==================== dtc_prog_engine
==> dtc_prog_engine/m4.png <==
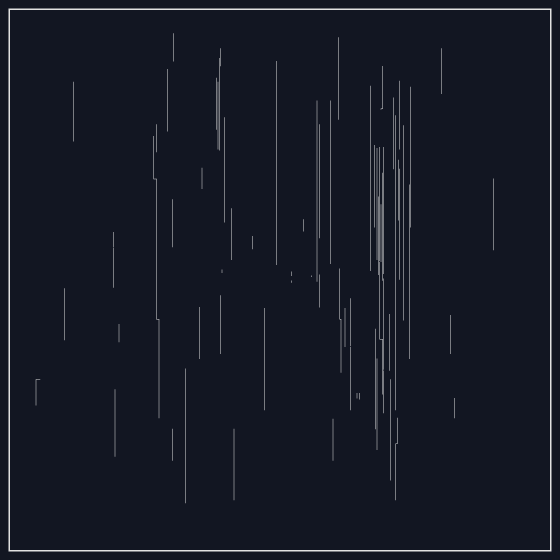

File: src/rtl/dtc_pkg.sv
// Shared types and helpers for the programmable decision-tree engine.
// Node words are decoded into a max-width struct so one type serves every parameter set.
package dtc_pkg;

    localparam int unsigned MAX_FW     = 8;
    localparam int unsigned MAX_AW     = 16;
    localparam int unsigned MAX_CLS_W  = 8;
    localparam int unsigned MAX_NODE_W = 1 + MAX_FW + 2 * MAX_AW + MAX_CLS_W;

    typedef enum logic [1:0] {StIdle, StWalk, StDone} state_e;

    typedef struct packed {
        logic                 leaf;
        logic [MAX_FW-1:0]    feat;
        logic [MAX_AW-1:0]    hi;
        logic [MAX_AW-1:0]    lo;
        logic [MAX_CLS_W-1:0] cls;
    } node_t;

    function automatic int unsigned clog2s(input int unsigned n);
        return (n <= 1) ? 1 : $clog2(n);
    endfunction

    function automatic int unsigned node_width(input int unsigned fw, input int unsigned aw,
                                               input int unsigned cw);
        return 1 + fw + 2 * aw + cw;
    endfunction

    function automatic logic [MAX_NODE_W-1:0] low_mask(input int unsigned k);
        return (MAX_NODE_W'(1) << k) - MAX_NODE_W'(1);
    endfunction

    // Word layout, MSB first: {leaf, feat, hi, lo, cls}.
    function automatic node_t node_unpack(input logic [MAX_NODE_W-1:0] w, input int unsigned fw,
                                          input int unsigned aw, input int unsigned cw);
        node_t                 n;
        logic [MAX_NODE_W-1:0] s;
        n = '0;
        s = w;
        for (int unsigned i = 0; i < MAX_CLS_W; i++) if (i < cw) n.cls[i] = s[i];
        s = s >> cw;
        for (int unsigned i = 0; i < MAX_AW; i++) if (i < aw) n.lo[i] = s[i];
        s = s >> aw;
        for (int unsigned i = 0; i < MAX_AW; i++) if (i < aw) n.hi[i] = s[i];
        s = s >> aw;
        for (int unsigned i = 0; i < MAX_FW; i++) if (i < fw) n.feat[i] = s[i];
        s = s >> fw;
        n.leaf = s[0];
        return n;
    endfunction

    function automatic logic [MAX_NODE_W-1:0] node_pack(input node_t n, input int unsigned fw,
                                                        input int unsigned aw,
                                                        input int unsigned cw);
        logic [MAX_NODE_W-1:0] w;
        w = MAX_NODE_W'(n.leaf);
        w = (w << fw) | (MAX_NODE_W'(n.feat) & low_mask(fw));
        w = (w << aw) | (MAX_NODE_W'(n.hi) & low_mask(aw));
        w = (w << aw) | (MAX_NODE_W'(n.lo) & low_mask(aw));
        w = (w << cw) | (MAX_NODE_W'(n.cls) & low_mask(cw));
        return w;
    endfunction

    // True when no field carries bits beyond its configured width.
    function automatic logic node_fits(input node_t n, input int unsigned fw,
                                       input int unsigned aw, input int unsigned cw);
        return ((MAX_NODE_W'(n.feat) & ~low_mask(fw)) == '0) &&
               ((MAX_NODE_W'(n.hi) & ~low_mask(aw)) == '0) &&
               ((MAX_NODE_W'(n.lo) & ~low_mask(aw)) == '0) &&
               ((MAX_NODE_W'(n.cls) & ~low_mask(cw)) == '0);
    endfunction

endpackage

File: src/rtl/dtc_node_table.sv
// Writable node table: one synchronous write port, one combinational read port.
// Reset turns every entry into a class-0 leaf.
module dtc_node_table #(
    parameter int unsigned N_NODES = 64,
    parameter int unsigned AW      = 6,
    parameter int unsigned NODE_W  = 20
) (
    input  logic              clk,
    input  logic              rst,
    input  logic              we,
    input  logic [AW-1:0]     waddr,
    input  logic [NODE_W-1:0] wdata,
    input  logic [AW-1:0]     raddr,
    output logic [NODE_W-1:0] rdata
);

    localparam logic [NODE_W-1:0] LEAF0 = {1'b1, {(NODE_W - 1){1'b0}}};

    logic [NODE_W-1:0] mem [N_NODES];

    always_ff @(posedge clk) begin
        if (rst) begin
            for (int i = 0; i < int'(N_NODES); i++) mem[i] <= LEAF0;
        end else if (we && (32'(waddr) < N_NODES)) begin
            mem[waddr] <= wdata;
        end
    end

    assign rdata = (32'(raddr) < N_NODES) ? mem[raddr] : LEAF0;

endmodule

File: src/rtl/dtc_prog_engine.sv
// Sequential decision-tree classifier: walks a programmable node table one node per clock,
// with valid/ready handshakes on input and output and a config port for loading trees.
module dtc_prog_engine
    import dtc_pkg::*;
#(
    parameter  int unsigned N_FEAT    = 12,
    parameter  int unsigned CLS_W     = 3,
    parameter  int unsigned N_NODES   = 64,
    parameter  int unsigned MAX_DEPTH = 16,
    localparam int unsigned AW        = clog2s(N_NODES),
    localparam int unsigned FW        = clog2s(N_FEAT),
    localparam int unsigned NODE_W    = node_width(FW, AW, CLS_W)
) (
    input  logic              clk,
    input  logic              rst,
    input  logic [N_FEAT-1:0] inp,
    input  logic              in_valid,
    output logic              in_ready,
    output logic [CLS_W-1:0]  outp,
    output logic              out_err,
    output logic              out_valid,
    input  logic              out_ready,
    input  logic              cfg_we,
    input  logic [AW-1:0]     cfg_addr,
    input  logic [NODE_W-1:0] cfg_wdata,
    output logic              cfg_ready
);

    localparam int unsigned DW = clog2s(MAX_DEPTH);

    state_e              state_q, state_d;
    logic [N_FEAT-1:0]   inp_q, inp_d;
    logic [AW-1:0]       ptr_q, ptr_d;
    logic [DW-1:0]       depth_q, depth_d;
    logic [CLS_W-1:0]    outp_q, outp_d;
    logic                err_q, err_d;
    logic [NODE_W-1:0]   rdata;
    node_t               node;
    logic                sel_bit;
    logic [MAX_AW-1:0]   child;

    dtc_node_table #(
        .N_NODES (N_NODES),
        .AW      (AW),
        .NODE_W  (NODE_W)
    ) u_table (
        .clk   (clk),
        .rst   (rst),
        .we    (cfg_we && (state_q == StIdle)),
        .waddr (cfg_addr),
        .wdata (cfg_wdata),
        .raddr (ptr_q),
        .rdata (rdata)
    );

    always_ff @(posedge clk) begin
        if (rst) begin
            state_q <= StIdle;
            inp_q   <= '0;
            ptr_q   <= '0;
            depth_q <= '0;
            outp_q  <= '0;
            err_q   <= 1'b0;
        end else begin
            state_q <= state_d;
            inp_q   <= inp_d;
            ptr_q   <= ptr_d;
            depth_q <= depth_d;
            outp_q  <= outp_d;
            err_q   <= err_d;
        end
    end

    always_comb begin
        state_d = state_q;
        inp_d   = inp_q;
        ptr_d   = ptr_q;
        depth_d = depth_q;
        outp_d  = outp_q;
        err_d   = err_q;
        node    = node_unpack(MAX_NODE_W'(rdata), FW, AW, CLS_W);
        sel_bit = 1'b0;
        for (int unsigned i = 0; i < N_FEAT; i++) begin
            if (32'(node.feat) == i) sel_bit = inp_q[i];
        end
        child = sel_bit ? node.hi : node.lo;

        unique case (state_q)
            StIdle: begin
                if (in_valid && in_ready) begin
                    inp_d   = inp;
                    ptr_d   = '0;
                    depth_d = '0;
                    state_d = StWalk;
                end
            end
            StWalk: begin
                if (!node_fits(node, FW, AW, CLS_W)) begin
                    outp_d  = '0;
                    err_d   = 1'b1;
                    state_d = StDone;
                end else if (node.leaf) begin
                    outp_d  = node.cls[CLS_W-1:0];
                    err_d   = 1'b0;
                    state_d = StDone;
                end else if ((32'(node.feat) >= N_FEAT) || (32'(child) >= N_NODES) ||
                             (32'(depth_q) == MAX_DEPTH - 1)) begin
                    // Bad pointer or depth overrun; the depth cap also stops cyclic trees.
                    outp_d  = '0;
                    err_d   = 1'b1;
                    state_d = StDone;
                end else begin
                    ptr_d   = child[AW-1:0];
                    depth_d = depth_q + DW'(1);
                end
            end
            StDone: begin
                if (out_ready) state_d = StIdle;
            end
            default: state_d = StIdle;
        endcase
    end

    assign in_ready  = (state_q == StIdle) && !cfg_we;
    assign cfg_ready = (state_q == StIdle);
    assign out_valid = (state_q == StDone);
    assign outp      = outp_q;
    assign out_err   = err_q;

endmodule

File: config.mk
export PLATFORM = sky130hd
export DESIGN_NAME = dtc_prog_engine
export DESIGN_NICKNAME = d
export VERILOG_FILES = /design/src/rtl/dtc_pkg.sv /design/src/rtl/dtc_node_table.sv /design/src/rtl/dtc_prog_engine.sv
export SDC_FILE = /design/constraint.sdc
export NUM_CORES = 2
export LEC_CHECK = 0
export ABC_AREA = 0
export CAP_MARGIN = 20
export CORE_UTILIZATION = 44
export CTS_CLUSTER_DIAMETER = 80
export CTS_CLUSTER_SIZE = 40
export DETAILED_ROUTE_END_ITERATION = 8
export RECOVER_POWER = 100
export SYNTH_ARGS = -nofsm -noshare
export SYNTH_HDL_FRONTEND = slang
export SYNTH_SLANG_ARGS = --single-unit
export TNS_END_PERCENT = 50
File: constraint.sdc
create_clock -name clk -period 8.1 [get_ports clk]
set_input_delay 2.025 -clock clk [delete_from_list [all_inputs] [get_ports clk]]
set_output_delay 2.025 -clock clk [all_outputs]
set_load 0.05 [all_outputs]
==================== flash_cmd_sequencer
### config.mk
export PLATFORM = sky130hd
export DESIGN_NAME = flash_cmd_sequencer
export DESIGN_NICKNAME = d
export VERILOG_FILES = /design/src/rtl/flash_cmd_sequencer.sv
export SDC_FILE = /design/constraint.sdc
export NUM_CORES = 1
export LEC_CHECK = 0
export CORE_UTILIZATION = 51
export CTS_CLUSTER_DIAMETER = 200
export DETAILED_ROUTE_END_ITERATION = 10
export GPL_TIMING_DRIVEN = 0
export PLACE_DENSITY = 0.77
export SETUP_SLACK_MARGIN = 0.15
export SLEW_MARGIN = 20
export SYNTH_ARGS = -nofsm -noshare
export SYNTH_HDL_FRONTEND = slang
export SYNTH_SLANG_ARGS = --single-unit
### constraint.sdc
create_clock -name m2 -period 2.2 [get_ports m2]
set_input_delay 0.66 -clock m2 [delete_from_list [all_inputs] [get_ports m2]]
set_output_delay 0.66 -clock m2 [all_outputs]
set_load 0.02 [all_outputs]
### src/rtl/flash_cmd_sequencer.sv
// JEDEC command tracker for PRG flash: decodes unlock sequences and times program/erase, 1-cycle registered latency.
// While busy it supplies a toggle/data-polling status byte in place of flash reads; no backpressure, writes during busy are dropped.
module flash_cmd_sequencer #(
    parameter logic [11:0] UNLOCK_A     = 12'hAAA,
    parameter logic [11:0] UNLOCK_B     = 12'h555,
    parameter int          PROG_CYCLES  = 16,
    parameter int          ERASE_CYCLES = 100000,
    parameter int          CNT_W        = 17
) (
    input  logic        m2,
    input  logic        rst_n,
    input  logic        enable,
    input  logic        wr_stb,
    input  logic        rd_stb,
    input  logic [11:0] addr,
    input  logic [7:0]  wr_data,
    output logic        busy,
    output logic        status_en,
    output logic [7:0]  status_data,
    output logic        autoselect,
    output logic        op_done
);

    generate
        if (PROG_CYCLES < 1 || ERASE_CYCLES < 1 ||
            longint'(PROG_CYCLES - 1) >= (longint'(1) << CNT_W) ||
            longint'(ERASE_CYCLES - 1) >= (longint'(1) << CNT_W)) begin : g_bad_param
            $error("flash_cmd_sequencer: cycle counts must be >= 1 and fit in CNT_W bits");
        end
    endgenerate

    typedef enum logic [3:0] {
        S_IDLE, S_UNL1, S_UNL2, S_PARM, S_ER0, S_ER1, S_ER2, S_AUTOSEL, S_BUSY_P, S_BUSY_E
    } state_t;

    localparam logic [CNT_W-1:0] PROG_LOAD  = CNT_W'(PROG_CYCLES - 1);
    localparam logic [CNT_W-1:0] ERASE_LOAD = CNT_W'(ERASE_CYCLES - 1);

    state_t           state, state_d;
    logic [CNT_W-1:0] cnt, cnt_d;
    logic             toggle, toggle_d;
    logic             prog_d7, prog_d7_d;
    logic             op_done_d;
    logic             is_a, is_b, in_busy, next_busy;

    assign is_a    = (addr == UNLOCK_A);
    assign is_b    = (addr == UNLOCK_B);
    assign in_busy = (state == S_BUSY_P) || (state == S_BUSY_E);

    always_comb begin
        state_d   = state;
        cnt_d     = cnt;
        prog_d7_d = prog_d7;
        op_done_d = 1'b0;
        if (!enable) begin
            state_d = S_IDLE;
            cnt_d   = '0;
        end else if (in_busy) begin
            if (cnt == '0) begin
                state_d   = S_IDLE;
                op_done_d = 1'b1;
            end else begin
                cnt_d = cnt - 1'b1;
            end
        end else if (wr_stb) begin
            // Reset command wins over every non-busy state, including PARM.
            if (wr_data == 8'hF0) begin
                state_d = S_IDLE;
            end else begin
                case (state)
                    S_IDLE:    if (wr_data == 8'hAA && is_a) state_d = S_UNL1;
                    S_UNL1:    state_d = (wr_data == 8'h55 && is_b) ? S_UNL2 : S_IDLE;
                    S_UNL2: begin
                        if      (wr_data == 8'hA0 && is_a) state_d = S_PARM;
                        else if (wr_data == 8'h80 && is_a) state_d = S_ER0;
                        else if (wr_data == 8'h90 && is_a) state_d = S_AUTOSEL;
                        else                               state_d = S_IDLE;
                    end
                    S_ER0:     state_d = (wr_data == 8'hAA && is_a) ? S_ER1 : S_IDLE;
                    S_ER1:     state_d = (wr_data == 8'h55 && is_b) ? S_ER2 : S_IDLE;
                    S_ER2: begin
                        if (wr_data == 8'h30 || (wr_data == 8'h10 && is_a)) begin
                            state_d = S_BUSY_E;
                            cnt_d   = ERASE_LOAD;
                        end else begin
                            state_d = S_IDLE;
                        end
                    end
                    S_PARM: begin
                        state_d   = S_BUSY_P;
                        cnt_d     = PROG_LOAD;
                        prog_d7_d = wr_data[7];
                    end
                    S_AUTOSEL: state_d = S_AUTOSEL;
                    default:   state_d = S_IDLE;
                endcase
            end
        end
    end

    assign next_busy = (state_d == S_BUSY_P) || (state_d == S_BUSY_E);

    always_comb begin
        toggle_d = 1'b0;
        if (next_busy)
            toggle_d = (in_busy && rd_stb && !wr_stb) ? ~toggle : toggle;
    end

    always_ff @(posedge m2 or negedge rst_n) begin
        if (!rst_n) begin
            state   <= S_IDLE;
            cnt     <= '0;
            toggle  <= 1'b0;
            prog_d7 <= 1'b0;
            op_done <= 1'b0;
        end else begin
            state   <= state_d;
            cnt     <= cnt_d;
            toggle  <= toggle_d;
            prog_d7 <= prog_d7_d;
            op_done <= op_done_d;
        end
    end

    assign busy        = in_busy;
    assign status_en   = in_busy;
    assign autoselect  = (state == S_AUTOSEL);
    assign status_data = in_busy ? {(state == S_BUSY_P) & ~prog_d7, toggle, 2'b00,
                                    (state == S_BUSY_E), 3'b000} : 8'h00;

endmodule

==> dtc_prog_engine/m3.png <==
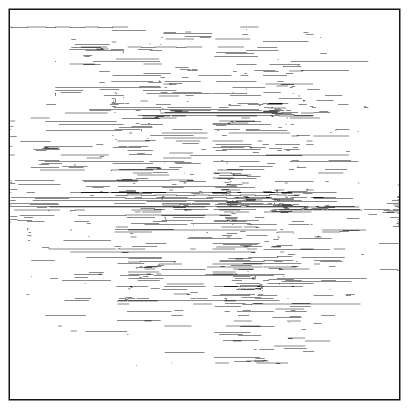
wire length on this layer = 16100 um
share of all routed wire = 9.5%
longest straight run = 193 um
nets with wire on the layer = 472
main direction = horizontal
final WL: 170 mm
met3 Use GR: 4.75%
via count: 32200

## Picture notes: dtc_prog_engine/m4.png
longest straight run = 203 um
main direction = vertical

==> results.yml, dtc_prog_engine <==
# implementation run metrics
clocking:
  ctsHtreeMaxLevel: 3
  hold_buffers: 0
  postCtsResizedCells: 0
global_route:
  track_usage_pct: 24.6
  antenna_found_initial: 15
  grt_pass1_vias: 30200
placed_design:
  dp.cells: 5311
  dp_hpwl_mm: 105
synthesis:
  ys_chip_area_sq_um: 60100
  synth_area_leader_cell: "edfxtp_1"
  netlist_area_sq_um: 60100
  syn_nets: 3851
  edf_count: 1280
  common_cells: "edfxtp_1 (1280), and2_1 (1223), mux4_2 (379), clkbuf_1 (320), nor2_1 (84)"
power:
  p_int_mw: 9.64
  combPwrFrac_pct: 4.7
  switching_share_pct: 24.2
cells_and_area:
  nets: 3647
  antenna_cells: 2
  flop_area_sq_um: 39100
  postLayoutCoreUtil_pct: 47.3
  seq_cell_count: 1314
hold_path:
  hold_start: "inp_q[10]$_SDFFE_PP0P_"
outcome:
  status: "finished with violations"
  violations: "max-capacitance violations, max-slew violations"
route:
  drtIter0Drc: 4174
timing:
  slew_violations: 840
  setup_tns_ps: 0
  slew_headroom_pct: -27.8
floorplanning:
  die_w_um: 371
  row_count: 135
flow_run:
  drv_cap: 43
worst_setup_path:
  slowest_delay_ps: 1230
  critical_path.endpoint: "u_table.mem[63][2]$_SDFFCE_PN0P_"
  critical_path_required_ps: 8400
==> dtc_prog_engine: power by group through the flow <==
stage / clock [mW] / combinational [mW] / sequential (mW)
final: 4.39 / 0.598 / 7.73
after global routing: 4.64 / 0.623 / 7.74
after CTS: 4.45 / 0.604 / 7.71
after detailed placement: 0 / 0.604 / 7.87
after global placement: 0 / 0.598 / 7.86
after floorplan: 0 / 0.325 / 7.82
==> dtc_prog_engine: state kept, by name, indices dropped and copies added, names as in the netlist, named ones only <==
register / cells
u_table.mem: 1280
inp_q: 12
ptr_q: 6
depth_q: 4
outp: 3
state_q: 2
out_err: 1
==> dtc_prog_engine: metal layers <==
layer / share of wire (%) / GRT usage, %
met5: 0.024 / 0
met4: 2.3 / 5.42
met3: 9.5 / 4.75
met2: 43 / 35.0
met1: 45 / 38.9
==> dtc_prog_engine: cells by family after synthesis <==
kind of cell / share of synthesized area [%]
AND/OR/NAND/NOR: 15.6
flip-flops: 65.1
multiplexers: 15.0
buffers and inverters: 2.75
AND-OR/OR-AND: 1.37
XOR/XNOR: 0.0437
adder cells (fa/ha/maj): 0.0208
==> flash_cmd_sequencer/m4.png <==
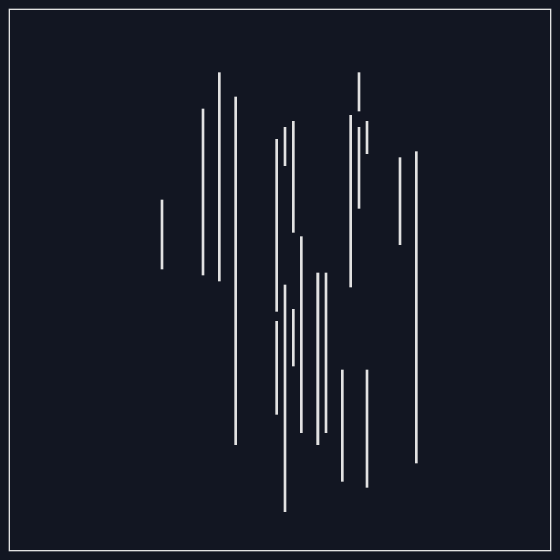
longest straight run = 38.8 um
share of all routed wire = 4.9%
main direction = vertical
nets with wire on the layer = 19
wire length on this layer = 328 um
via count: 2191
final WL: 6.71 mm

==> results.yml, flash_cmd_sequencer <==
# implementation run metrics
route:
  drc: 0
  wl_met1_mm: 2.47
  post_drt_wl_per_cell_um: 21.2
  drtPass1Iterations: 5
  wl_met3_um: 773
worst_setup_path:
  cp_max_fo: 6
  worst_r2r_path_depth: 7
  critical_path_required_ps: 1540
  worstPathCellList: "nor2_4 > nand2_4 > inv_4 > buf_6 > buf_6 > and2_4 > buf_6"
  r2r_start: "state[0]$_DFF_PN0_"
  critical_path.endpoint: "status_data[6]"
  r2r_slack_ps: 40
  crit_type: "flop to primary output"
  r2r_end: "toggle$_DFFE_PN0P_"
cells_and_area:
  fin_cells: 317
  seq_cell_count: 24
  mi_logic_area_sq_um: 1270
  drive_above_1_share_pct: 39.9
  antenna_cells: 0
  num-multi-input-gates: 166
  final-clk-cell-share_pct: 2.02
timing:
  slew_headroom_pct: 61.4
  slew_violations: 0
  fin_ws_ps: -75.3
  setup_viol: 4
  period_needed_ps: 2280
  rsz0062_at_grt: "yes"
placed_design:
  pre_cts_ws_ps: -591
synthesis:
  mux_area_share_pct: 1.22
  synthTopLogicFamily: "simple AND/OR/NAND/NOR gates"
  xor_share_pct: 0.501
  ys.flops: 24
  yosys_warnings: 0
  common_cells: "dfrtp_1 (24), a21oi_1 (22), nor2_1 (22), nand2_1 (15), o21ai_0 (11)"
global_route:
  globalRouteMet1Util_pct: 45.9
  grt_pass1_wl_mm: 9.41
  antenna_found_initial: 0
floorplanning:
  row_count: 20
  core_sq_um: 3150
power:
  vdd_drop_max_uv: 307
hold_path:
  holdCritPathClass: "input port to async pin"
clocking:
  numClockSinks: 24
  cts-buffers-inserted: 3
outcome:
  violations: "negative setup slack"
  status: "finished with violations"
flow_run:
  drv_cap: 0
==> flash_cmd_sequencer: worst min path at each step <==
stage,slack (ps),from,endpoint,cells past startpoint
floorplan,360,rst_n,cnt[0]$_DFFE_PN0P_,0
global placement,480,cnt[6]$_DFFE_PN0P_,cnt[6]$_DFFE_PN0P_,1
detailed placement,490,cnt[6]$_DFFE_PN0P_,cnt[6]$_DFFE_PN0P_,1
CTS,530,cnt[6]$_DFFE_PN0P_,cnt[6]$_DFFE_PN0P_,1
global route,300,rst_n,state[0]$_DFF_PN0_,1
finish,270,rst_n,state[1]$_DFF_PN0_,1
==> flash_cmd_sequencer: power breakdown <==
group	switching (mW)	leakage, nW	total (mW)	internal [mW]
clock network	0.165	0.0279	0.350	0.185
registers	0.0210	0.311	0.475	0.454
logic	0.116	0.802	0.204	0.0884
total	0.302	1.14	1.03	0.727
==> flash_cmd_sequencer: state kept, by name, summed over array words and instances, names as in the netlist <==
signal,flops
state,4
toggle,1
prog_d7,1
op_done,1
cnt,17
==> flash_cmd_sequencer: what timing repair did <==
| action | CTS | global route |
|---|---|---|
| setup buffers | 21 | 9 |
| pin swaps | 21 | 13 |
| resized | 100 | 25 |
| endpoints found under the setup margin | 29 | 25 |

==================== bcd_display
==> bcd_display/m2.png <==
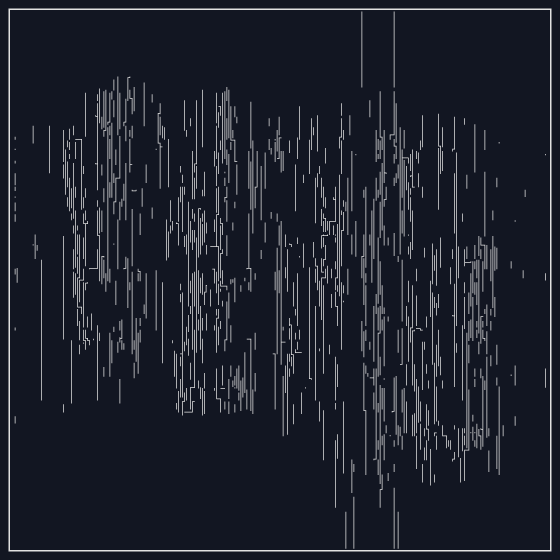

[src/rtl/bcd_display_pkg.sv]
// Shared constants for the BCD display path: FSM encoding, segment patterns
// and the single double-dabble step used by the converter.
package bcd_display_pkg;

  localparam int BIN_W    = 14;
  localparam int BCD_W    = 16;
  localparam int SHR_W    = BCD_W + BIN_W;
  localparam int BCD_ITER = 14;

  typedef logic [1:0] state_t;
  localparam state_t ST_IDLE  = 2'd0;
  localparam state_t ST_SHIFT = 2'd1;
  localparam state_t ST_DONE  = 2'd2;

  // Segment order is {g,f,e,d,c,b,a}, active-low.
  localparam logic [6:0] SEG_BLANK = 7'b1111111;
  localparam logic [6:0] SEG_DASH  = 7'b0111111;

  localparam logic [6:0] SEG_DIGIT [0:9] = '{
    7'b1000000, 7'b1111001, 7'b0100100, 7'b0110000, 7'b0011001,
    7'b0010010, 7'b0000010, 7'b1111000, 7'b0000000, 7'b0010000
  };

  // One iteration: correct every BCD nibble >= 5, then shift {bcd, bin} left.
  function automatic logic [SHR_W-1:0] dabble_step(input logic [SHR_W-1:0] r);
    logic [SHR_W-1:0] t;
    t = r;
    for (int i = 0; i < 4; i++) begin
      if (t[BIN_W + 4*i +: 4] >= 4'd5) begin
        t[BIN_W + 4*i +: 4] = t[BIN_W + 4*i +: 4] + 4'd3;
      end
    end
    return {t[SHR_W-2:0], 1'b0};
  endfunction

endpackage

[src/rtl/bcd_display_seg7_decode.sv]
// Combinational digit-to-segment lookup; dash wins over blank, blank over digit.
// Shared with the keypad echo display.
module seg7_decode
  import bcd_display_pkg::*;
(
  input  logic [3:0] digit_i,
  input  logic       blank_i,
  input  logic       dash_i,
  output logic [6:0] seg_o
);

  always_comb begin
    seg_o = SEG_BLANK;
    if (dash_i) begin
      seg_o = SEG_DASH;
    end else if (!blank_i && (digit_i <= 4'd9)) begin
      seg_o = SEG_DIGIT[digit_i];
    end
  end

endmodule

[src/rtl/bcd_display.sv]
// Sequential double-dabble binary-to-BCD converter feeding a 4-digit,
// time-multiplexed, active-low 7-segment display.
module bcd_display
  import bcd_display_pkg::*;
#(
  parameter int REFRESH_DIV = 50000,
  parameter bit BLANK_LZ    = 1'b1
) (
  input  logic             clk,
  input  logic             rst,
  input  logic [BIN_W-1:0] value_i,
  input  logic             load_i,
  output logic             busy_o,
  output logic             done_o,
  output logic             ovf_o,
  output logic [3:0]       an_o,
  output logic [6:0]       seg_o
);

  localparam int CNT_W = (REFRESH_DIV > 2) ? $clog2(REFRESH_DIV) : 1;
  localparam logic [CNT_W-1:0] CNT_LAST = CNT_W'(REFRESH_DIV - 1);

  state_t             state_q, state_d;
  logic [SHR_W-1:0]   shreg_q, shreg_d;
  logic [3:0]         iter_q, iter_d;
  logic               ovf_pend_q, ovf_pend_d;
  logic [BCD_W-1:0]   disp_q, disp_d;
  logic               ovf_q, ovf_d;
  logic               busy_q, busy_d;
  logic               done_q, done_d;
  logic [CNT_W-1:0]   rcnt_q, rcnt_d;
  logic [1:0]         scan_q, scan_d;
  logic [3:0]         an_q, an_d;
  logic [6:0]         seg_q, seg_d;

  logic [3:0]         lz;
  logic [3:0]         dec_digit;
  logic               dec_blank;
  logic [6:0]         dec_seg;

  // Conversion FSM. busy is registered from the current state so it is high
  // for exactly the 14 cycles following the first shift edge.
  always_comb begin
    state_d    = state_q;
    shreg_d    = shreg_q;
    iter_d     = iter_q;
    ovf_pend_d = ovf_pend_q;
    disp_d     = disp_q;
    ovf_d      = ovf_q;
    done_d     = 1'b0;
    busy_d     = (state_q == ST_SHIFT);
    case (state_q)
      ST_IDLE: begin
        if (load_i) begin
          shreg_d    = {{BCD_W{1'b0}}, value_i};
          iter_d     = 4'd0;
          ovf_pend_d = (value_i > 14'd9999);
          state_d    = ST_SHIFT;
        end
      end
      ST_SHIFT: begin
        shreg_d = dabble_step(shreg_q);
        iter_d  = iter_q + 4'd1;
        if (iter_q == 4'(BCD_ITER - 1)) begin
          state_d = ST_DONE;
        end
      end
      ST_DONE: begin
        disp_d  = shreg_q[SHR_W-1:BIN_W];
        ovf_d   = ovf_pend_q;
        done_d  = 1'b1;
        state_d = ST_IDLE;
      end
      default: state_d = ST_IDLE;
    endcase
  end

  // lz[k] means digits k..3 are all zero; digit 0 is never blanked.
  always_comb begin
    lz[3] = (disp_q[15:12] == 4'd0);
    lz[2] = lz[3] && (disp_q[11:8] == 4'd0);
    lz[1] = lz[2] && (disp_q[7:4] == 4'd0);
    lz[0] = 1'b0;
  end

  // Scan: free-running counter; on wrap, advance the slot and register the
  // anode/segment pair for the slot being entered.
  always_comb begin
    rcnt_d    = rcnt_q + CNT_W'(1);
    scan_d    = scan_q;
    an_d      = an_q;
    seg_d     = seg_q;
    if (rcnt_q == CNT_LAST) begin
      rcnt_d = '0;
      scan_d = scan_q + 2'd1;
      an_d   = ~(4'b0001 << scan_d);
      seg_d  = dec_seg;
    end
  end

  always_comb begin
    dec_digit = disp_q[{scan_d, 2'b00} +: 4];
    dec_blank = BLANK_LZ && lz[scan_d];
  end

  seg7_decode u_dec (
    .digit_i (dec_digit),
    .blank_i (dec_blank),
    .dash_i  (ovf_q),
    .seg_o   (dec_seg)
  );

  always_ff @(posedge clk or posedge rst) begin
    if (rst) begin
      state_q    <= ST_IDLE;
      shreg_q    <= '0;
      iter_q     <= 4'd0;
      ovf_pend_q <= 1'b0;
      disp_q     <= '0;
      ovf_q      <= 1'b0;
      busy_q     <= 1'b0;
      done_q     <= 1'b0;
      rcnt_q     <= '0;
      scan_q     <= 2'd0;
      an_q       <= 4'b1111;
      seg_q      <= SEG_BLANK;
    end else begin
      state_q    <= state_d;
      shreg_q    <= shreg_d;
      iter_q     <= iter_d;
      ovf_pend_q <= ovf_pend_d;
      disp_q     <= disp_d;
      ovf_q      <= ovf_d;
      busy_q     <= busy_d;
      done_q     <= done_d;
      rcnt_q     <= rcnt_d;
      scan_q     <= scan_d;
      an_q       <= an_d;
      seg_q      <= seg_d;
    end
  end

  assign busy_o = busy_q;
  assign done_o = done_q;
  assign ovf_o  = ovf_q;
  assign an_o   = an_q;
  assign seg_o  = seg_q;

endmodule

[config.mk]
export PLATFORM = sky130hd
export DESIGN_NAME = bcd_display
export DESIGN_NICKNAME = d
export VERILOG_FILES = /design/src/rtl/bcd_display_pkg.sv /design/src/rtl/bcd_display_seg7_decode.sv /design/src/rtl/bcd_display.sv
export SDC_FILE = /design/constraint.sdc
export NUM_CORES = 1
export LEC_CHECK = 0
export ABC_AREA = 1
export CAP_MARGIN = 15
export CORE_MARGIN = 5
export CORE_UTILIZATION = 34
export DETAILED_ROUTE_END_ITERATION = 7
export MAX_ROUTING_LAYER = met4
export SETUP_SLACK_MARGIN = 0.02
export SKIP_LAST_GASP = 1
export SYNTH_ARGS = -nofsm -noshare
export SYNTH_HDL_FRONTEND = slang
export SYNTH_SLANG_ARGS = --single-unit
[constraint.sdc]
create_clock -name clk -period 4.9 [get_ports clk]
set_clock_uncertainty 0.2 [all_clocks]
set_input_delay 0.98 -clock clk [delete_from_list [all_inputs] [get_ports clk]]
set_output_delay 0.98 -clock clk [all_outputs]
set_load 0.01 [all_outputs]
==================== hazard_fwd_ctrl_flat
`src/rtl/hazard_fwd_ctrl_if.sv`:
```
// Decode-stage hazard/forwarding bundle: D-stage operand and producer info
// in, stall and per-stage forward selects out.
interface hazard_fwd_ctrl_if;
  logic [4:0]  rs_d;
  logic [4:0]  rt_d;
  logic [1:0]  tuse_rs;
  logic [1:0]  tuse_rt;
  logic [4:0]  wa_d;
  logic [1:0]  tnew_d;
  logic        ext_stall;
  logic        stall;
  logic [31:0] RS_D_Sel;
  logic [31:0] RT_D_Sel;
  logic [31:0] RS_E_Sel;
  logic [31:0] RT_E_Sel;
  logic [31:0] RS_M_Sel;
  logic [31:0] RT_M_Sel;

  modport master (
    output rs_d, rt_d, tuse_rs, tuse_rt, wa_d, tnew_d, ext_stall,
    input  stall, RS_D_Sel, RT_D_Sel, RS_E_Sel, RT_E_Sel, RS_M_Sel, RT_M_Sel
  );

  modport slave (
    input  rs_d, rt_d, tuse_rs, tuse_rt, wa_d, tnew_d, ext_stall,
    output stall, RS_D_Sel, RT_D_Sel, RS_E_Sel, RT_E_Sel, RS_M_Sel, RT_M_Sel
  );
endinterface

```
`src/rtl/hazard_fwd_ctrl.sv`:
```
// Pipeline hazard unit: Tuse/Tnew scoreboard across E/M/W, producing
// D/E/M forwarding selects and a D-stage stall. Outputs are combinational.
module hazard_fwd_ctrl #(
  parameter int unsigned E = 1,
  parameter int unsigned M = 2,
  parameter int unsigned W = 3
) (
  input logic             clk,
  input logic             rst_n,
  hazard_fwd_ctrl_if.slave bus
);

  localparam logic [1:0] SEL_NONE = 2'd0;
  localparam logic [1:0] SEL_E    = 2'(E);
  localparam logic [1:0] SEL_M    = 2'(M);
  localparam logic [1:0] SEL_W    = 2'(W);

  logic [4:0] wa_e, rs_e, rt_e;
  logic [1:0] tnew_e;
  logic [4:0] wa_m, rs_m, rt_m;
  logic [1:0] tnew_m;
  logic [4:0] wa_w;

  logic [1:0] tnew_d_sat;
  logic       stall_rs, stall_rt, stall_int;

  logic       hit_e_rsd, hit_m_rsd, hit_w_rsd;
  logic       hit_e_rtd, hit_m_rtd, hit_w_rtd;
  logic       hit_m_rse, hit_w_rse, hit_m_rte, hit_w_rte;
  logic       hit_w_rsm, hit_w_rtm;

  logic [1:0] rs_d_sel, rt_d_sel, rs_e_sel, rt_e_sel, rs_m_sel, rt_m_sel;

  // Producer latency saturates at 2; a code of 3 behaves like 2.
  always_comb begin
    tnew_d_sat = (bus.tnew_d == 2'd3) ? 2'd2 : bus.tnew_d;
  end

  // Scoreboard advance: E from D (or bubble on stall), M from E, W from M.
  always_ff @(posedge clk or negedge rst_n) begin
    if (!rst_n) begin
      wa_e   <= '0;
      tnew_e <= '0;
      rs_e   <= '0;
      rt_e   <= '0;
      wa_m   <= '0;
      tnew_m <= '0;
      rs_m   <= '0;
      rt_m   <= '0;
      wa_w   <= '0;
    end else begin
      if (bus.stall) begin
        wa_e   <= '0;
        tnew_e <= '0;
        rs_e   <= '0;
        rt_e   <= '0;
      end else begin
        wa_e   <= bus.wa_d;
        tnew_e <= tnew_d_sat;
        rs_e   <= bus.rs_d;
        rt_e   <= bus.rt_d;
      end
      wa_m   <= wa_e;
      tnew_m <= (tnew_e == 2'd0) ? 2'd0 : tnew_e - 2'd1;
      rs_m   <= rs_e;
      rt_m   <= rt_e;
      wa_w   <= wa_m;
    end
  end

  // Register-index matches; index 0 never matches anything.
  always_comb begin
    hit_e_rsd = (bus.rs_d != '0) && (wa_e == bus.rs_d);
    hit_m_rsd = (bus.rs_d != '0) && (wa_m == bus.rs_d);
    hit_w_rsd = (bus.rs_d != '0) && (wa_w == bus.rs_d);
    hit_e_rtd = (bus.rt_d != '0) && (wa_e == bus.rt_d);
    hit_m_rtd = (bus.rt_d != '0) && (wa_m == bus.rt_d);
    hit_w_rtd = (bus.rt_d != '0) && (wa_w == bus.rt_d);
    hit_m_rse = (rs_e != '0) && (wa_m == rs_e);
    hit_w_rse = (rs_e != '0) && (wa_w == rs_e);
    hit_m_rte = (rt_e != '0) && (wa_m == rt_e);
    hit_w_rte = (rt_e != '0) && (wa_w == rt_e);
    hit_w_rsm = (rs_m != '0) && (wa_w == rs_m);
    hit_w_rtm = (rt_m != '0) && (wa_w == rt_m);
  end

  // Forward selects: youngest matching stage decides; a not-yet-ready
  // young producer blocks older (stale) copies from being forwarded.
  always_comb begin
    rs_d_sel = SEL_NONE;
    rt_d_sel = SEL_NONE;
    rs_e_sel = SEL_NONE;
    rt_e_sel = SEL_NONE;
    rs_m_sel = SEL_NONE;
    rt_m_sel = SEL_NONE;

    if (hit_e_rsd)      rs_d_sel = (tnew_e == 2'd0) ? SEL_E : SEL_NONE;
    else if (hit_m_rsd) rs_d_sel = (tnew_m == 2'd0) ? SEL_M : SEL_NONE;
    else if (hit_w_rsd) rs_d_sel = SEL_W;

    if (hit_e_rtd)      rt_d_sel = (tnew_e == 2'd0) ? SEL_E : SEL_NONE;
    else if (hit_m_rtd) rt_d_sel = (tnew_m == 2'd0) ? SEL_M : SEL_NONE;
    else if (hit_w_rtd) rt_d_sel = SEL_W;

    if (hit_m_rse)      rs_e_sel = (tnew_m == 2'd0) ? SEL_M : SEL_NONE;
    else if (hit_w_rse) rs_e_sel = SEL_W;

    if (hit_m_rte)      rt_e_sel = (tnew_m == 2'd0) ? SEL_M : SEL_NONE;
    else if (hit_w_rte) rt_e_sel = SEL_W;

    if (hit_w_rsm) rs_m_sel = SEL_W;
    if (hit_w_rtm) rt_m_sel = SEL_W;
  end

  // Stall when the youngest E/M producer of a needed operand is later than its use.
  always_comb begin
    stall_rs = 1'b0;
    stall_rt = 1'b0;
    if (bus.tuse_rs != 2'd3) begin
      if (hit_e_rsd)      stall_rs = (tnew_e > bus.tuse_rs);
      else if (hit_m_rsd) stall_rs = (tnew_m > bus.tuse_rs);
    end
    if (bus.tuse_rt != 2'd3) begin
      if (hit_e_rtd)      stall_rt = (tnew_e > bus.tuse_rt);
      else if (hit_m_rtd) stall_rt = (tnew_m > bus.tuse_rt);
    end
    stall_int = stall_rs | stall_rt | bus.ext_stall;
  end

  // Output drive, zero-extended select codes.
  always_comb begin
    bus.stall    = stall_int;
    bus.RS_D_Sel = {30'd0, rs_d_sel};
    bus.RT_D_Sel = {30'd0, rt_d_sel};
    bus.RS_E_Sel = {30'd0, rs_e_sel};
    bus.RT_E_Sel = {30'd0, rt_e_sel};
    bus.RS_M_Sel = {30'd0, rs_m_sel};
    bus.RT_M_Sel = {30'd0, rt_m_sel};
  end

endmodule

```
`src/flat_wrapper.sv`:
```
// flat-port wrapper written by rule: the top's interface ports become plain ports
module hazard_fwd_ctrl_flat 
#(
  parameter int unsigned E = 1,
  parameter int unsigned M = 2,
  parameter int unsigned W = 3
)
  (clk, rst_n, bus_rs_d, bus_rt_d, bus_tuse_rs, bus_tuse_rt, bus_wa_d, bus_tnew_d, bus_ext_stall, bus_stall, bus_RS_D_Sel, bus_RT_D_Sel, bus_RS_E_Sel, bus_RT_E_Sel, bus_RS_M_Sel, bus_RT_M_Sel);
  hazard_fwd_ctrl_if bus_i ();
  input logic clk;
  input logic rst_n;
  input wire logic [$bits(bus_i.rs_d)-1:0] bus_rs_d;
  input wire logic [$bits(bus_i.rt_d)-1:0] bus_rt_d;
  input wire logic [$bits(bus_i.tuse_rs)-1:0] bus_tuse_rs;
  input wire logic [$bits(bus_i.tuse_rt)-1:0] bus_tuse_rt;
  input wire logic [$bits(bus_i.wa_d)-1:0] bus_wa_d;
  input wire logic [$bits(bus_i.tnew_d)-1:0] bus_tnew_d;
  input wire logic [$bits(bus_i.ext_stall)-1:0] bus_ext_stall;
  output wire logic [$bits(bus_i.stall)-1:0] bus_stall;
  output wire logic [$bits(bus_i.RS_D_Sel)-1:0] bus_RS_D_Sel;
  output wire logic [$bits(bus_i.RT_D_Sel)-1:0] bus_RT_D_Sel;
  output wire logic [$bits(bus_i.RS_E_Sel)-1:0] bus_RS_E_Sel;
  output wire logic [$bits(bus_i.RT_E_Sel)-1:0] bus_RT_E_Sel;
  output wire logic [$bits(bus_i.RS_M_Sel)-1:0] bus_RS_M_Sel;
  output wire logic [$bits(bus_i.RT_M_Sel)-1:0] bus_RT_M_Sel;
  assign bus_i.rs_d = bus_rs_d;
  assign bus_i.rt_d = bus_rt_d;
  assign bus_i.tuse_rs = bus_tuse_rs;
  assign bus_i.tuse_rt = bus_tuse_rt;
  assign bus_i.wa_d = bus_wa_d;
  assign bus_i.tnew_d = bus_tnew_d;
  assign bus_i.ext_stall = bus_ext_stall;
  assign bus_stall = bus_i.stall;
  assign bus_RS_D_Sel = bus_i.RS_D_Sel;
  assign bus_RT_D_Sel = bus_i.RT_D_Sel;
  assign bus_RS_E_Sel = bus_i.RS_E_Sel;
  assign bus_RT_E_Sel = bus_i.RT_E_Sel;
  assign bus_RS_M_Sel = bus_i.RS_M_Sel;
  assign bus_RT_M_Sel = bus_i.RT_M_Sel;
  hazard_fwd_ctrl #(.E(E), .M(M), .W(W)) u_core (.clk(clk), .rst_n(rst_n), .bus(bus_i));
endmodule
```
`config.mk`:
```
export PLATFORM = sky130hd
export DESIGN_NAME = hazard_fwd_ctrl_flat
export DESIGN_NICKNAME = d
export VERILOG_FILES = /design/src/rtl/hazard_fwd_ctrl_if.sv /design/src/rtl/hazard_fwd_ctrl.sv /design/src/flat_wrapper.sv
export SDC_FILE = /design/constraint.sdc
export NUM_CORES = 1
export LEC_CHECK = 0
export CAP_MARGIN = 20
export CORE_UTILIZATION = 30
export CTS_CLUSTER_DIAMETER = 120
export DETAILED_ROUTE_END_ITERATION = 8
export MAX_ROUTING_LAYER = met4
export PLACE_DENSITY = 0.66
export SYNTH_ARGS = -nofsm -noshare
export SYNTH_HDL_FRONTEND = slang
export SYNTH_SLANG_ARGS = --single-unit
```
`constraint.sdc`:
```
create_clock -name clk -period 3.4 [get_ports clk]
set_clock_uncertainty 0.1 [all_clocks]
set_input_delay 0.34 -clock clk [delete_from_list [all_inputs] [get_ports clk]]
set_output_delay 0.34 -clock clk [all_outputs]
set_load 0.02 [all_outputs]
```

==> gallery <==
The metal 1 layer.
Scale bar: 20 um.
Plate I
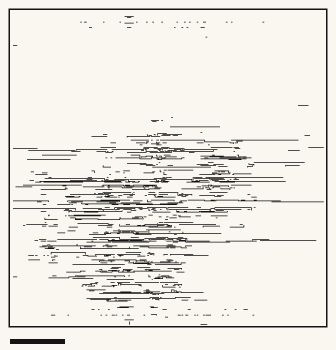
Plate II
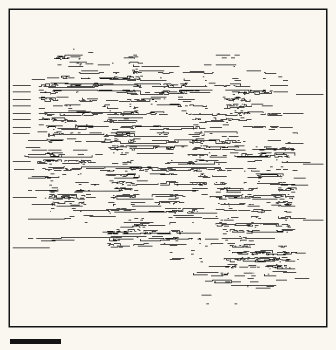
bcd_display is Plate II.
hazard_fwd_ctrl_flat is Plate I.
The one with the largest die is Plate II.

Key to Plate II:
share of all routed wire = 47%
longest straight run = 24.8 um
nets with wire on the layer = 523

==> bcd_display/congestion_map.png <==
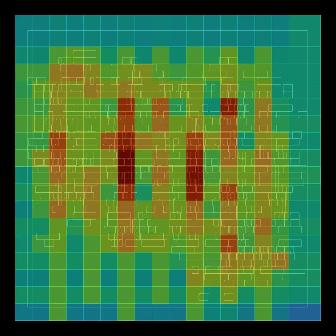
GR Layer Usage met1: 16.2%
GRT Max-Usage Layer: met2
Core Util, Final: 41.0%
total track usage: 13.0%
met3 Use GR: 3.39%

## Picture notes: bcd_display/m2.png
longest straight run = 39.4 um
share of all routed wire = 47%

==> results.yml, bcd_display <==
# implementation run metrics
power:
  powerSeq_mw: 1.01
  vdd_drop_max_uv: 276
  top_power_group: "sequential cells"
  switching_share_pct: 35.1
  comb-power_uw: 832
  p_int_mw: 1.64
worst_setup_path:
  crit_path_end_kind: "flop"
  critical_path.endpoint: "shreg_q[7]$_DFFE_PP0P_"
  worst_r2r_path_depth: 7
  worstPathArrival_ps: 3120
  critical_path_required_ps: 4930
  crit_family: "simple AND/OR/NAND/NOR gates"
clocking:
  insertion_delay_ps: 330
  postCtsResizedCells: 0
  clkTransAtPathRegs_ps: 60
  cts-buffers-inserted: 9
cells_and_area:
  final_common_cell: "nand2_1"
  top_register: "shreg_q"
  n_fill_cell: 1262
  largest_reg_flops: 30
  nets: 571
  lay_top_cells: "nand2_1 (94), inv_1 (74), dfrtp_1 (74)"
  inv_count: 80
  antenna_cells: 0
route:
  antenna_left: 0
  wl_met2_mm: 4.11
  wl_met3_um: 308
  drc: 0
  wl_mm: 8.67
floorplanning:
  floorplan.core_util_pct: 34.7
  ioPinCount: 31
  core_sq_um: 12600
timing:
  worst_slew_pin_slew_ps: 844
  finalClockPeriodUsage_pct: 63.1
  finalHoldViolCount: 0
  holdWs_ps: 274
synthesis:
  xor_share_pct: 1.41
  avgSynthCellArea_sq_um: 8.68
  synth_area_leader_cell: "dfrtp_1"
  simple_gate_area_share_pct: 22.5
outcome:
  status: "finished, final reports clean"
flow_run:
  drv_cap: 0
  warnings: 36
## bcd_display: cell usage after synthesis, drive strengths merged
| cell | instances |
|---|---|
| o41ai | 1 |
| a22o | 1 |
| o221a | 1 |
| o32ai | 3 |
| o21a | 1 |
| a31oi | 2 |
| ha | 18 |
| nand3 | 34 |
| nand4 | 4 |
| xor2 | 6 |
| o21bai | 1 |
| xnor2 | 1 |
| o211ai | 5 |
| a21oi | 19 |
| nor4 | 2 |
| dfrtp | 74 |
| clkinv | 3 |
| nor3 | 7 |
| clkbuf | 10 |
| o22ai | 10 |
| nand2 | 107 |
| or2 | 2 |
| o21ai | 47 |
| dfstp | 11 |
| nand3b | 2 |
| o221ai | 7 |
| buf | 1 |
| nor2 | 45 |
| inv | 77 |
## bcd_display: through the flow
stage	power, mW	cell area (sq um)	cells	setup WS (ps)	utilization [%]
floorplan	1.64	4360	502	1540	-
global placement	1.82	4850	697	1630	38.6
detailed placement	1.86	4850	697	1520	38.6
CTS	2.55	5150	713	1740	41.0
global route	2.74	5150	713	1420	41.0
finish	2.52	5150	713	1810	41.0
## bcd_display: worst reg2reg max path, delay by kind of cell, from the launching register on
family	cells	cell delay, ps
simple gates	3	1230
buf+inv	3	890
flops	1	360
compound gates	1	310
==> hazard_fwd_ctrl_flat/m3.png <==
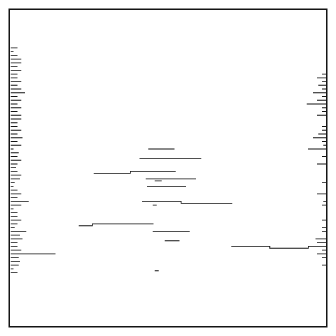
wire length on this layer = 457 um
share of all routed wire = 7.3%
nets with wire on the layer = 103
main direction = horizontal
longest straight run = 22.1 um

==> results.yml, hazard_fwd_ctrl_flat <==
# implementation run metrics
synthesis:
  syn_inst: 425
  xor_share_pct: 13.3
  synthAoiAreaFrac_pct: 7.75
  async_flop_share_pct: 100
  synth_cell_types: 41
  yosys_warnings: 0
  mux_area_share_pct: 0.263
  netlist_area_sq_um: 3810
  ys_chip_area_sq_um: 3810
  ys_sh_adder_pct: 2.63
  top_area_share_pct: 36.6
worst_setup_path:
  critical_path_required_ps: 2960
  r2r_end: "u_core.tnew_e[0]$_DFF_PN0_"
  slowest_delay_ps: 630
  crit_type: "input port to primary output"
global_route:
  grt_pass1_vias: 1823
  track_usage_pct: 9.95
  globalRouteMet1Util_pct: 13.1
  grt_pass1_wl_mm: 9.63
clocking:
  ctsHtreeMaxLevel: 2
  cts_tree: "done"
placed_design:
  io_buffers: 36
route:
  drtPass1Iterations: 4
  wl_met3_um: 457
cells_and_area:
  comb_area_share_pct: 52.4
  largest_class: "combinational gates"
  n_fill_cell: 1285
  area_growth_pct: -1.18
  nets: 487
outcome:
  status: "finished, final reports clean"
power:
  p_leak_nw: 1.88
floorplanning:
  die_area_sq_um: 13200
  floorplan.core_util_pct: 31.2
timing:
  setup_viol: 0
hold_path:
  worstHoldPathCells: 0
[hazard_fwd_ctrl_flat: registers in the layout, indices dropped and copies added, names as in the netlist]
signal	cells
u_core.wa_m	5
u_core.tnew_e	2
u_core.tnew_m	2
u_core.wa_e	5
u_core.rt_e	5
u_core.rs_m	5
u_core.wa_w	5
u_core.rs_e	5
u_core.rt_m	5
[hazard_fwd_ctrl_flat: worst reg2reg max path, stage by stage (launching register included)]
cell and delay, ps:
dfrtp_1 440, ha_1 310, nor2b_1 140, a2bb2oi_1 130
nor3_1 260, a221oi_4 110, buf_4 220, a2111oi_2 340
[hazard_fwd_ctrl_flat: through the flow]
step / total power, mW / hold WS (ps) / std cells / instance area (sq um)
after floorplan: 1.11 / -55.6 / 604 / 4480
after global placement: 1.06 / 326 / 616 / 3640
after detailed placement: 1.07 / 331 / 616 / 3640
after CTS: 1.49 / 343 / 622 / 3770
after global routing: 1.58 / 365 / 622 / 3770
final: 1.48 / 344 / 622 / 3770
[hazard_fwd_ctrl_flat: where the power goes]
group          switching [mW]  internal [mW]
clock network           0.159          0.263
registers              0.0608          0.503
logic                   0.332          0.164
total                   0.551          0.930

==================== gb_cart_mbc1
==> gb_cart_mbc1/congestion_map.png <==
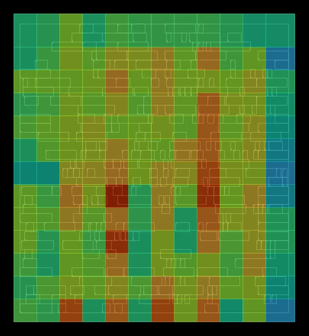

==> src/rtl/gb_cart_pkg.sv <==
// Shared definitions for the MBC1 cartridge responder: FSM encoding,
// write-region decode on a[15:13], and the open-bus value.
package gb_cart_pkg;

  typedef enum logic [1:0] {
    ST_IDLE,
    ST_RD_WAIT,
    ST_RD_HOLD,
    ST_WR_DONE
  } cart_state_e;

  localparam logic [2:0] REG_RAMEN  = 3'b000;
  localparam logic [2:0] REG_BANKLO = 3'b001;
  localparam logic [2:0] REG_BANKHI = 3'b010;
  localparam logic [2:0] REG_MODE   = 3'b011;
  localparam logic [2:0] RAM_BASE   = 3'b101;

  localparam logic [7:0] OPEN_BUS = 8'hFF;

  // Bank 0 cannot be selected in the switchable window; only the 5-bit field is tested.
  function automatic logic [4:0] bank_lo_fix(input logic [4:0] v);
    return (v == 5'd0) ? 5'd1 : v;
  endfunction

endpackage

==> src/rtl/gb_bus_sync.sv <==
// Synchronizes one asynchronous bus strobe into clk and flags its
// rising and falling edges for one cycle each.
module gb_bus_sync #(
  parameter int SYNC_STAGES = 2
) (
  input  logic clk,
  input  logic rst_n,
  input  logic strobe,
  output logic level,
  output logic rise,
  output logic fall
);

  logic [SYNC_STAGES-1:0] chain_p0;
  logic                   prev_p1;

  always_ff @(posedge clk or negedge rst_n) begin
    if (!rst_n) begin
      chain_p0 <= '0;
      prev_p1  <= 1'b0;
    end else begin
      chain_p0 <= (chain_p0 << 1) | SYNC_STAGES'(strobe);
      prev_p1  <= chain_p0[SYNC_STAGES-1];
    end
  end

  assign level = chain_p0[SYNC_STAGES-1];
  assign rise  = level & ~prev_p1;
  assign fall  = ~level & prev_p1;

endmodule

==> src/rtl/gb_cart_mbc1.sv <==
// MBC1 cartridge emulation: decodes bus writes into bank registers and
// turns bus reads into banked ROM/RAM requests on a fixed-latency memory port.
module gb_cart_mbc1
  import gb_cart_pkg::*;
#(
  parameter int ROM_AW      = 21,
  parameter int RAM_AW      = 15,
  parameter int MEM_LAT     = 2,
  parameter int SYNC_STAGES = 2
) (
  input  logic              clk,
  input  logic              rst,
  input  logic [15:0]       bus_a,
  input  logic [7:0]        bus_din,
  input  logic              bus_rd,
  input  logic              bus_wr,
  output logic [7:0]        bus_dout,
  output logic              bus_oe,
  output logic [ROM_AW-1:0] rom_addr,
  output logic [RAM_AW-1:0] ram_addr,
  output logic              mem_sel_ram,
  output logic              mem_rd,
  output logic              mem_wr,
  output logic [7:0]        mem_wdata,
  input  logic [7:0]        mem_rdata
);

  logic [1:0]  rst_q;
  logic        rst_n;
  logic        rd_level, rd_rise, rd_fall;
  logic        wr_level, wr_rise, wr_fall;
  cart_state_e state;
  logic [2:0]  cnt;
  logic        rd_dropped;
  logic        ram_en;
  logic [4:0]  bank_lo;
  logic [1:0]  bank_hi;
  logic        mode;

  // Reset asserts immediately and releases two clk edges later.
  always_ff @(posedge clk or negedge rst) begin
    if (!rst) rst_q <= 2'b00;
    else      rst_q <= {rst_q[0], 1'b1};
  end
  assign rst_n = rst_q[1];

  gb_bus_sync #(.SYNC_STAGES(SYNC_STAGES)) u_rd_sync (
    .clk    (clk),
    .rst_n  (rst_n),
    .strobe (bus_rd),
    .level  (rd_level),
    .rise   (rd_rise),
    .fall   (rd_fall)
  );

  gb_bus_sync #(.SYNC_STAGES(SYNC_STAGES)) u_wr_sync (
    .clk    (clk),
    .rst_n  (rst_n),
    .strobe (bus_wr),
    .level  (wr_level),
    .rise   (wr_rise),
    .fall   (wr_fall)
  );

  function automatic logic [ROM_AW-1:0] rom_map(input logic upper, input logic [13:0] off,
                                               input logic [1:0] hi, input logic [4:0] lo,
                                               input logic m);
    logic [20:0] full;
    if (upper) full = {hi, lo, off};
    else       full = {(m ? hi : 2'b00), 5'b00000, off};
    return full[ROM_AW-1:0];
  endfunction

  function automatic logic [RAM_AW-1:0] ram_map(input logic [12:0] off, input logic [1:0] hi,
                                               input logic m);
    logic [14:0] full;
    full = {(m ? hi : 2'b00), off};
    return full[RAM_AW-1:0];
  endfunction

  always_ff @(posedge clk or negedge rst_n) begin
    if (!rst_n) begin
      state       <= ST_IDLE;
      bus_dout    <= OPEN_BUS;
      bus_oe      <= 1'b0;
      mem_rd      <= 1'b0;
      mem_wr      <= 1'b0;
      mem_wdata   <= 8'h00;
      ram_en      <= 1'b0;
      bank_lo     <= 5'd1;
      bank_hi     <= 2'd0;
      mode        <= 1'b0;
      cnt         <= 3'd0;
      rd_dropped  <= 1'b0;
      rom_addr    <= '0;
      ram_addr    <= '0;
      mem_sel_ram <= 1'b0;
    end else begin
      mem_rd <= 1'b0;
      mem_wr <= 1'b0;
      unique case (state)
        ST_IDLE: begin
          if (wr_rise) begin
            state <= ST_WR_DONE;
            case (bus_a[15:13])
              REG_RAMEN:  ram_en  <= (bus_din[3:0] == 4'hA);
              REG_BANKLO: bank_lo <= bank_lo_fix(bus_din[4:0]);
              REG_BANKHI: bank_hi <= bus_din[1:0];
              REG_MODE:   mode    <= bus_din[0];
              RAM_BASE: begin
                if (ram_en) begin
                  mem_wr      <= 1'b1;
                  mem_wdata   <= bus_din;
                  ram_addr    <= ram_map(bus_a[12:0], bank_hi, mode);
                  mem_sel_ram <= 1'b1;
                end
              end
              default: ;
            endcase
          end else if (rd_rise) begin
            rd_dropped <= 1'b0;
            if (!bus_a[15]) begin
              rom_addr    <= rom_map(bus_a[14], bus_a[13:0], bank_hi, bank_lo, mode);
              mem_sel_ram <= 1'b0;
              mem_rd      <= 1'b1;
              cnt         <= 3'(MEM_LAT);
              state       <= ST_RD_WAIT;
            end else if (bus_a[15:13] == RAM_BASE) begin
              if (ram_en) begin
                ram_addr    <= ram_map(bus_a[12:0], bank_hi, mode);
                mem_sel_ram <= 1'b1;
                mem_rd      <= 1'b1;
                cnt         <= 3'(MEM_LAT);
                state       <= ST_RD_WAIT;
              end else begin
                // Disabled RAM reads back as open bus without touching memory.
                bus_dout <= OPEN_BUS;
                bus_oe   <= 1'b1;
                state    <= ST_RD_HOLD;
              end
            end
          end
        end
        ST_RD_WAIT: begin
          if (rd_fall) rd_dropped <= 1'b1;
          if (cnt == 3'd0) begin
            // A strobe that fell at any point during the wait forfeits the data.
            if (rd_level && !rd_dropped) begin
              bus_dout <= mem_rdata;
              bus_oe   <= 1'b1;
              state    <= ST_RD_HOLD;
            end else begin
              state <= ST_IDLE;
            end
          end else begin
            cnt <= cnt - 3'd1;
          end
        end
        ST_RD_HOLD: begin
          if (!rd_level) begin
            bus_oe <= 1'b0;
            state  <= ST_IDLE;
          end
        end
        ST_WR_DONE: begin
          if (wr_fall || !wr_level) state <= ST_IDLE;
        end
        default: state <= ST_IDLE;
      endcase
    end
  end

endmodule

==> config.mk <==
export PLATFORM = sky130hd
export DESIGN_NAME = gb_cart_mbc1
export DESIGN_NICKNAME = d
export VERILOG_FILES = /design/src/rtl/gb_cart_pkg.sv /design/src/rtl/gb_bus_sync.sv /design/src/rtl/gb_cart_mbc1.sv
export SDC_FILE = /design/constraint.sdc
export NUM_CORES = 1
export LEC_CHECK = 0
export ABC_AREA = 0
export CAP_MARGIN = 0
export CORE_ASPECT_RATIO = 1.1
export CORE_MARGIN = 1.5
export CORE_UTILIZATION = 44
export CTS_BUF_LIST = sky130_fd_sc_hd__clkbuf_8
export DETAILED_ROUTE_END_ITERATION = 10
export DONT_BUFFER_PORTS = 1
export GPL_TIMING_DRIVEN = 0
export SYNTH_ARGS = -nofsm -noshare
export SYNTH_HDL_FRONTEND = slang
export SYNTH_SLANG_ARGS = --single-unit
==> constraint.sdc <==
create_clock -name clk -period 2.23 [get_ports clk]
set_input_delay 0.446 -clock clk [delete_from_list [all_inputs] [get_ports clk]]
set_output_delay 0.446 -clock clk [all_outputs]
set_load 0.05 [all_outputs]
==================== counter_ctrl
==> src/rtl/counter_ctrl_pkg.sv <==
`default_nettype none
// ============================================================================
// Module  : counter_ctrl_pkg
// Brief   : Shared state and command encodings for the counter sequencer.
// Revision: 1.0 - initial release
// ============================================================================
package counter_ctrl_pkg;

    // Sequencer states
    typedef enum logic [1:0] {
        IDLE  = 2'd0,
        RUN   = 2'd1,
        PAUSE = 2'd2,
        DONE  = 2'd3
    } state_t;

    // Command opcodes as carried on cmd_op
    typedef enum logic [1:0] {
        OP_LOAD  = 2'd0,
        OP_START = 2'd1,
        OP_STOP  = 2'd2,
        OP_CLEAR = 2'd3
    } cmd_op_t;

endpackage
`default_nettype wire

==> src/rtl/counter_core.sv <==
`default_nettype none
// ============================================================================
// Module  : counter_core
// Brief   : WIDTH-bit up-counter datapath with synchronous clear and enable.
//           Clear takes priority over enable.
// Revision: 1.0 - initial release
// ============================================================================
module counter_core
    import counter_ctrl_pkg::*;
#(
    parameter int WIDTH = 6
) (
    input  logic             clk,
    input  logic             reset,
    input  logic             clr,
    input  logic             en,
    output logic [WIDTH-1:0] q
);

    logic [WIDTH-1:0] q_q;
    logic [WIDTH-1:0] q_d;

    // Next count: clear wins, otherwise increment when enabled
    always_comb begin
        q_d = q_q;
        if (clr) begin
            q_d = '0;
        end else if (en) begin
            q_d = q_q + WIDTH'(1);
        end
    end

    // Count register, asynchronously cleared by reset
    always_ff @(posedge clk or negedge reset) begin
        if (!reset) begin
            q_q <= '0;
        end else begin
            q_q <= q_d;
        end
    end

    assign q = q_q;

endmodule
`default_nettype wire

==> src/rtl/counter_ctrl.sv <==
`default_nettype none
// ============================================================================
// Module  : counter_ctrl
// Brief   : Command-driven sequencer for an up-counter. Accepts LOAD/START/
//           STOP/CLEAR over valid/ready, runs one-shot or periodic up to a
//           programmable terminal value, reports tc/busy/done/cmd_err.
// Revision: 1.0 - initial release
// ============================================================================
module counter_ctrl
    import counter_ctrl_pkg::*;
#(
    parameter int WIDTH = 6
) (
    input  logic             clk,
    input  logic             reset,
    input  logic             cmd_valid,
    output logic             cmd_ready,
    input  logic [1:0]       cmd_op,
    input  logic [WIDTH-1:0] cmd_data,
    input  logic             periodic,
    output logic [WIDTH-1:0] q,
    output logic             tc,
    output logic             busy,
    output logic             done,
    output logic             cmd_err
);

    state_t           state_q, state_d;
    logic [WIDTH-1:0] term_q,  term_d;
    logic             mode_q,  mode_d;     // 1 = periodic
    logic             ready_q, ready_d;
    logic             err_q,   err_d;

    logic             core_clr;
    logic             core_en;
    logic             accept;
    logic             at_term;
    cmd_op_t          op;
    logic [WIDTH-1:0] count;

    assign op      = cmd_op_t'(cmd_op);
    assign accept  = cmd_valid && ready_q;
    assign at_term = (count == term_q);

    // Next-state, register updates and counter controls for one cycle
    always_comb begin
        state_d  = state_q;
        term_d   = term_q;
        mode_d   = mode_q;
        ready_d  = !accept;          // one dead cycle after every acceptance
        err_d    = 1'b0;
        core_clr = 1'b0;
        core_en  = 1'b0;

        if (accept && (op == OP_CLEAR)) begin
            // CLEAR overrides counting and any terminal-count action
            state_d  = IDLE;
            core_clr = 1'b1;
        end else begin
            case (state_q)
                RUN: begin
                    // Autonomous counting step
                    if (!at_term) begin
                        core_en = 1'b1;
                    end else if (mode_q) begin
                        core_clr = 1'b1;
                    end else begin
                        state_d = DONE;
                    end
                    if (accept) begin
                        case (op)
                            OP_STOP: begin
                                // One-shot terminal count: DONE wins, STOP is absorbed
                                if (!(at_term && !mode_q)) begin
                                    state_d = PAUSE;
                                    core_en = 1'b0;   // hold q; a wrap still clears
                                end
                            end
                            OP_LOAD, OP_START: err_d = 1'b1;
                            default: ;
                        endcase
                    end
                end
                default: begin
                    // IDLE, PAUSE, DONE: counter is frozen
                    if (accept) begin
                        case (op)
                            OP_LOAD:  term_d = cmd_data;
                            OP_START: begin
                                state_d = RUN;
                                if (state_q != PAUSE) begin
                                    core_clr = 1'b1;
                                    mode_d   = periodic;
                                end
                            end
                            OP_STOP:  err_d = 1'b1;
                            default: ;
                        endcase
                    end
                end
            endcase
        end
    end

    // Control registers with asynchronous active-low reset
    always_ff @(posedge clk or negedge reset) begin
        if (!reset) begin
            state_q <= IDLE;
            term_q  <= '1;
            mode_q  <= 1'b0;
            ready_q <= 1'b1;
            err_q   <= 1'b0;
        end else begin
            state_q <= state_d;
            term_q  <= term_d;
            mode_q  <= mode_d;
            ready_q <= ready_d;
            err_q   <= err_d;
        end
    end

    counter_core #(
        .WIDTH (WIDTH)
    ) u_core (
        .clk   (clk),
        .reset (reset),
        .clr   (core_clr),
        .en    (core_en),
        .q     (count)
    );

    assign q         = count;
    assign tc        = (state_q == RUN) && at_term;
    assign busy      = (state_q == RUN) || (state_q == PAUSE);
    assign done      = (state_q == DONE);
    assign cmd_ready = ready_q;
    assign cmd_err   = err_q;

endmodule
`default_nettype wire

==> config.mk <==
export PLATFORM = sky130hd
export DESIGN_NAME = counter_ctrl
export DESIGN_NICKNAME = d
export VERILOG_FILES = /design/src/rtl/counter_ctrl_pkg.sv /design/src/rtl/counter_core.sv /design/src/rtl/counter_ctrl.sv
export SDC_FILE = /design/constraint.sdc
export NUM_CORES = 1
export LEC_CHECK = 0
export CAP_MARGIN = 20
export CELL_PAD_IN_SITES_DETAIL_PLACEMENT = 1
export CELL_PAD_IN_SITES_GLOBAL_PLACEMENT = 1
export CORE_ASPECT_RATIO = 1.25
export CORE_MARGIN = 4
export CORE_UTILIZATION = 40
export CTS_CLUSTER_DIAMETER = 50
export DETAILED_ROUTE_END_ITERATION = 7
export PLACE_DENSITY = 0.83
export SETUP_SLACK_MARGIN = 0.1
export SYNTH_ARGS = -nofsm -noshare
export SYNTH_HDL_FRONTEND = slang
export SYNTH_HIERARCHICAL = 1
export SYNTH_SLANG_ARGS = --single-unit
==> constraint.sdc <==
create_clock -name clk -period 3.2 [get_ports clk]
set_input_delay 0.64 -clock clk [delete_from_list [all_inputs] [get_ports clk]]
set_output_delay 0.64 -clock clk [all_outputs]
set_load 0.01 [all_outputs]
==================== spi_apb_sequencer_flat
**config.mk**
```make
export PLATFORM = sky130hd
export DESIGN_NAME = spi_apb_sequencer_flat
export DESIGN_NICKNAME = d
export VERILOG_FILES = /design/src/rtl/spi_seq_pkg.sv /design/src/rtl/spi_apb_sequencer_if.sv /design/src/rtl/apb_master_port.sv /design/src/rtl/spi_apb_sequencer.sv /design/src/flat_wrapper.sv
export SDC_FILE = /design/constraint.sdc
export NUM_CORES = 1
export LEC_CHECK = 0
export ABC_AREA = 1
export ABC_CLOCK_PERIOD_IN_PS = 1850
export CAP_MARGIN = 20
export CORE_MARGIN = 2
export CORE_UTILIZATION = 51
export DETAILED_ROUTE_END_ITERATION = 7
export GPL_TIMING_DRIVEN = 0
export HOLD_SLACK_MARGIN = 0.02
export PLACE_DENSITY_LB_ADDON = 0.3
export SLEW_MARGIN = 20
export SYNTH_ARGS = -nofsm -noshare
export SYNTH_HDL_FRONTEND = slang
export SYNTH_SLANG_ARGS = --single-unit
```
**constraint.sdc**
```tcl
create_clock -name PCLK -period 1.85 [get_ports PCLK]
set_input_delay 0.37 -clock PCLK [delete_from_list [all_inputs] [get_ports PCLK]]
set_output_delay 0.37 -clock PCLK [all_outputs]
set_load 0.02 [all_outputs]
```
**src/rtl/spi_seq_pkg.sv**
```systemverilog
// rtl/spi_seq_pkg.sv - CORESPI register map, STAT bits and sequencer state encoding
package spi_seq_pkg;

    localparam logic [6:0] REG_CTRL1  = 7'h00;
    localparam logic [6:0] REG_INTCLR = 7'h04;
    localparam logic [6:0] REG_RXDATA = 7'h08;
    localparam logic [6:0] REG_TXDATA = 7'h0C;
    localparam logic [6:0] REG_STAT   = 7'h20;
    localparam logic [6:0] REG_SSEL   = 7'h24;
    localparam logic [6:0] REG_TXLAST = 7'h28;

    localparam int STAT_RXEMPTY = 2;

    // enable | master
    localparam logic [7:0] CTRL1_INIT = 8'h03;

    // TXWR is split out of WAITTX so the TX byte handshake and the APB write
    // never overlap in the same state.
    typedef enum logic [3:0] {
        S_INIT,
        S_IDLE,
        S_SSEL,
        S_WAITTX,
        S_TXWR,
        S_POLL,
        S_RXRD,
        S_PUSH,
        S_DESEL
    } seq_state_e;

endpackage

```
**src/rtl/spi_apb_sequencer_if.sv**
```systemverilog
// rtl/spi_apb_sequencer_if.sv - APB3 bus between the sequencer and CORESPI
interface spi_apb_sequencer_if;
    logic [6:0] PADDR;
    logic       PSEL;
    logic       PENABLE;
    logic       PWRITE;
    logic [7:0] PWDATA;
    logic [7:0] PRDATA;
    logic       PREADY;
    logic       PSLVERR;

    modport master (
        output PADDR, PSEL, PENABLE, PWRITE, PWDATA,
        input  PRDATA, PREADY, PSLVERR
    );

    modport slave (
        input  PADDR, PSEL, PENABLE, PWRITE, PWDATA,
        output PRDATA, PREADY, PSLVERR
    );
endinterface

```
**src/rtl/apb_master_port.sv**
```systemverilog
// rtl/apb_master_port.sv - single-access APB3 SETUP/ACCESS sequencer
module apb_master_port (
    input  logic       clk,
    input  logic       rst,
    input  logic       req,
    input  logic [6:0] addr,
    input  logic       wr,
    input  logic [7:0] wdata,
    output logic       ack,
    output logic [7:0] rdata,
    output logic       slverr,
    spi_apb_sequencer_if.master apb
);

    logic       psel;
    logic       penable;
    logic [6:0] paddr;
    logic       pwrite;
    logic [7:0] pwdata;

    // Start an access when idle and requested, step SETUP->ACCESS, release on PREADY.
    // The release cycle always leaves PSEL low for a cycle, so a request that is still
    // high from the finishing state can never start a duplicate access.
    always_ff @(posedge clk) begin
        if (rst) begin
            psel    <= 1'b0;
            penable <= 1'b0;
            paddr   <= '0;
            pwrite  <= 1'b0;
            pwdata  <= '0;
        end else if (!psel) begin
            if (req) begin
                psel   <= 1'b1;
                paddr  <= addr;
                pwrite <= wr;
                pwdata <= wdata;
            end
        end else if (!penable) begin
            penable <= 1'b1;
        end else if (apb.PREADY) begin
            psel    <= 1'b0;
            penable <= 1'b0;
        end
    end

    assign ack    = psel && penable && apb.PREADY;
    assign rdata  = apb.PRDATA;
    assign slverr = apb.PSLVERR;

    assign apb.PSEL    = psel;
    assign apb.PENABLE = penable;
    assign apb.PADDR   = paddr;
    assign apb.PWRITE  = pwrite;
    assign apb.PWDATA  = pwdata;

endmodule

```
**src/rtl/spi_apb_sequencer.sv**
```systemverilog
// rtl/spi_apb_sequencer.sv - command-driven APB master feeding CORESPI frames
module spi_apb_sequencer
    import spi_seq_pkg::*;
#(
    parameter int LEN_W    = 5,
    parameter int POLL_MAX = 1023
) (
    input  logic             PCLK,
    input  logic             PRESET,
    input  logic             cmd_valid,
    output logic             cmd_ready,
    input  logic [7:0]       cmd_ssel,
    input  logic [LEN_W-1:0] cmd_len,
    input  logic             tx_valid,
    output logic             tx_ready,
    input  logic [7:0]       tx_data,
    output logic             rx_valid,
    input  logic             rx_ready,
    output logic [7:0]       rx_data,
    output logic             busy,
    output logic             done,
    output logic             err,
    spi_apb_sequencer_if.master apb
);

    localparam int POLL_W = $clog2(POLL_MAX + 1);

    seq_state_e        state, state_n;
    logic [7:0]        ssel_q;
    logic [LEN_W-1:0]  len_q;
    logic [LEN_W-1:0]  frame_cnt;
    logic [POLL_W-1:0] poll_cnt;
    logic [7:0]        tx_q;
    logic [7:0]        rx_q;
    logic              fail_q;
    logic              done_q;
    logic              err_q;
    logic              fail_set;
    logic              last_frame;

    logic              req;
    logic [6:0]        addr;
    logic              wr;
    logic [7:0]        wdata;
    logic              ack;
    logic [7:0]        rdata;
    logic              slverr;

    apb_master_port u_port (
        .clk    (PCLK),
        .rst    (PRESET),
        .req    (req),
        .addr   (addr),
        .wr     (wr),
        .wdata  (wdata),
        .ack    (ack),
        .rdata  (rdata),
        .slverr (slverr),
        .apb    (apb)
    );

    assign last_frame = (frame_cnt == (len_q - LEN_W'(1)));

    // State register; reset always lands in INIT so CTRL1 is rewritten.
    always_ff @(posedge PCLK) begin
        if (PRESET) state <= S_INIT;
        else        state <= state_n;
    end

    // Next state, APB request and stream handshakes.
    always_comb begin
        state_n   = state;
        req       = 1'b0;
        addr      = REG_CTRL1;
        wr        = 1'b1;
        wdata     = 8'h00;
        cmd_ready = 1'b0;
        tx_ready  = 1'b0;
        rx_valid  = 1'b0;
        fail_set  = 1'b0;
        case (state)
            S_INIT: begin
                req   = 1'b1;
                wdata = CTRL1_INIT;
                if (ack) state_n = S_IDLE;
            end
            S_IDLE: begin
                cmd_ready = 1'b1;
                if (cmd_valid && (cmd_len != '0)) state_n = S_SSEL;
            end
            S_SSEL: begin
                req   = 1'b1;
                addr  = REG_SSEL;
                wdata = ssel_q;
                if (ack) begin
                    fail_set = slverr;
                    state_n  = slverr ? S_DESEL : S_WAITTX;
                end
            end
            S_WAITTX: begin
                tx_ready = tx_valid;
                if (tx_valid) state_n = S_TXWR;
            end
            S_TXWR: begin
                req   = 1'b1;
                addr  = last_frame ? REG_TXLAST : REG_TXDATA;
                wdata = tx_q;
                if (ack) begin
                    fail_set = slverr;
                    state_n  = slverr ? S_DESEL : S_POLL;
                end
            end
            S_POLL: begin
                req  = 1'b1;
                wr   = 1'b0;
                addr = REG_STAT;
                if (ack) begin
                    if (slverr) begin
                        fail_set = 1'b1;
                        state_n  = S_DESEL;
                    end else if (!rdata[STAT_RXEMPTY]) begin
                        state_n = S_RXRD;
                    end else if (poll_cnt == POLL_W'(POLL_MAX - 1)) begin
                        fail_set = 1'b1;
                        state_n  = S_DESEL;
                    end
                end
            end
            S_RXRD: begin
                req  = 1'b1;
                wr   = 1'b0;
                addr = REG_RXDATA;
                if (ack) begin
                    fail_set = slverr;
                    state_n  = slverr ? S_DESEL : S_PUSH;
                end
            end
            S_PUSH: begin
                rx_valid = 1'b1;
                if (rx_ready) state_n = last_frame ? S_DESEL : S_WAITTX;
            end
            S_DESEL: begin
                req  = 1'b1;
                addr = REG_SSEL;
                if (ack) state_n = S_IDLE;
            end
            default: state_n = S_INIT;
        endcase
    end

    // Command latch, frame/poll counters, data holding registers and end pulses.
    always_ff @(posedge PCLK) begin
        if (PRESET) begin
            ssel_q    <= '0;
            len_q     <= '0;
            frame_cnt <= '0;
            poll_cnt  <= '0;
            tx_q      <= '0;
            rx_q      <= '0;
            fail_q    <= 1'b0;
            done_q    <= 1'b0;
            err_q     <= 1'b0;
        end else begin
            done_q <= 1'b0;
            err_q  <= 1'b0;
            case (state)
                S_INIT:   if (ack && slverr) err_q <= 1'b1;
                S_IDLE: begin
                    if (cmd_valid) begin
                        ssel_q    <= cmd_ssel;
                        len_q     <= cmd_len;
                        frame_cnt <= '0;
                        fail_q    <= 1'b0;
                        if (cmd_len == '0) done_q <= 1'b1;
                    end
                end
                S_WAITTX: if (tx_valid) tx_q <= tx_data;
                S_TXWR:   poll_cnt <= '0;
                S_POLL:   if (ack) poll_cnt <= poll_cnt + POLL_W'(1);
                S_RXRD:   if (ack) rx_q <= rdata;
                S_PUSH:   if (rx_ready) frame_cnt <= frame_cnt + LEN_W'(1);
                S_DESEL: begin
                    if (ack) begin
                        if (fail_q || slverr) err_q  <= 1'b1;
                        else                  done_q <= 1'b1;
                    end
                end
                default: ;
            endcase
            if (fail_set) fail_q <= 1'b1;
        end
    end

    assign busy    = (state != S_IDLE) && (state != S_INIT);
    assign rx_data = rx_q;
    assign done    = done_q;
    assign err     = err_q;

endmodule

```
**src/flat_wrapper.sv**
```systemverilog
// flat-port wrapper written by rule: the top's interface ports become plain ports
module spi_apb_sequencer_flat import spi_seq_pkg::*;
#(
    parameter int LEN_W    = 5,
    parameter int POLL_MAX = 1023
)
  (PCLK, PRESET, cmd_valid, cmd_ready, cmd_ssel, cmd_len, tx_valid, tx_ready, tx_data, rx_valid, rx_ready, rx_data, busy, done, err, apb_PADDR, apb_PSEL, apb_PENABLE, apb_PWRITE, apb_PWDATA, apb_PRDATA, apb_PREADY, apb_PSLVERR);
  spi_apb_sequencer_if apb_i ();
  input  logic PCLK;
  input  logic PRESET;
  input  logic cmd_valid;
  output logic cmd_ready;
  input  logic [7:0] cmd_ssel;
  input  logic [LEN_W-1:0] cmd_len;
  input  logic tx_valid;
  output logic tx_ready;
  input  logic [7:0] tx_data;
  output logic rx_valid;
  input  logic rx_ready;
  output logic [7:0] rx_data;
  output logic busy;
  output logic done;
  output logic err;
  output wire logic [$bits(apb_i.PADDR)-1:0] apb_PADDR;
  output wire logic [$bits(apb_i.PSEL)-1:0] apb_PSEL;
  output wire logic [$bits(apb_i.PENABLE)-1:0] apb_PENABLE;
  output wire logic [$bits(apb_i.PWRITE)-1:0] apb_PWRITE;
  output wire logic [$bits(apb_i.PWDATA)-1:0] apb_PWDATA;
  input wire logic [$bits(apb_i.PRDATA)-1:0] apb_PRDATA;
  input wire logic [$bits(apb_i.PREADY)-1:0] apb_PREADY;
  input wire logic [$bits(apb_i.PSLVERR)-1:0] apb_PSLVERR;
  assign apb_PADDR = apb_i.PADDR;
  assign apb_PSEL = apb_i.PSEL;
  assign apb_PENABLE = apb_i.PENABLE;
  assign apb_PWRITE = apb_i.PWRITE;
  assign apb_PWDATA = apb_i.PWDATA;
  assign apb_i.PRDATA = apb_PRDATA;
  assign apb_i.PREADY = apb_PREADY;
  assign apb_i.PSLVERR = apb_PSLVERR;
  spi_apb_sequencer #(.LEN_W(LEN_W), .POLL_MAX(POLL_MAX)) u_core (.PCLK(PCLK), .PRESET(PRESET), .cmd_valid(cmd_valid), .cmd_ready(cmd_ready), .cmd_ssel(cmd_ssel), .cmd_len(cmd_len), .tx_valid(tx_valid), .tx_ready(tx_ready), .tx_data(tx_data), .rx_valid(rx_valid), .rx_ready(rx_ready), .rx_data(rx_data), .busy(busy), .done(done), .err(err), .apb(apb_i));
endmodule
```
==================== adc_spi_capture
--- src/rtl/adc_spi_capture_pkg.sv ---
// Shared FSM encoding and frame geometry for the serial ADC capture path.
// Latency: none, declarations only.
// Backpressure: none, declarations only.
package adc_spi_capture_pkg;

   localparam int LEAD_ZEROS = 4;
   localparam int ADC_BITS   = 12;
   localparam int D_BITS     = 10;

   typedef enum logic [2:0] {
      IDLE     = 3'd0,
      SETUP    = 3'd1,
      SHIFT_LO = 3'd2,
      SHIFT_HI = 3'd3,
      DONE     = 3'd4
   } state_t;

endpackage

--- src/rtl/adc_spi_capture_tick_gen.sv ---
// Frame-rate tick: free-running 0..PERIOD-1 counter, tick while the count is zero.
// Latency: tick is high in the first cycle after reset, then once every PERIOD cycles.
// Backpressure: none; the counter never stalls.
module adc_spi_capture_tick_gen #(
   parameter int PERIOD = 2000
) (
   input  logic clk,
   input  logic reset,
   output logic tick
);

   localparam int CW = (PERIOD > 1) ? $clog2(PERIOD) : 1;

   logic [CW-1:0] count;

   // Wrapping period counter, independent of the capture FSM.
   always_ff @(posedge clk or posedge reset) begin
      if (reset) begin
         count <= '0;
      end else if (count == CW'(PERIOD - 1)) begin
         count <= '0;
      end else begin
         count <= count + 1'b1;
      end
   end

   assign tick = (count == '0);

endmodule

--- src/rtl/adc_spi_capture.sv ---
// Reads one AD7476-style frame per period tick and holds sample[11:2] as duty word d.
// Latency: cs_n low CLK_DIV + 2*CLK_DIV*FRAME_BITS cycles; d/d_valid update as cs_n rises.
// Backpressure: none; d_valid is a one-cycle pulse, a tick arriving mid-frame is dropped.
module adc_spi_capture
   import adc_spi_capture_pkg::*;
#(
   parameter int CLK_DIV       = 4,
   parameter int SAMPLE_PERIOD = 2000,
   parameter int FRAME_BITS    = LEAD_ZEROS + ADC_BITS
) (
   input  logic              clk,
   input  logic              reset,
   input  logic              en,
   input  logic              miso,
   output logic              sclk,
   output logic              cs_n,
   output logic [D_BITS-1:0] d,
   output logic              d_valid,
   output logic              busy
);

   localparam int DIV_W = $clog2(CLK_DIV);
   localparam int BIT_W = $clog2(FRAME_BITS + 1);

   state_t                  state, state_nxt;
   logic [DIV_W-1:0]        div, div_nxt;
   logic [BIT_W-1:0]        bits, bits_nxt;
   logic [FRAME_BITS-1:0]   shift, shift_nxt;
   logic                    sclk_nxt, cs_n_nxt, busy_nxt, d_valid_nxt;
   logic [D_BITS-1:0]       d_nxt;
   logic                    tick;
   logic                    div_end;

   adc_spi_capture_tick_gen #(.PERIOD(SAMPLE_PERIOD)) u_tick (
      .clk   (clk),
      .reset (reset),
      .tick  (tick)
   );

   // Last cycle of an sclk half-period (or of the cs_n-to-first-edge setup).
   assign div_end = (div == DIV_W'(CLK_DIV - 1));

   // State and registered-output update; reset aborts any frame in flight.
   always_ff @(posedge clk or posedge reset) begin
      if (reset) begin
         state   <= IDLE;
         div     <= '0;
         bits    <= '0;
         shift   <= '0;
         sclk    <= 1'b1;
         cs_n    <= 1'b1;
         busy    <= 1'b0;
         d       <= '0;
         d_valid <= 1'b0;
      end else begin
         state   <= state_nxt;
         div     <= div_nxt;
         bits    <= bits_nxt;
         shift   <= shift_nxt;
         sclk    <= sclk_nxt;
         cs_n    <= cs_n_nxt;
         busy    <= busy_nxt;
         d       <= d_nxt;
         d_valid <= d_valid_nxt;
      end
   end

   // Next-state and next-output logic. The frame-end outputs (cs_n high, d load,
   // d_valid) are set on the edge that enters DONE so they appear together.
   always_comb begin
      state_nxt   = state;
      div_nxt     = div;
      bits_nxt    = bits;
      shift_nxt   = shift;
      sclk_nxt    = sclk;
      cs_n_nxt    = cs_n;
      busy_nxt    = busy;
      d_nxt       = d;
      d_valid_nxt = 1'b0;
      case (state)
         IDLE: begin
            if (tick && en) begin
               cs_n_nxt  = 1'b0;
               busy_nxt  = 1'b1;
               div_nxt   = '0;
               bits_nxt  = '0;
               state_nxt = SETUP;
            end
         end
         SETUP: begin
            if (div_end) begin
               sclk_nxt  = 1'b0;
               div_nxt   = '0;
               state_nxt = SHIFT_LO;
            end else begin
               div_nxt = div + 1'b1;
            end
         end
         SHIFT_LO: begin
            if (div_end) begin
               sclk_nxt  = 1'b1;
               shift_nxt = (shift << 1) | FRAME_BITS'(miso);
               div_nxt   = '0;
               state_nxt = SHIFT_HI;
            end else begin
               div_nxt = div + 1'b1;
            end
         end
         SHIFT_HI: begin
            if (div_end) begin
               div_nxt  = '0;
               bits_nxt = bits + 1'b1;
               if (bits + 1'b1 == BIT_W'(FRAME_BITS)) begin
                  cs_n_nxt    = 1'b1;
                  busy_nxt    = 1'b0;
                  d_nxt       = shift[ADC_BITS-1 -: D_BITS];
                  d_valid_nxt = 1'b1;
                  state_nxt   = DONE;
               end else begin
                  sclk_nxt  = 1'b0;
                  state_nxt = SHIFT_LO;
               end
            end else begin
               div_nxt = div + 1'b1;
            end
         end
         DONE: begin
            state_nxt = IDLE;
         end
         default: begin
            state_nxt = IDLE;
         end
      endcase
   end

endmodule

--- config.mk ---
export PLATFORM = sky130hd
export DESIGN_NAME = adc_spi_capture
export DESIGN_NICKNAME = d
export VERILOG_FILES = /design/src/rtl/adc_spi_capture_pkg.sv /design/src/rtl/adc_spi_capture_tick_gen.sv /design/src/rtl/adc_spi_capture.sv
export SDC_FILE = /design/constraint.sdc
export NUM_CORES = 1
export LEC_CHECK = 0
export ABC_AREA = 1
export CORE_UTILIZATION = 30
export DETAILED_ROUTE_END_ITERATION = 10
export SLEW_MARGIN = 20
export SYNTH_ARGS = -nofsm -noshare
export SYNTH_HDL_FRONTEND = slang
export SYNTH_HIERARCHICAL = 1
export SYNTH_SLANG_ARGS = --single-unit
--- constraint.sdc ---
create_clock -name clk -period 2.07 [get_ports clk]
set_clock_uncertainty 0.2 [all_clocks]
set_input_delay 0.3105 -clock clk [delete_from_list [all_inputs] [get_ports clk]]
set_output_delay 0.3105 -clock clk [all_outputs]
set_load 0.02 [all_outputs]

## Gallery

Wires at chosen ports, followed through buffers.
Scale bar: 20 um.
panel A
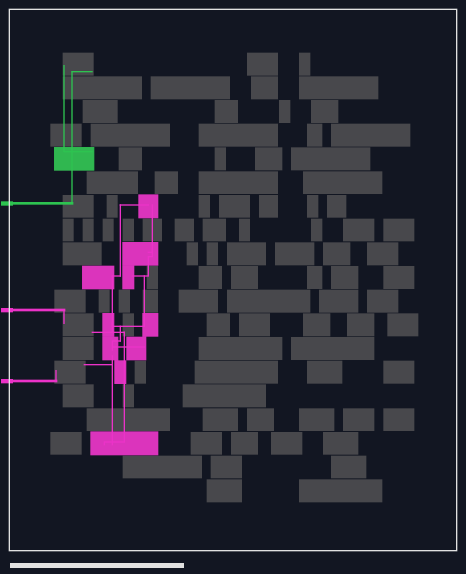
panel B
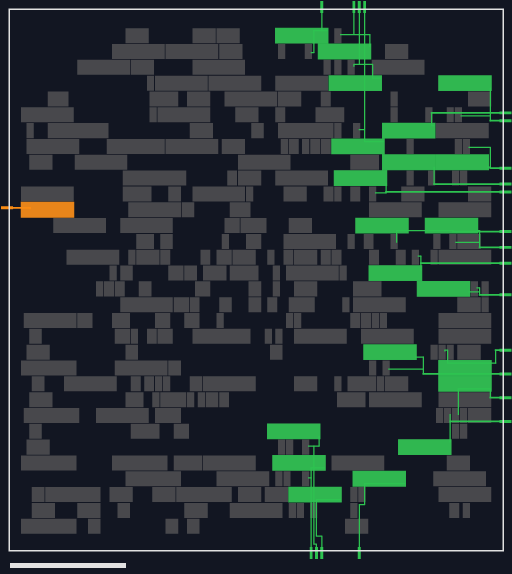
panel C
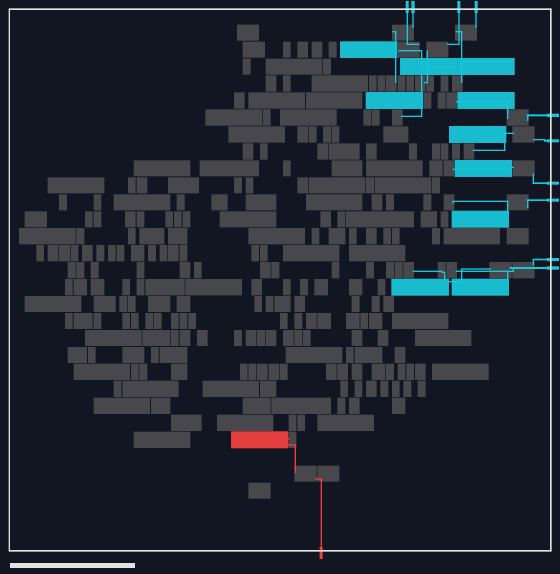
Of these, fewest cells: panel A
Of these, smallest die: panel A
| picture | from |
|---|---|
| panel B | gb_cart_mbc1 |
| panel C | adc_spi_capture |
| panel A | counter_ctrl |

==> gb_cart_mbc1/m3.png <==
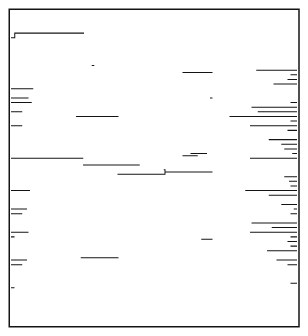
wire length on this layer = 393 um
longest straight run = 20.9 um
met3 Use GR: 4.81%
via count: 1922

## Picture notes: gb_cart_mbc1/congestion_map.png
DR WL/cell: 15.4 um
routing usage on met2: 25.7%
Core Util, Final: 50.6%

==> results.yml, gb_cart_mbc1 <==
# implementation run metrics
outcome:
  status: "finished, final reports clean"
placed_design:
  place_area_sq_um: 3360
  io_buffers: 0
synthesis:
  synthTopLogicFamily: "simple AND/OR/NAND/NOR gates"
  synth_area_leader_cell: "dfrtp_1"
  ys_seq_share_pct: 61.6
power:
  pwr-share-clk_pct: 17.9
  vdd_drop_max_uv: 913
  p_int_mw: 3.01
  p_leak_nw: 1.64
  powerClk_mw: 1.03
route:
  via_per_inst: 5.14
  drc: 0
  drtIter0Drc: 75
timing:
  worst_slew_pin_slew_ps: 620
  fmax_mhz: 485
  finalHoldViolCount: 0
  slew_headroom_pct: 58.3
  setup_tns_ps: 0
  rsz0062_at_grt: "no"
  fin_ws_ps: 167
cells_and_area:
  antenna_cells: 0
  sh_seq_area_pct: 55.8
  num-multi-input-gates: 174
  nClkBuffers: 10
  final_common_cell: "dfrtp_1"
  nets: 322
global_route:
  grt_start_max_net_pins: 58
worst_setup_path:
  critical_path.endpoint: "rom_addr[15]$_DFFE_PN0P_"
hold_path:
  worstHoldPathCells: 0
  hold_start: "bus_wr"
clocking:
  cts_setup_buffers: 0
  clk_path_buf_depth: 2
floorplanning:
  ioPinCount: 92
-- gb_cart_mbc1: routing by layer --
layer | up-vias | GRT usage, % | share of wire [%]
met4 | 0 | 8.87 | 2.5
met2 | 62 | 25.7 | 48
met1 | 917 | 19.5 | 43
met5 | - | 0 | 0
met3 | 11 | 4.81 | 6.8
li1 | 932 | - | -
-- gb_cart_mbc1: Yosys cell counts --
cell type  number
a2111o_1        1
a211oi_1        1
a21o_1          2
a21oi_1         7
a22o_1          1
a2bb2oi_1       1
and2_1          1
buf_2           4
buf_6           1
clkbuf_1        8
conb_1          1
dfrtp_1        70
dfstp_2         9
ha_1            2
inv_1           5
mux2_2         37
mux2i_1         1
nand2_1        62
nand2b_1       13
nand3_1         5
nand3b_1        1
nor2_1          7
nor2b_1         2
nor3_1          1
nor3b_2         1
nor4_1          2
nor4_2          1
o211ai_1        1
o21a_1          3
o21ai_0         7
o21ai_1         1
o32ai_4         1
or2_1           1
or2b_1          1
or3_1           4
or3_4           1
or3b_2          1
or4_1           2
or4bb_1         1
==> spi_apb_sequencer_flat/congestion_map.png <==
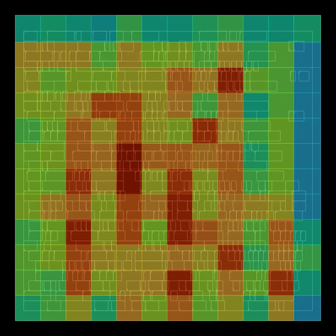
total track usage: 24.2%
routing usage on met2: 38.3%
Core Util, Final: 69.4%
DR WL/cell: 13.2 um

==> results.yml, spi_apb_sequencer_flat <==
# implementation run metrics
outcome:
  status: "finished, final reports clean"
timing:
  worst_slew_pin_slew_ps: 586
clocking:
  insertion_delay_ps: 330
  ctsHtreeMaxLevel: 3
synthesis:
  ys_sh_adder_pct: 1.56
  synth_area_leader_cell: "dfxtp_1"
  top_area_share_pct: 40.7
  simple_gate_area_share_pct: 29.1
  ys_chip_area_sq_um: 3200
  synthTopCellsByArea: "dfxtp_1 (41%), nand2_1 (11%), nor2_1 (7.0%)"
  syn_inst: 455
global_route:
  busiest_layer: "met2"
  grt_overflow: 0
  globalRouteMet1Util_pct: 32.4
worst_setup_path:
  crit_start: "u_core.state[3]$_SDFFE_PP0P_"
  startpoint_type: "flop"
  cp_max_fo: 7
  r2r_start: "u_core.state[2]$_SDFFE_PP0P_"
  crit_type: "flop to primary output"
  cp.depth: 4
cells_and_area:
  comb_area_share_pct: 38.7
  design_area_sq_um: 4160
  num-multi-input-gates: 319
  area_growth_pct: 29.8
  antenna_cells: 0
route:
  wl_mm: 8.12
  top_layer: "met4"
  drtIter0Drc: 233
power:
  finalPower_mw: 3.00
hold_path:
  hold_path_end: "u_core.tx_q[2]$_SDFFE_PP0P_"
floorplanning:
  nWellTaps: 75
## spi_apb_sequencer_flat: state kept, by name, indices dropped and copies added (netlist names), 3 cells and up
signal	count
u_core.rx_data	8
u_core.state	4
u_core.len_q	5
u_core.u_port.apb.PWDATA	8
u_core.u_port.apb.PADDR	3
u_core.poll_cnt	10
u_core.frame_cnt	5
u_core.ssel_q	8
u_core.tx_q	8
## spi_apb_sequencer_flat: report_power, final
group,total [mW],switching (mW),internal [mW]
Sequential,1.45,0.0188,1.43
Combinational,0.327,0.173,0.154
Clock,1.23,0.540,0.685
## spi_apb_sequencer_flat: cells in the final DEF (no fill, tap or decap), types with 2 or more instances in the layout
cell             count
nand2_1             95
dfxtp_1             61
clkdlybuf4s50_1     59
nor2_1              58
inv_1               51
a21oi_1             40
o21ai_0             40
nand3_1             13
clkbuf_8            11
buf_4                9
inv_2                8
nor2_4               7
nor2_2               7
o22ai_1              7
nor3_1               7
clkbuf_1             5
a211oi_1             5
nand2_2              4
nand4_1              4
ha_1                 4
conb_1               4
buf_2                3
a31oi_1              3
nand3b_1             3
dfxtp_2              3
nand2_4              2
buf_6                2
o21ai_1              2
o211ai_1             2
o2111ai_1            2
xor2_1               2
clkinv_2             2
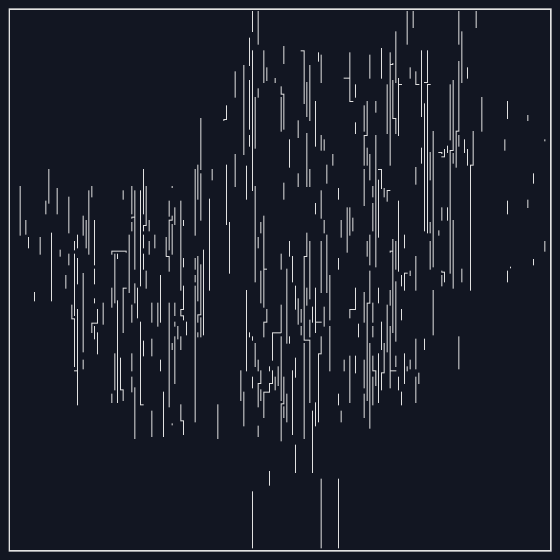
(adc_spi_capture/m2.png)
main direction = vertical
longest straight run = 23.8 um
nets with wire on the layer = 214
final WL: 3.80 mm
routing usage on met2: 19.2%

==> adc_spi_capture/m1.png <==
Scale bar: 20 um.
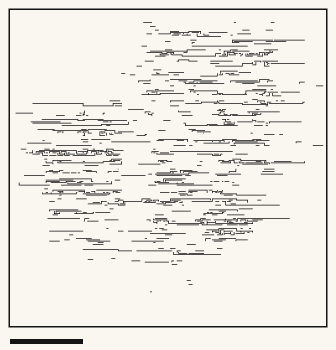
nets with wire on the layer = 261
share of all routed wire = 49%
longest straight run = 17.0 um
main direction = horizontal
wire length on this layer = 1870 um
via count: 1626
GR Layer Usage met1: 14.4%

==> results.yml, adc_spi_capture <==
# implementation run metrics
route:
  drtIter0Drc: 115
  via_per_inst: 4.39
  wl_met2_mm: 1.75
timing:
  setup_tns_ps: 0
  slew_headroom_pct: 70.5
  fin_ws_ps: 130
  setup_viol: 0
worst_setup_path:
  critical_path_required_ps: 1560
  crit_start: "sclk$_DFFE_PP1P_"
  r2r_start: "bits[0]$_DFFE_PP0P_"
  worstPathArrival_ps: 1430
floorplanning:
  core_sq_um: 6870
  row_count: 30
  dieHeight_um: 86.6
cells_and_area:
  fin_cells: 370
  mi_logic_area_sq_um: 840
  comb_area_share_pct: 32.9
  sh_seq_area_pct: 46.2
  antenna_cells: 0
power:
  p_sw_uw: 351
  comb-power_uw: 33.0
  vdd_drop_max_uv: 252
placed_design:
  place_area_sq_um: 2420
flow_run:
  drv_cap: 0
  warnings: 27
outcome:
  status: "finished, final reports clean"
clocking:
  numClockSinks: 47
  hold_buffers: 0
  clk_path_buf_depth: 2
global_route:
  busiest_layer: "met2"
  grt_pass1_wl_mm: 6.87
synthesis:
  edf_count: 0
  netlist_area_sq_um: 2150
==> adc_spi_capture: layout by cell type, fill, tap and decap left out <==
cell type | synthesis | final
inv_2 | 3 | 3
nor2_4 | 2 | 2
o31ai_1 | 1 | 1
clkbuf_8 | 0 | 5
inv_6 | 0 | 1
nand2_1 | 68 | 68
nor2_1 | 28 | 28
ha_1 | 4 | 4
clkdlybuf4s50_1 | 0 | 17
dfrtp_1 | 45 | 45
nand3_2 | 3 | 3
o21ai_0 | 14 | 14
nand3_4 | 1 | 1
nand4_1 | 4 | 4
a21oi_1 | 10 | 10
clkinvlp_4 | 0 | 1
nor3_1 | 1 | 1
dfstp_2 | 2 | 2
nand3_1 | 15 | 15
nor2_2 | 5 | 6
o21ai_1 | 10 | 10
xor2_1 | 3 | 3
nand2_2 | 2 | 2
buf_4 | 1 | 4
inv_1 | 23 | 23
bufinv_16 | 0 | 1
==> adc_spi_capture: registers in the layout, indices dropped and copies added (netlist names), 2 cells and up <==
register,count
state,3
bits,5
div,2
d,10
u_tick/count,11
shift,12
==> counter_ctrl/m1.png <==
Scale bar: 20 um.
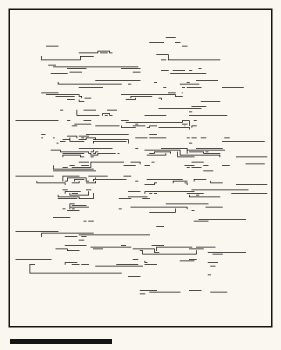
nets with wire on the layer = 108
main direction = horizontal
via count: 738
final WL: 2.13 mm
GR Layer Usage met1: 17.5%

==> results.yml, counter_ctrl <==
# implementation run metrics
outcome:
  status: "finished, final reports clean"
floorplanning:
  core_sq_um: 2210
  die_area_sq_um: 3170
timing:
  setup_viol: 0
  rsz0062_at_grt: "no"
  finalClockPeriodUsage_pct: 85.0
  fin_ws_ps: 479
clocking:
  cts_setup_buffers: 0
worst_setup_path:
  worstPathArrival_ps: 2080
  r2r_start: "state_q[1]$_DFFE_PN0P_"
  r2r_slack_ps: 1180
route:
  post_drt_wl_per_cell_um: 15.3
power:
  combPwrFrac_pct: 45.9
  p_sw_uw: 369
synthesis:
  edf_count: 0
  avgSynthCellArea_sq_um: 11.1
[counter_ctrl: power groups by stage]
stage | sequential, mW | combinational [mW] | clock, mW
6_report | 0.419 | 0.450 | 0.111
5_1_grt | 0.437 | 0.511 | 0.126
4_1_cts | 0.422 | 0.459 | 0.116
3_5_place_dp | 0.425 | 0.457 | 0
3_3_place_gp | 0.420 | 0.436 | 0
2_1_floorplan | 0.406 | 0.294 | 0
[counter_ctrl: critical path, stage by stage, from the launching register on]
cell and delay, ps:
dfstp_2 560, xor2_1 80, nor4_2 320, nand3_2 180, nor2_1 130, clkdlybuf4s50_1 540
[counter_ctrl: area by class of cell]
class                      instances  share of cell area, %
timing repair buffer              22                   18.2
multi-input combinational         61                   39.2
inverter                           4                   1.24
sequential                        17                   36.0
clock buffer                       4                   2.18
tap                               31                   3.21
[counter_ctrl: cell families after synthesis]
family	Yosys count	share of synthesized area, %
AOI/OAI and AO/OA	9	6.85
xor gates and xnor gates	10	9.40
buffers and inverters	6	2.68
muxes	9	10.7
and+or+nand+nor	29	18.4
adders and majority gates	4	5.37
DFF	17	46.6

==================== xup_debounce_vector
==> xup_debounce_vector/port_trees.png <==
Scale bar: 20 um.
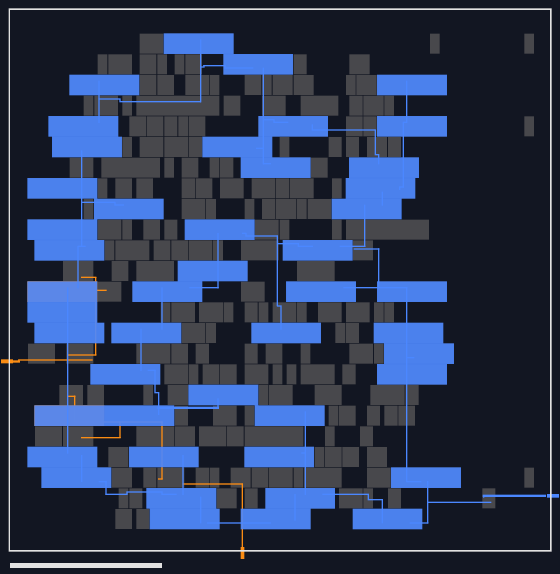

$ cat config.mk
export PLATFORM = sky130hd
export DESIGN_NAME = xup_debounce_vector
export DESIGN_NICKNAME = d
export VERILOG_FILES = /design/src/rtl/xup_debounce_vector.sv
export SDC_FILE = /design/constraint.sdc
export NUM_CORES = 1
export LEC_CHECK = 0
export CORE_MARGIN = 2
export CORE_UTILIZATION = 50
export DETAILED_ROUTE_END_ITERATION = 7
export HOLD_SLACK_MARGIN = 0.03
export PLACE_DENSITY = 0.74
export SLEW_MARGIN = 30
export SYNTH_ARGS = -nofsm -noshare
export SYNTH_HDL_FRONTEND = slang
export SYNTH_SLANG_ARGS = --single-unit
$ cat constraint.sdc
create_clock -name clk -period 2.7 [get_ports clk]
set_input_delay 0.54 -clock clk [delete_from_list [all_inputs] [get_ports clk]]
set_output_delay 0.54 -clock clk [all_outputs]
set_load 0.02 [all_outputs]
$ cat src/rtl/xup_debounce_vector.sv
// xup_debounce_vector: per-bit two-flop synchroniser and counter debouncer for raw board inputs.
// Define XUP_DEBOUNCE_EDGE_EN to build registered rise/fall strobes; otherwise they are tied to 0.
module xup_debounce_vector #(
    parameter int SIZE          = 2,
    parameter int STABLE_CYCLES = 1000000,
    parameter int CNT_WIDTH     = 20
) (
    input  logic            clk,
    input  logic            reset_n,
    input  logic [SIZE-1:0] d,
    output logic [SIZE-1:0] y,
    output logic [SIZE-1:0] rise,
    output logic [SIZE-1:0] fall
);
    localparam logic [CNT_WIDTH-1:0] TERM = CNT_WIDTH'(STABLE_CYCLES - 1);
    logic [SIZE-1:0]                s1_q, s2_q, y_q, y_d;
    logic [SIZE-1:0][CNT_WIDTH-1:0] cnt_q, cnt_d;
    for (genvar g = 0; g < SIZE; g++) begin : g_bit
        logic diff, done;
        assign diff     = s2_q[g] ^ y_q[g];
        assign done     = diff && cnt_q[g] == TERM;
        assign y_d[g]   = done ? s2_q[g] : y_q[g];
        // any return of s2 to y, or an accepted toggle, restarts qualification from zero
        assign cnt_d[g] = (diff && !done) ? cnt_q[g] + 1'b1 : '0;
    end
    always_ff @(posedge clk or negedge reset_n)
        if (!reset_n) begin
            s1_q  <= '0;
            s2_q  <= '0;
            y_q   <= '0;
            cnt_q <= '0;
        end else begin
            s1_q  <= d;
            s2_q  <= s1_q;
            y_q   <= y_d;
            cnt_q <= cnt_d;
        end
    assign y = y_q;
`ifdef XUP_DEBOUNCE_EDGE_EN
    logic [SIZE-1:0] rise_q, fall_q;
    always_ff @(posedge clk or negedge reset_n)
        if (!reset_n) begin
            rise_q <= '0;
            fall_q <= '0;
        end else begin
            rise_q <= y_d & ~y_q;
            fall_q <= ~y_d & y_q;
        end
    assign rise = rise_q;
    assign fall = fall_q;
`else
    assign rise = '0;
    assign fall = '0;
`endif
endmodule

==================== header_feature_sel
--- src/rtl/hfs_pkg.sv ---
// Shared select-code map, header payload structs and segment-length helper
// for the header feature selector.
package hfs_pkg;

  localparam int unsigned FIELD_W   = 16;
  localparam int unsigned SEG_LEN_W = 17;

  localparam int unsigned SEL_ID       = 0;
  localparam int unsigned SEL_DF_FRAG  = 1;
  localparam int unsigned SEL_TOT_LEN  = 2;
  localparam int unsigned SEL_TOS      = 3;
  localparam int unsigned SEL_SEG_LEN  = 4;
  localparam int unsigned SEL_DOFF4    = 5;
  localparam int unsigned SEL_FIN      = 6;
  localparam int unsigned SEL_SYN      = 7;
  localparam int unsigned SEL_RST      = 8;
  localparam int unsigned SEL_ID_ALT   = 9;
  localparam int unsigned SEL_ACK      = 10;
  localparam int unsigned SEL_FLAGS    = 11;
  localparam int unsigned SEL_IHL4     = 12;
  localparam int unsigned SEL_WINDOW   = 13;

  // Raw header fields as captured by the first pipeline stage
  typedef struct packed {
    logic [15:0] tot_len;
    logic [15:0] id;
    logic [15:0] window;
    logic [7:0]  tos;
    logic [12:0] frag_off;
    logic [3:0]  ihl;
    logic [3:0]  doff;
    logic        df;
    logic        ack;
    logic        rst;
    logic        syn;
    logic        fin;
  } hfs_hdr_t;

  // Everything a lane mux can pick from, derived values included
  typedef struct packed {
    logic [15:0]          tot_len;
    logic [15:0]          id;
    logic [15:0]          window;
    logic [7:0]           tos;
    logic [12:0]          frag_off;
    logic                 df;
    logic                 ack;
    logic                 rst;
    logic                 syn;
    logic                 fin;
    logic [5:0]           ihl4;
    logic [5:0]           doff4;
    logic [SEG_LEN_W-1:0] seg_len;
  } hfs_src_t;

  // Payload length; MSB set means the header lengths exceed tot_len
  function automatic logic [SEG_LEN_W-1:0] calc_seg_len(
    input logic [15:0] tot_len,
    input logic [5:0]  ihl4,
    input logic [5:0]  doff4
  );
    return SEG_LEN_W'(tot_len) - SEG_LEN_W'(ihl4) - SEG_LEN_W'(doff4);
  endfunction

endpackage

--- src/rtl/hfs_lane_mux.sv ---
// Combinational per-lane select: maps a node-select code to a zero-extended
// feature and flags unsupported codes or a negative segment length.
module hfs_lane_mux
  import hfs_pkg::*;
#(
  parameter int unsigned FEAT_W = 16,
  parameter int unsigned SEL_W  = 4
) (
  input  hfs_src_t           i_src,
  input  logic [SEL_W-1:0]   i_sel,
  output logic [FEAT_W-1:0]  o_feat_c,
  output logic               o_err_c
);

  logic [FIELD_W-1:0] w_feat;
  logic               w_err;
  logic               w_seg_neg;

  assign w_seg_neg = i_src.seg_len[SEG_LEN_W-1];

  always_comb begin
    w_feat = '0;
    w_err  = 1'b0;
    case (32'(i_sel))
      SEL_ID, SEL_ID_ALT: w_feat = i_src.id;
      SEL_DF_FRAG:        w_feat = FIELD_W'({i_src.df, i_src.frag_off});
      SEL_TOT_LEN:        w_feat = i_src.tot_len;
      SEL_TOS:            w_feat = FIELD_W'(i_src.tos);
      SEL_SEG_LEN: begin
        if (w_seg_neg) w_err  = 1'b1;
        else           w_feat = i_src.seg_len[FIELD_W-1:0];
      end
      SEL_DOFF4:          w_feat = FIELD_W'(i_src.doff4);
      SEL_FIN:            w_feat = FIELD_W'(i_src.fin);
      SEL_SYN:            w_feat = FIELD_W'(i_src.syn);
      SEL_RST:            w_feat = FIELD_W'(i_src.rst);
      SEL_ACK:            w_feat = FIELD_W'(i_src.ack);
      SEL_FLAGS:          w_feat = FIELD_W'({i_src.ack, i_src.rst, i_src.syn, i_src.fin});
      SEL_IHL4:           w_feat = FIELD_W'(i_src.ihl4);
      SEL_WINDOW:         w_feat = i_src.window;
      default:            w_err  = 1'b1;
    endcase
  end

  assign o_feat_c = FEAT_W'(w_feat);
  assign o_err_c  = w_err;

endmodule

--- src/rtl/header_feature_sel.sv ---
// Two-stage elastic pipeline selecting one header-derived feature per lane.
// S1 holds header fields and select codes; S2 holds the muxed feature vector.
module header_feature_sel
  import hfs_pkg::*;
#(
  parameter int unsigned NUM_LANES = 4,
  parameter int unsigned FEAT_W    = 16,
  parameter int unsigned SEL_W     = 4
) (
  input  logic                        clk,
  input  logic                        rst_n,
  input  logic                        hdr_valid,
  output logic                        hdr_ready,
  input  logic [15:0]                 l3_iph_tot_len,
  input  logic [15:0]                 l3_iph_id,
  input  logic [15:0]                 l4_tcph_window,
  input  logic [3:0]                  l3_iph_ihl,
  input  logic [3:0]                  l4_tcph_doff,
  input  logic [7:0]                  l3_iph_tos,
  input  logic [12:0]                 l3_iph_frag_off,
  input  logic                        l3_iph_df,
  input  logic                        l4_tcph_syn,
  input  logic                        l4_tcph_fin,
  input  logic                        l4_tcph_rst,
  input  logic                        l4_tcph_ack,
  input  logic [NUM_LANES*SEL_W-1:0]  node_sel,
  output logic                        feat_valid,
  input  logic                        feat_ready,
  output logic [NUM_LANES*FEAT_W-1:0] feat_data,
  output logic [NUM_LANES-1:0]        feat_err
);

  localparam int unsigned DATA_W = NUM_LANES * FEAT_W;
  localparam int unsigned SELS_W = NUM_LANES * SEL_W;

  logic                 r_run;
  logic                 r_s1_valid;
  hfs_hdr_t             r_s1_hdr;
  logic [SELS_W-1:0]    r_s1_sel;
  logic                 r_s2_valid;
  logic [DATA_W-1:0]    r_feat_data;
  logic [NUM_LANES-1:0] r_feat_err;

  hfs_hdr_t             w_hdr;
  hfs_src_t             w_src;
  logic                 w_s1_ready;
  logic                 w_s2_ready;
  logic                 w_hdr_fire;
  logic                 w_s1_fire;
  logic [DATA_W-1:0]    w_lane_data;
  logic [NUM_LANES-1:0] w_lane_err;

  // A stage accepts when empty or when its contents move on this cycle
  assign w_s2_ready = !r_s2_valid || feat_ready;
  assign w_s1_ready = r_run && (!r_s1_valid || w_s2_ready);
  assign w_hdr_fire = hdr_valid && w_s1_ready;
  assign w_s1_fire  = r_s1_valid && w_s2_ready;

  assign hdr_ready  = w_s1_ready;
  assign feat_valid = r_s2_valid;
  assign feat_data  = r_feat_data;
  assign feat_err   = r_feat_err;

  always_comb begin
    w_hdr          = '0;
    w_hdr.tot_len  = l3_iph_tot_len;
    w_hdr.id       = l3_iph_id;
    w_hdr.window   = l4_tcph_window;
    w_hdr.tos      = l3_iph_tos;
    w_hdr.frag_off = l3_iph_frag_off;
    w_hdr.ihl      = l3_iph_ihl;
    w_hdr.doff     = l4_tcph_doff;
    w_hdr.df       = l3_iph_df;
    w_hdr.ack      = l4_tcph_ack;
    w_hdr.rst      = l4_tcph_rst;
    w_hdr.syn      = l4_tcph_syn;
    w_hdr.fin      = l4_tcph_fin;
  end

  // S1 derived values shared by all lanes
  always_comb begin
    w_src          = '0;
    w_src.tot_len  = r_s1_hdr.tot_len;
    w_src.id       = r_s1_hdr.id;
    w_src.window   = r_s1_hdr.window;
    w_src.tos      = r_s1_hdr.tos;
    w_src.frag_off = r_s1_hdr.frag_off;
    w_src.df       = r_s1_hdr.df;
    w_src.ack      = r_s1_hdr.ack;
    w_src.rst      = r_s1_hdr.rst;
    w_src.syn      = r_s1_hdr.syn;
    w_src.fin      = r_s1_hdr.fin;
    w_src.ihl4     = {r_s1_hdr.ihl, 2'b00};
    w_src.doff4    = {r_s1_hdr.doff, 2'b00};
    w_src.seg_len  = calc_seg_len(r_s1_hdr.tot_len, {r_s1_hdr.ihl, 2'b00},
                                  {r_s1_hdr.doff, 2'b00});
  end

  for (genvar k = 0; k < NUM_LANES; k++) begin : g_lane
    hfs_lane_mux #(
      .FEAT_W (FEAT_W),
      .SEL_W  (SEL_W)
    ) u_lane_mux (
      .i_src    (w_src),
      .i_sel    (r_s1_sel[k*SEL_W +: SEL_W]),
      .o_feat_c (w_lane_data[k*FEAT_W +: FEAT_W]),
      .o_err_c  (w_lane_err[k])
    );
  end

  // Stage 1: capture header; r_run holds ready low until the first edge out of reset
  always_ff @(posedge clk or negedge rst_n) begin
    if (!rst_n) begin
      r_run      <= 1'b0;
      r_s1_valid <= 1'b0;
      r_s1_hdr   <= '0;
      r_s1_sel   <= '0;
    end else begin
      r_run <= 1'b1;
      if (w_s1_ready) r_s1_valid <= hdr_valid;
      if (w_hdr_fire) begin
        r_s1_hdr <= w_hdr;
        r_s1_sel <= node_sel;
      end
    end
  end

  // Stage 2: registered feature vector, held while the consumer stalls
  always_ff @(posedge clk or negedge rst_n) begin
    if (!rst_n) begin
      r_s2_valid  <= 1'b0;
      r_feat_data <= '0;
      r_feat_err  <= '0;
    end else begin
      if (w_s2_ready) r_s2_valid <= r_s1_valid;
      if (w_s1_fire) begin
        r_feat_data <= w_lane_data;
        r_feat_err  <= w_lane_err;
      end
    end
  end

endmodule
--- config.mk ---
export PLATFORM = sky130hd
export DESIGN_NAME = header_feature_sel
export DESIGN_NICKNAME = d
export VERILOG_FILES = /design/src/rtl/hfs_pkg.sv /design/src/rtl/hfs_lane_mux.sv /design/src/rtl/header_feature_sel.sv
export SDC_FILE = /design/constraint.sdc
export NUM_CORES = 1
export LEC_CHECK = 0
export ABC_CLOCK_PERIOD_IN_PS = 3100
export CORE_UTILIZATION = 30
export DETAILED_ROUTE_END_ITERATION = 16
export GPL_ROUTABILITY_DRIVEN = 1
export HOLD_SLACK_MARGIN = 0.15
export SLEW_MARGIN = 20
export SYNTH_ARGS = -nofsm -noshare
export SYNTH_HDL_FRONTEND = slang
export SYNTH_SLANG_ARGS = --single-unit
--- constraint.sdc ---
create_clock -name clk -period 3.1 [get_ports clk]
set_input_delay 0.465 -clock clk [delete_from_list [all_inputs] [get_ports clk]]
set_output_delay 0.465 -clock clk [all_outputs]
set_load 0.02 [all_outputs]
==> header_feature_sel/m4.png <==
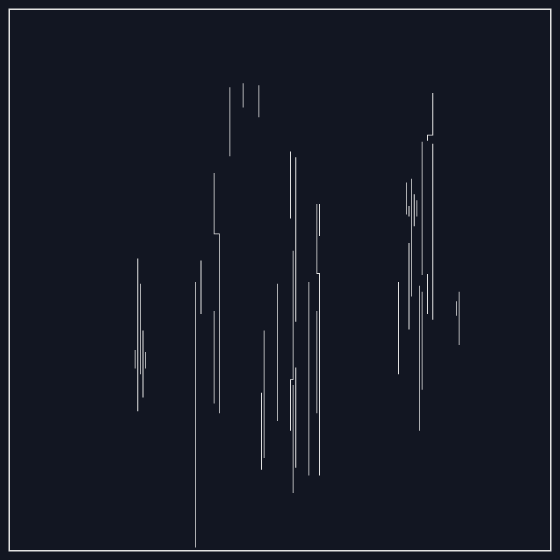
nets with wire on the layer = 35
share of all routed wire = 2.7%
longest straight run = 92.5 um
final WL: 48.1 mm
via count: 10100

==> results.yml, header_feature_sel <==
# implementation run metrics
synthesis:
  synthAoiAreaFrac_pct: 23.2
  ys_chip_area_sq_um: 10400
  simple_gate_area_share_pct: 13.1
  mux_area_share_pct: 16.2
  ys_seq_share_pct: 40.5
  yosys_warnings: 0
  async_flop_share_pct: 100
  netlist_area_sq_um: 10400
  yosysCellCount: 1015
  xor_share_pct: 0.838
  synthTopLogicFamily: "AND-OR/OR-AND gates"
  synth_cell_types: 80
worst_setup_path:
  critical_path_required_ps: 3470
  slowest_delay_ps: 510
  slowest_stage: "fa_1"
  startpoint_type: "flop"
  worstPathArrival_ps: 3270
  cp.depth: 8
  cp_max_fo: 10
power:
  pwr-share-clk_pct: 20.7
  seq_power_share_pct: 33.5
  comb-power_mw: 5.14
  p_int_mw: 6.44
  p_leak_nw: 5.57
  vdd_drop_max_uv: 450
floorplanning:
  row_count: 67
  die_w_um: 189
  dieHeight_um: 189
  floorplan.core_util_pct: 30.9
timing:
  worst_slew_pin_slew_ps: 1130
  rsz0062_at_grt: "no"
  setup_tns_ps: 0
  setup_viol: 0
  finalClockPeriodUsage_pct: 93.5
  fin_worst_skew_ps: 21.6
  slew_headroom_pct: 24.4
placed_design:
  dp.cells: 1646
  pre_cts_ws_ps: 258
  gp_congestion: 1.00
clocking:
  hold_buffers: 1
  clk_path_buf_depth: 2
  cts-root-buf: "clkbuf_16"
  insertion_delay_ps: 460
  cts_tree: "done"
global_route:
  track_usage_pct: 27.3
  grt_pass1_wl_mm: 70.1
  grt_pass1_vias: 9844
cells_and_area:
  top_register: "r_s1_hdr"
  largest_reg_flops: 82
route:
  post_drt_wl_per_cell_um: 28.7
  drtIter0Drc: 1471
  drc: 0
outcome:
  status: "finished, final reports clean"
-- header_feature_sel: area by class of cell --
cell class	count	area, sq um
clock buffer	18	439
tap	448	561
multi-input combinational	738	5750
fill	3358	20100
timing repair buffer	268	2520
clock inverter	14	183
inverter	24	90.1
sequential	169	4230
-- header_feature_sel: worst paths after layout --
path | from | to | slack [ps]
setup / recovery | r_s1_hdr[8]$_DFFE_PN0P_ | feat_data[42]$_DFFE_PN0P_ | 200
hold / removal | feat_data[54]$_DFFE_PN0P_ | feat_data[54]$_DFFE_PN0P_ | 480
setup reg to reg | r_s1_hdr[8]$_DFFE_PN0P_ | feat_data[42]$_DFFE_PN0P_ | 200
hold reg to reg | feat_data[54]$_DFFE_PN0P_ | feat_data[54]$_DFFE_PN0P_ | 480
max in group asynchronous | rst_n | feat_data[23]$_DFFE_PN0P_ | 1800
min in group asynchronous | rst_n | r_s1_hdr[3]$_DFFE_PN0P_ | 560
-- header_feature_sel: routing by layer --
layer	global-route usage [%]	part of all wire, %	up-vias
li1	-	-	4336
met1	40.2	46	5087
met2	40.3	43	622
met3	4.86	8.4	86
met4	7.85	2.7	0
met5	0	0	-
==> xup_debounce_vector/m3.png <==
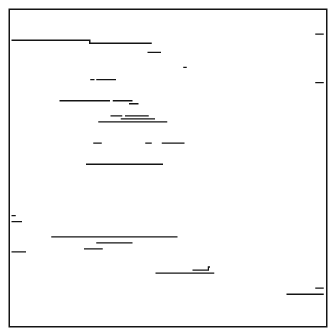
share of all routed wire = 4.8%
nets with wire on the layer = 22
main direction = horizontal
met3 Use GR: 2.99%
final WL: 3.90 mm

About xup_debounce_vector/port_trees.png:
blue -> reset_n  # direction input, edge right, end cells 46, buffers 2, wire 327 um
orange -> y  # direction output, edge 1 bottom, 1 left, end cells 2, buffers 2, wire 74.6 um

==> results.yml, xup_debounce_vector <==
# implementation run metrics
outcome:
  status: "finished, final reports clean"
clocking:
  insertion_delay_ps: 290
  postCtsResizedCells: 0
worst_setup_path:
  crit_path_end_kind: "flop"
placed_design:
  dp.cells: 273
  io_buffers: 5
  dp_hpwl_mm: 2.77
floorplanning:
  core_sq_um: 4350
route:
  antenna_left: 0
  drc: 0
global_route:
  track_usage_pct: 16.8
  grt_pass1_wl_mm: 6.67
power:
  combPwrFrac_pct: 3.5
  p_per_area_nw_per_um2: 555
timing:
  fmax_mhz: 493
  finalClockPeriodUsage_pct: 75.1
cells_and_area:
  lay_top_cells: "dfrtp_1 (46), nor2_1 (28), nand2_1 (15)"
## xup_debounce_vector: layout make-up
class | instances | area (sq um)
clock buffer | 6 | 82.6
clock inverter | 2 | 60.1
fill | 347 | 1880
inverter | 5 | 18.8
multi-input combinational | 163 | 1040
sequential | 46 | 1150
tap | 52 | 65.1
timing repair buffer | 7 | 60.1
## xup_debounce_vector: flip-flops by register name, indices dropped and copies added, names as in the netlist
signal and flops:
cnt_q 40, s1_q 2, s2_q 2, y 2
## xup_debounce_vector: critical path, cell delays in order (launching register included)
cell and delay [ps]:
dfrtp_1 400, nand3_1 130, or4b_1 580, o31ai_4 640
nor2_1 120
## xup_debounce_vector: cell families after synthesis
kind of cell / count (synthesis) / share of synthesized area (%)
xor+xnor: 28 / 10.9
mux: 2 / 1.00
flops: 46 / 51.2
buf+inv: 14 / 3.17
other cells: 1 / 0.167
simple gates: 105 / 25.3
fa+ha+maj: 2 / 1.11
compound gates: 22 / 7.12
## xup_debounce_vector: metal layers
metal	vias up	track usage (%)	wire length, um
met1	760	26.1	2010
li1	786	-	-
met5	-	0	0
met3	8	2.99	186
met4	0	6.92	72
met2	42	23.4	1630


==> screenshots <==
Signal wires on met3.
image #1
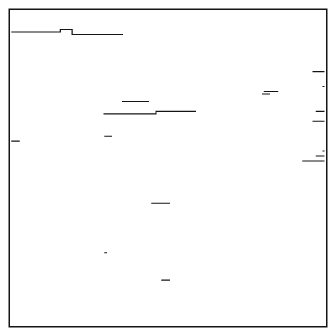
image #2
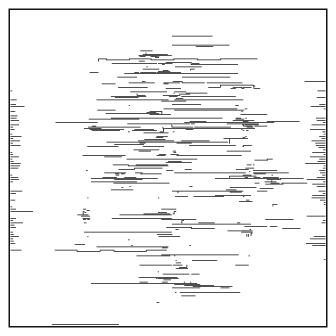
image #3
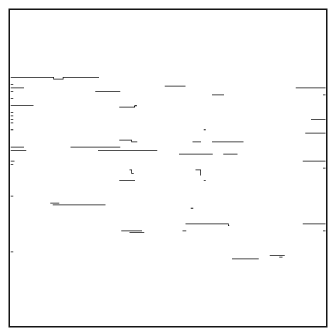
image #4
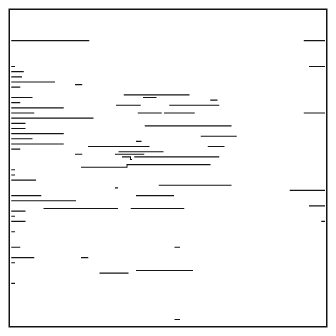
image #5
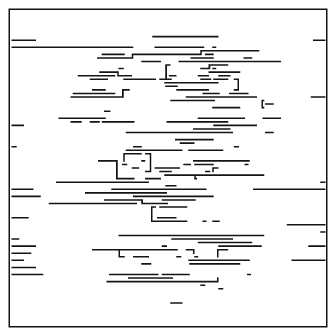
image #6
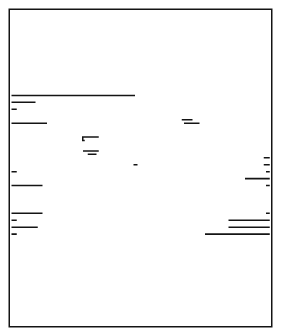
| picture | from |
|---|---|
| image #6 | counter_ctrl |
| image #2 | header_feature_sel |
| image #3 | bcd_display |
| image #4 | spi_apb_sequencer_flat |
| image #1 | adc_spi_capture |
| image #5 | flash_cmd_sequencer |


==> notes/layouts.md <==
Pictures saved along the way, in no particular order.

Track usage over the die.
picture 1
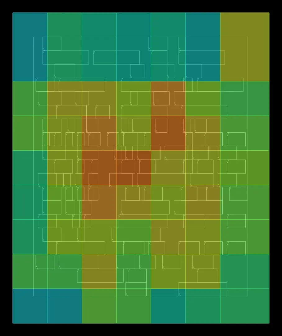
picture 2
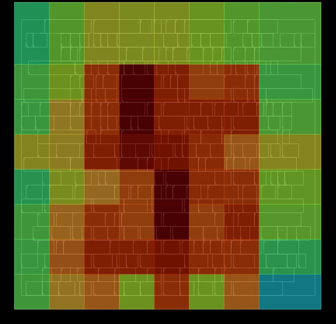
picture 3
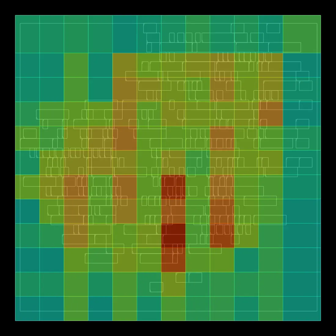
picture 4
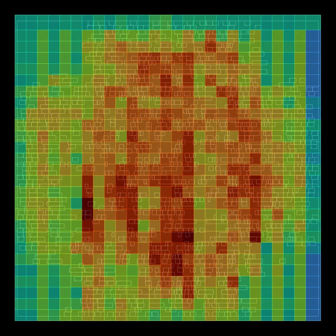
picture 5
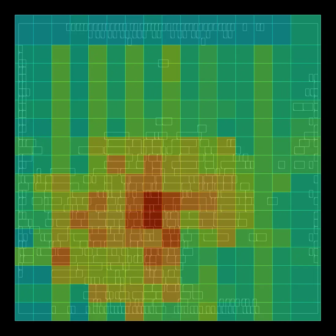
picture 6
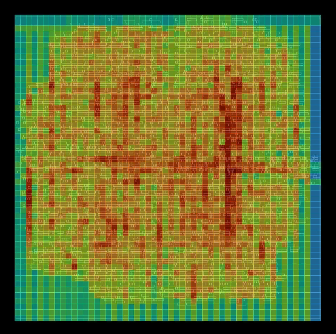
picture 2: flash_cmd_sequencer
picture 5: hazard_fwd_ctrl_flat
picture 1: counter_ctrl
picture 3: adc_spi_capture
picture 4: header_feature_sel
picture 6: dtc_prog_engine

Power and IR drop assume default switching activity.
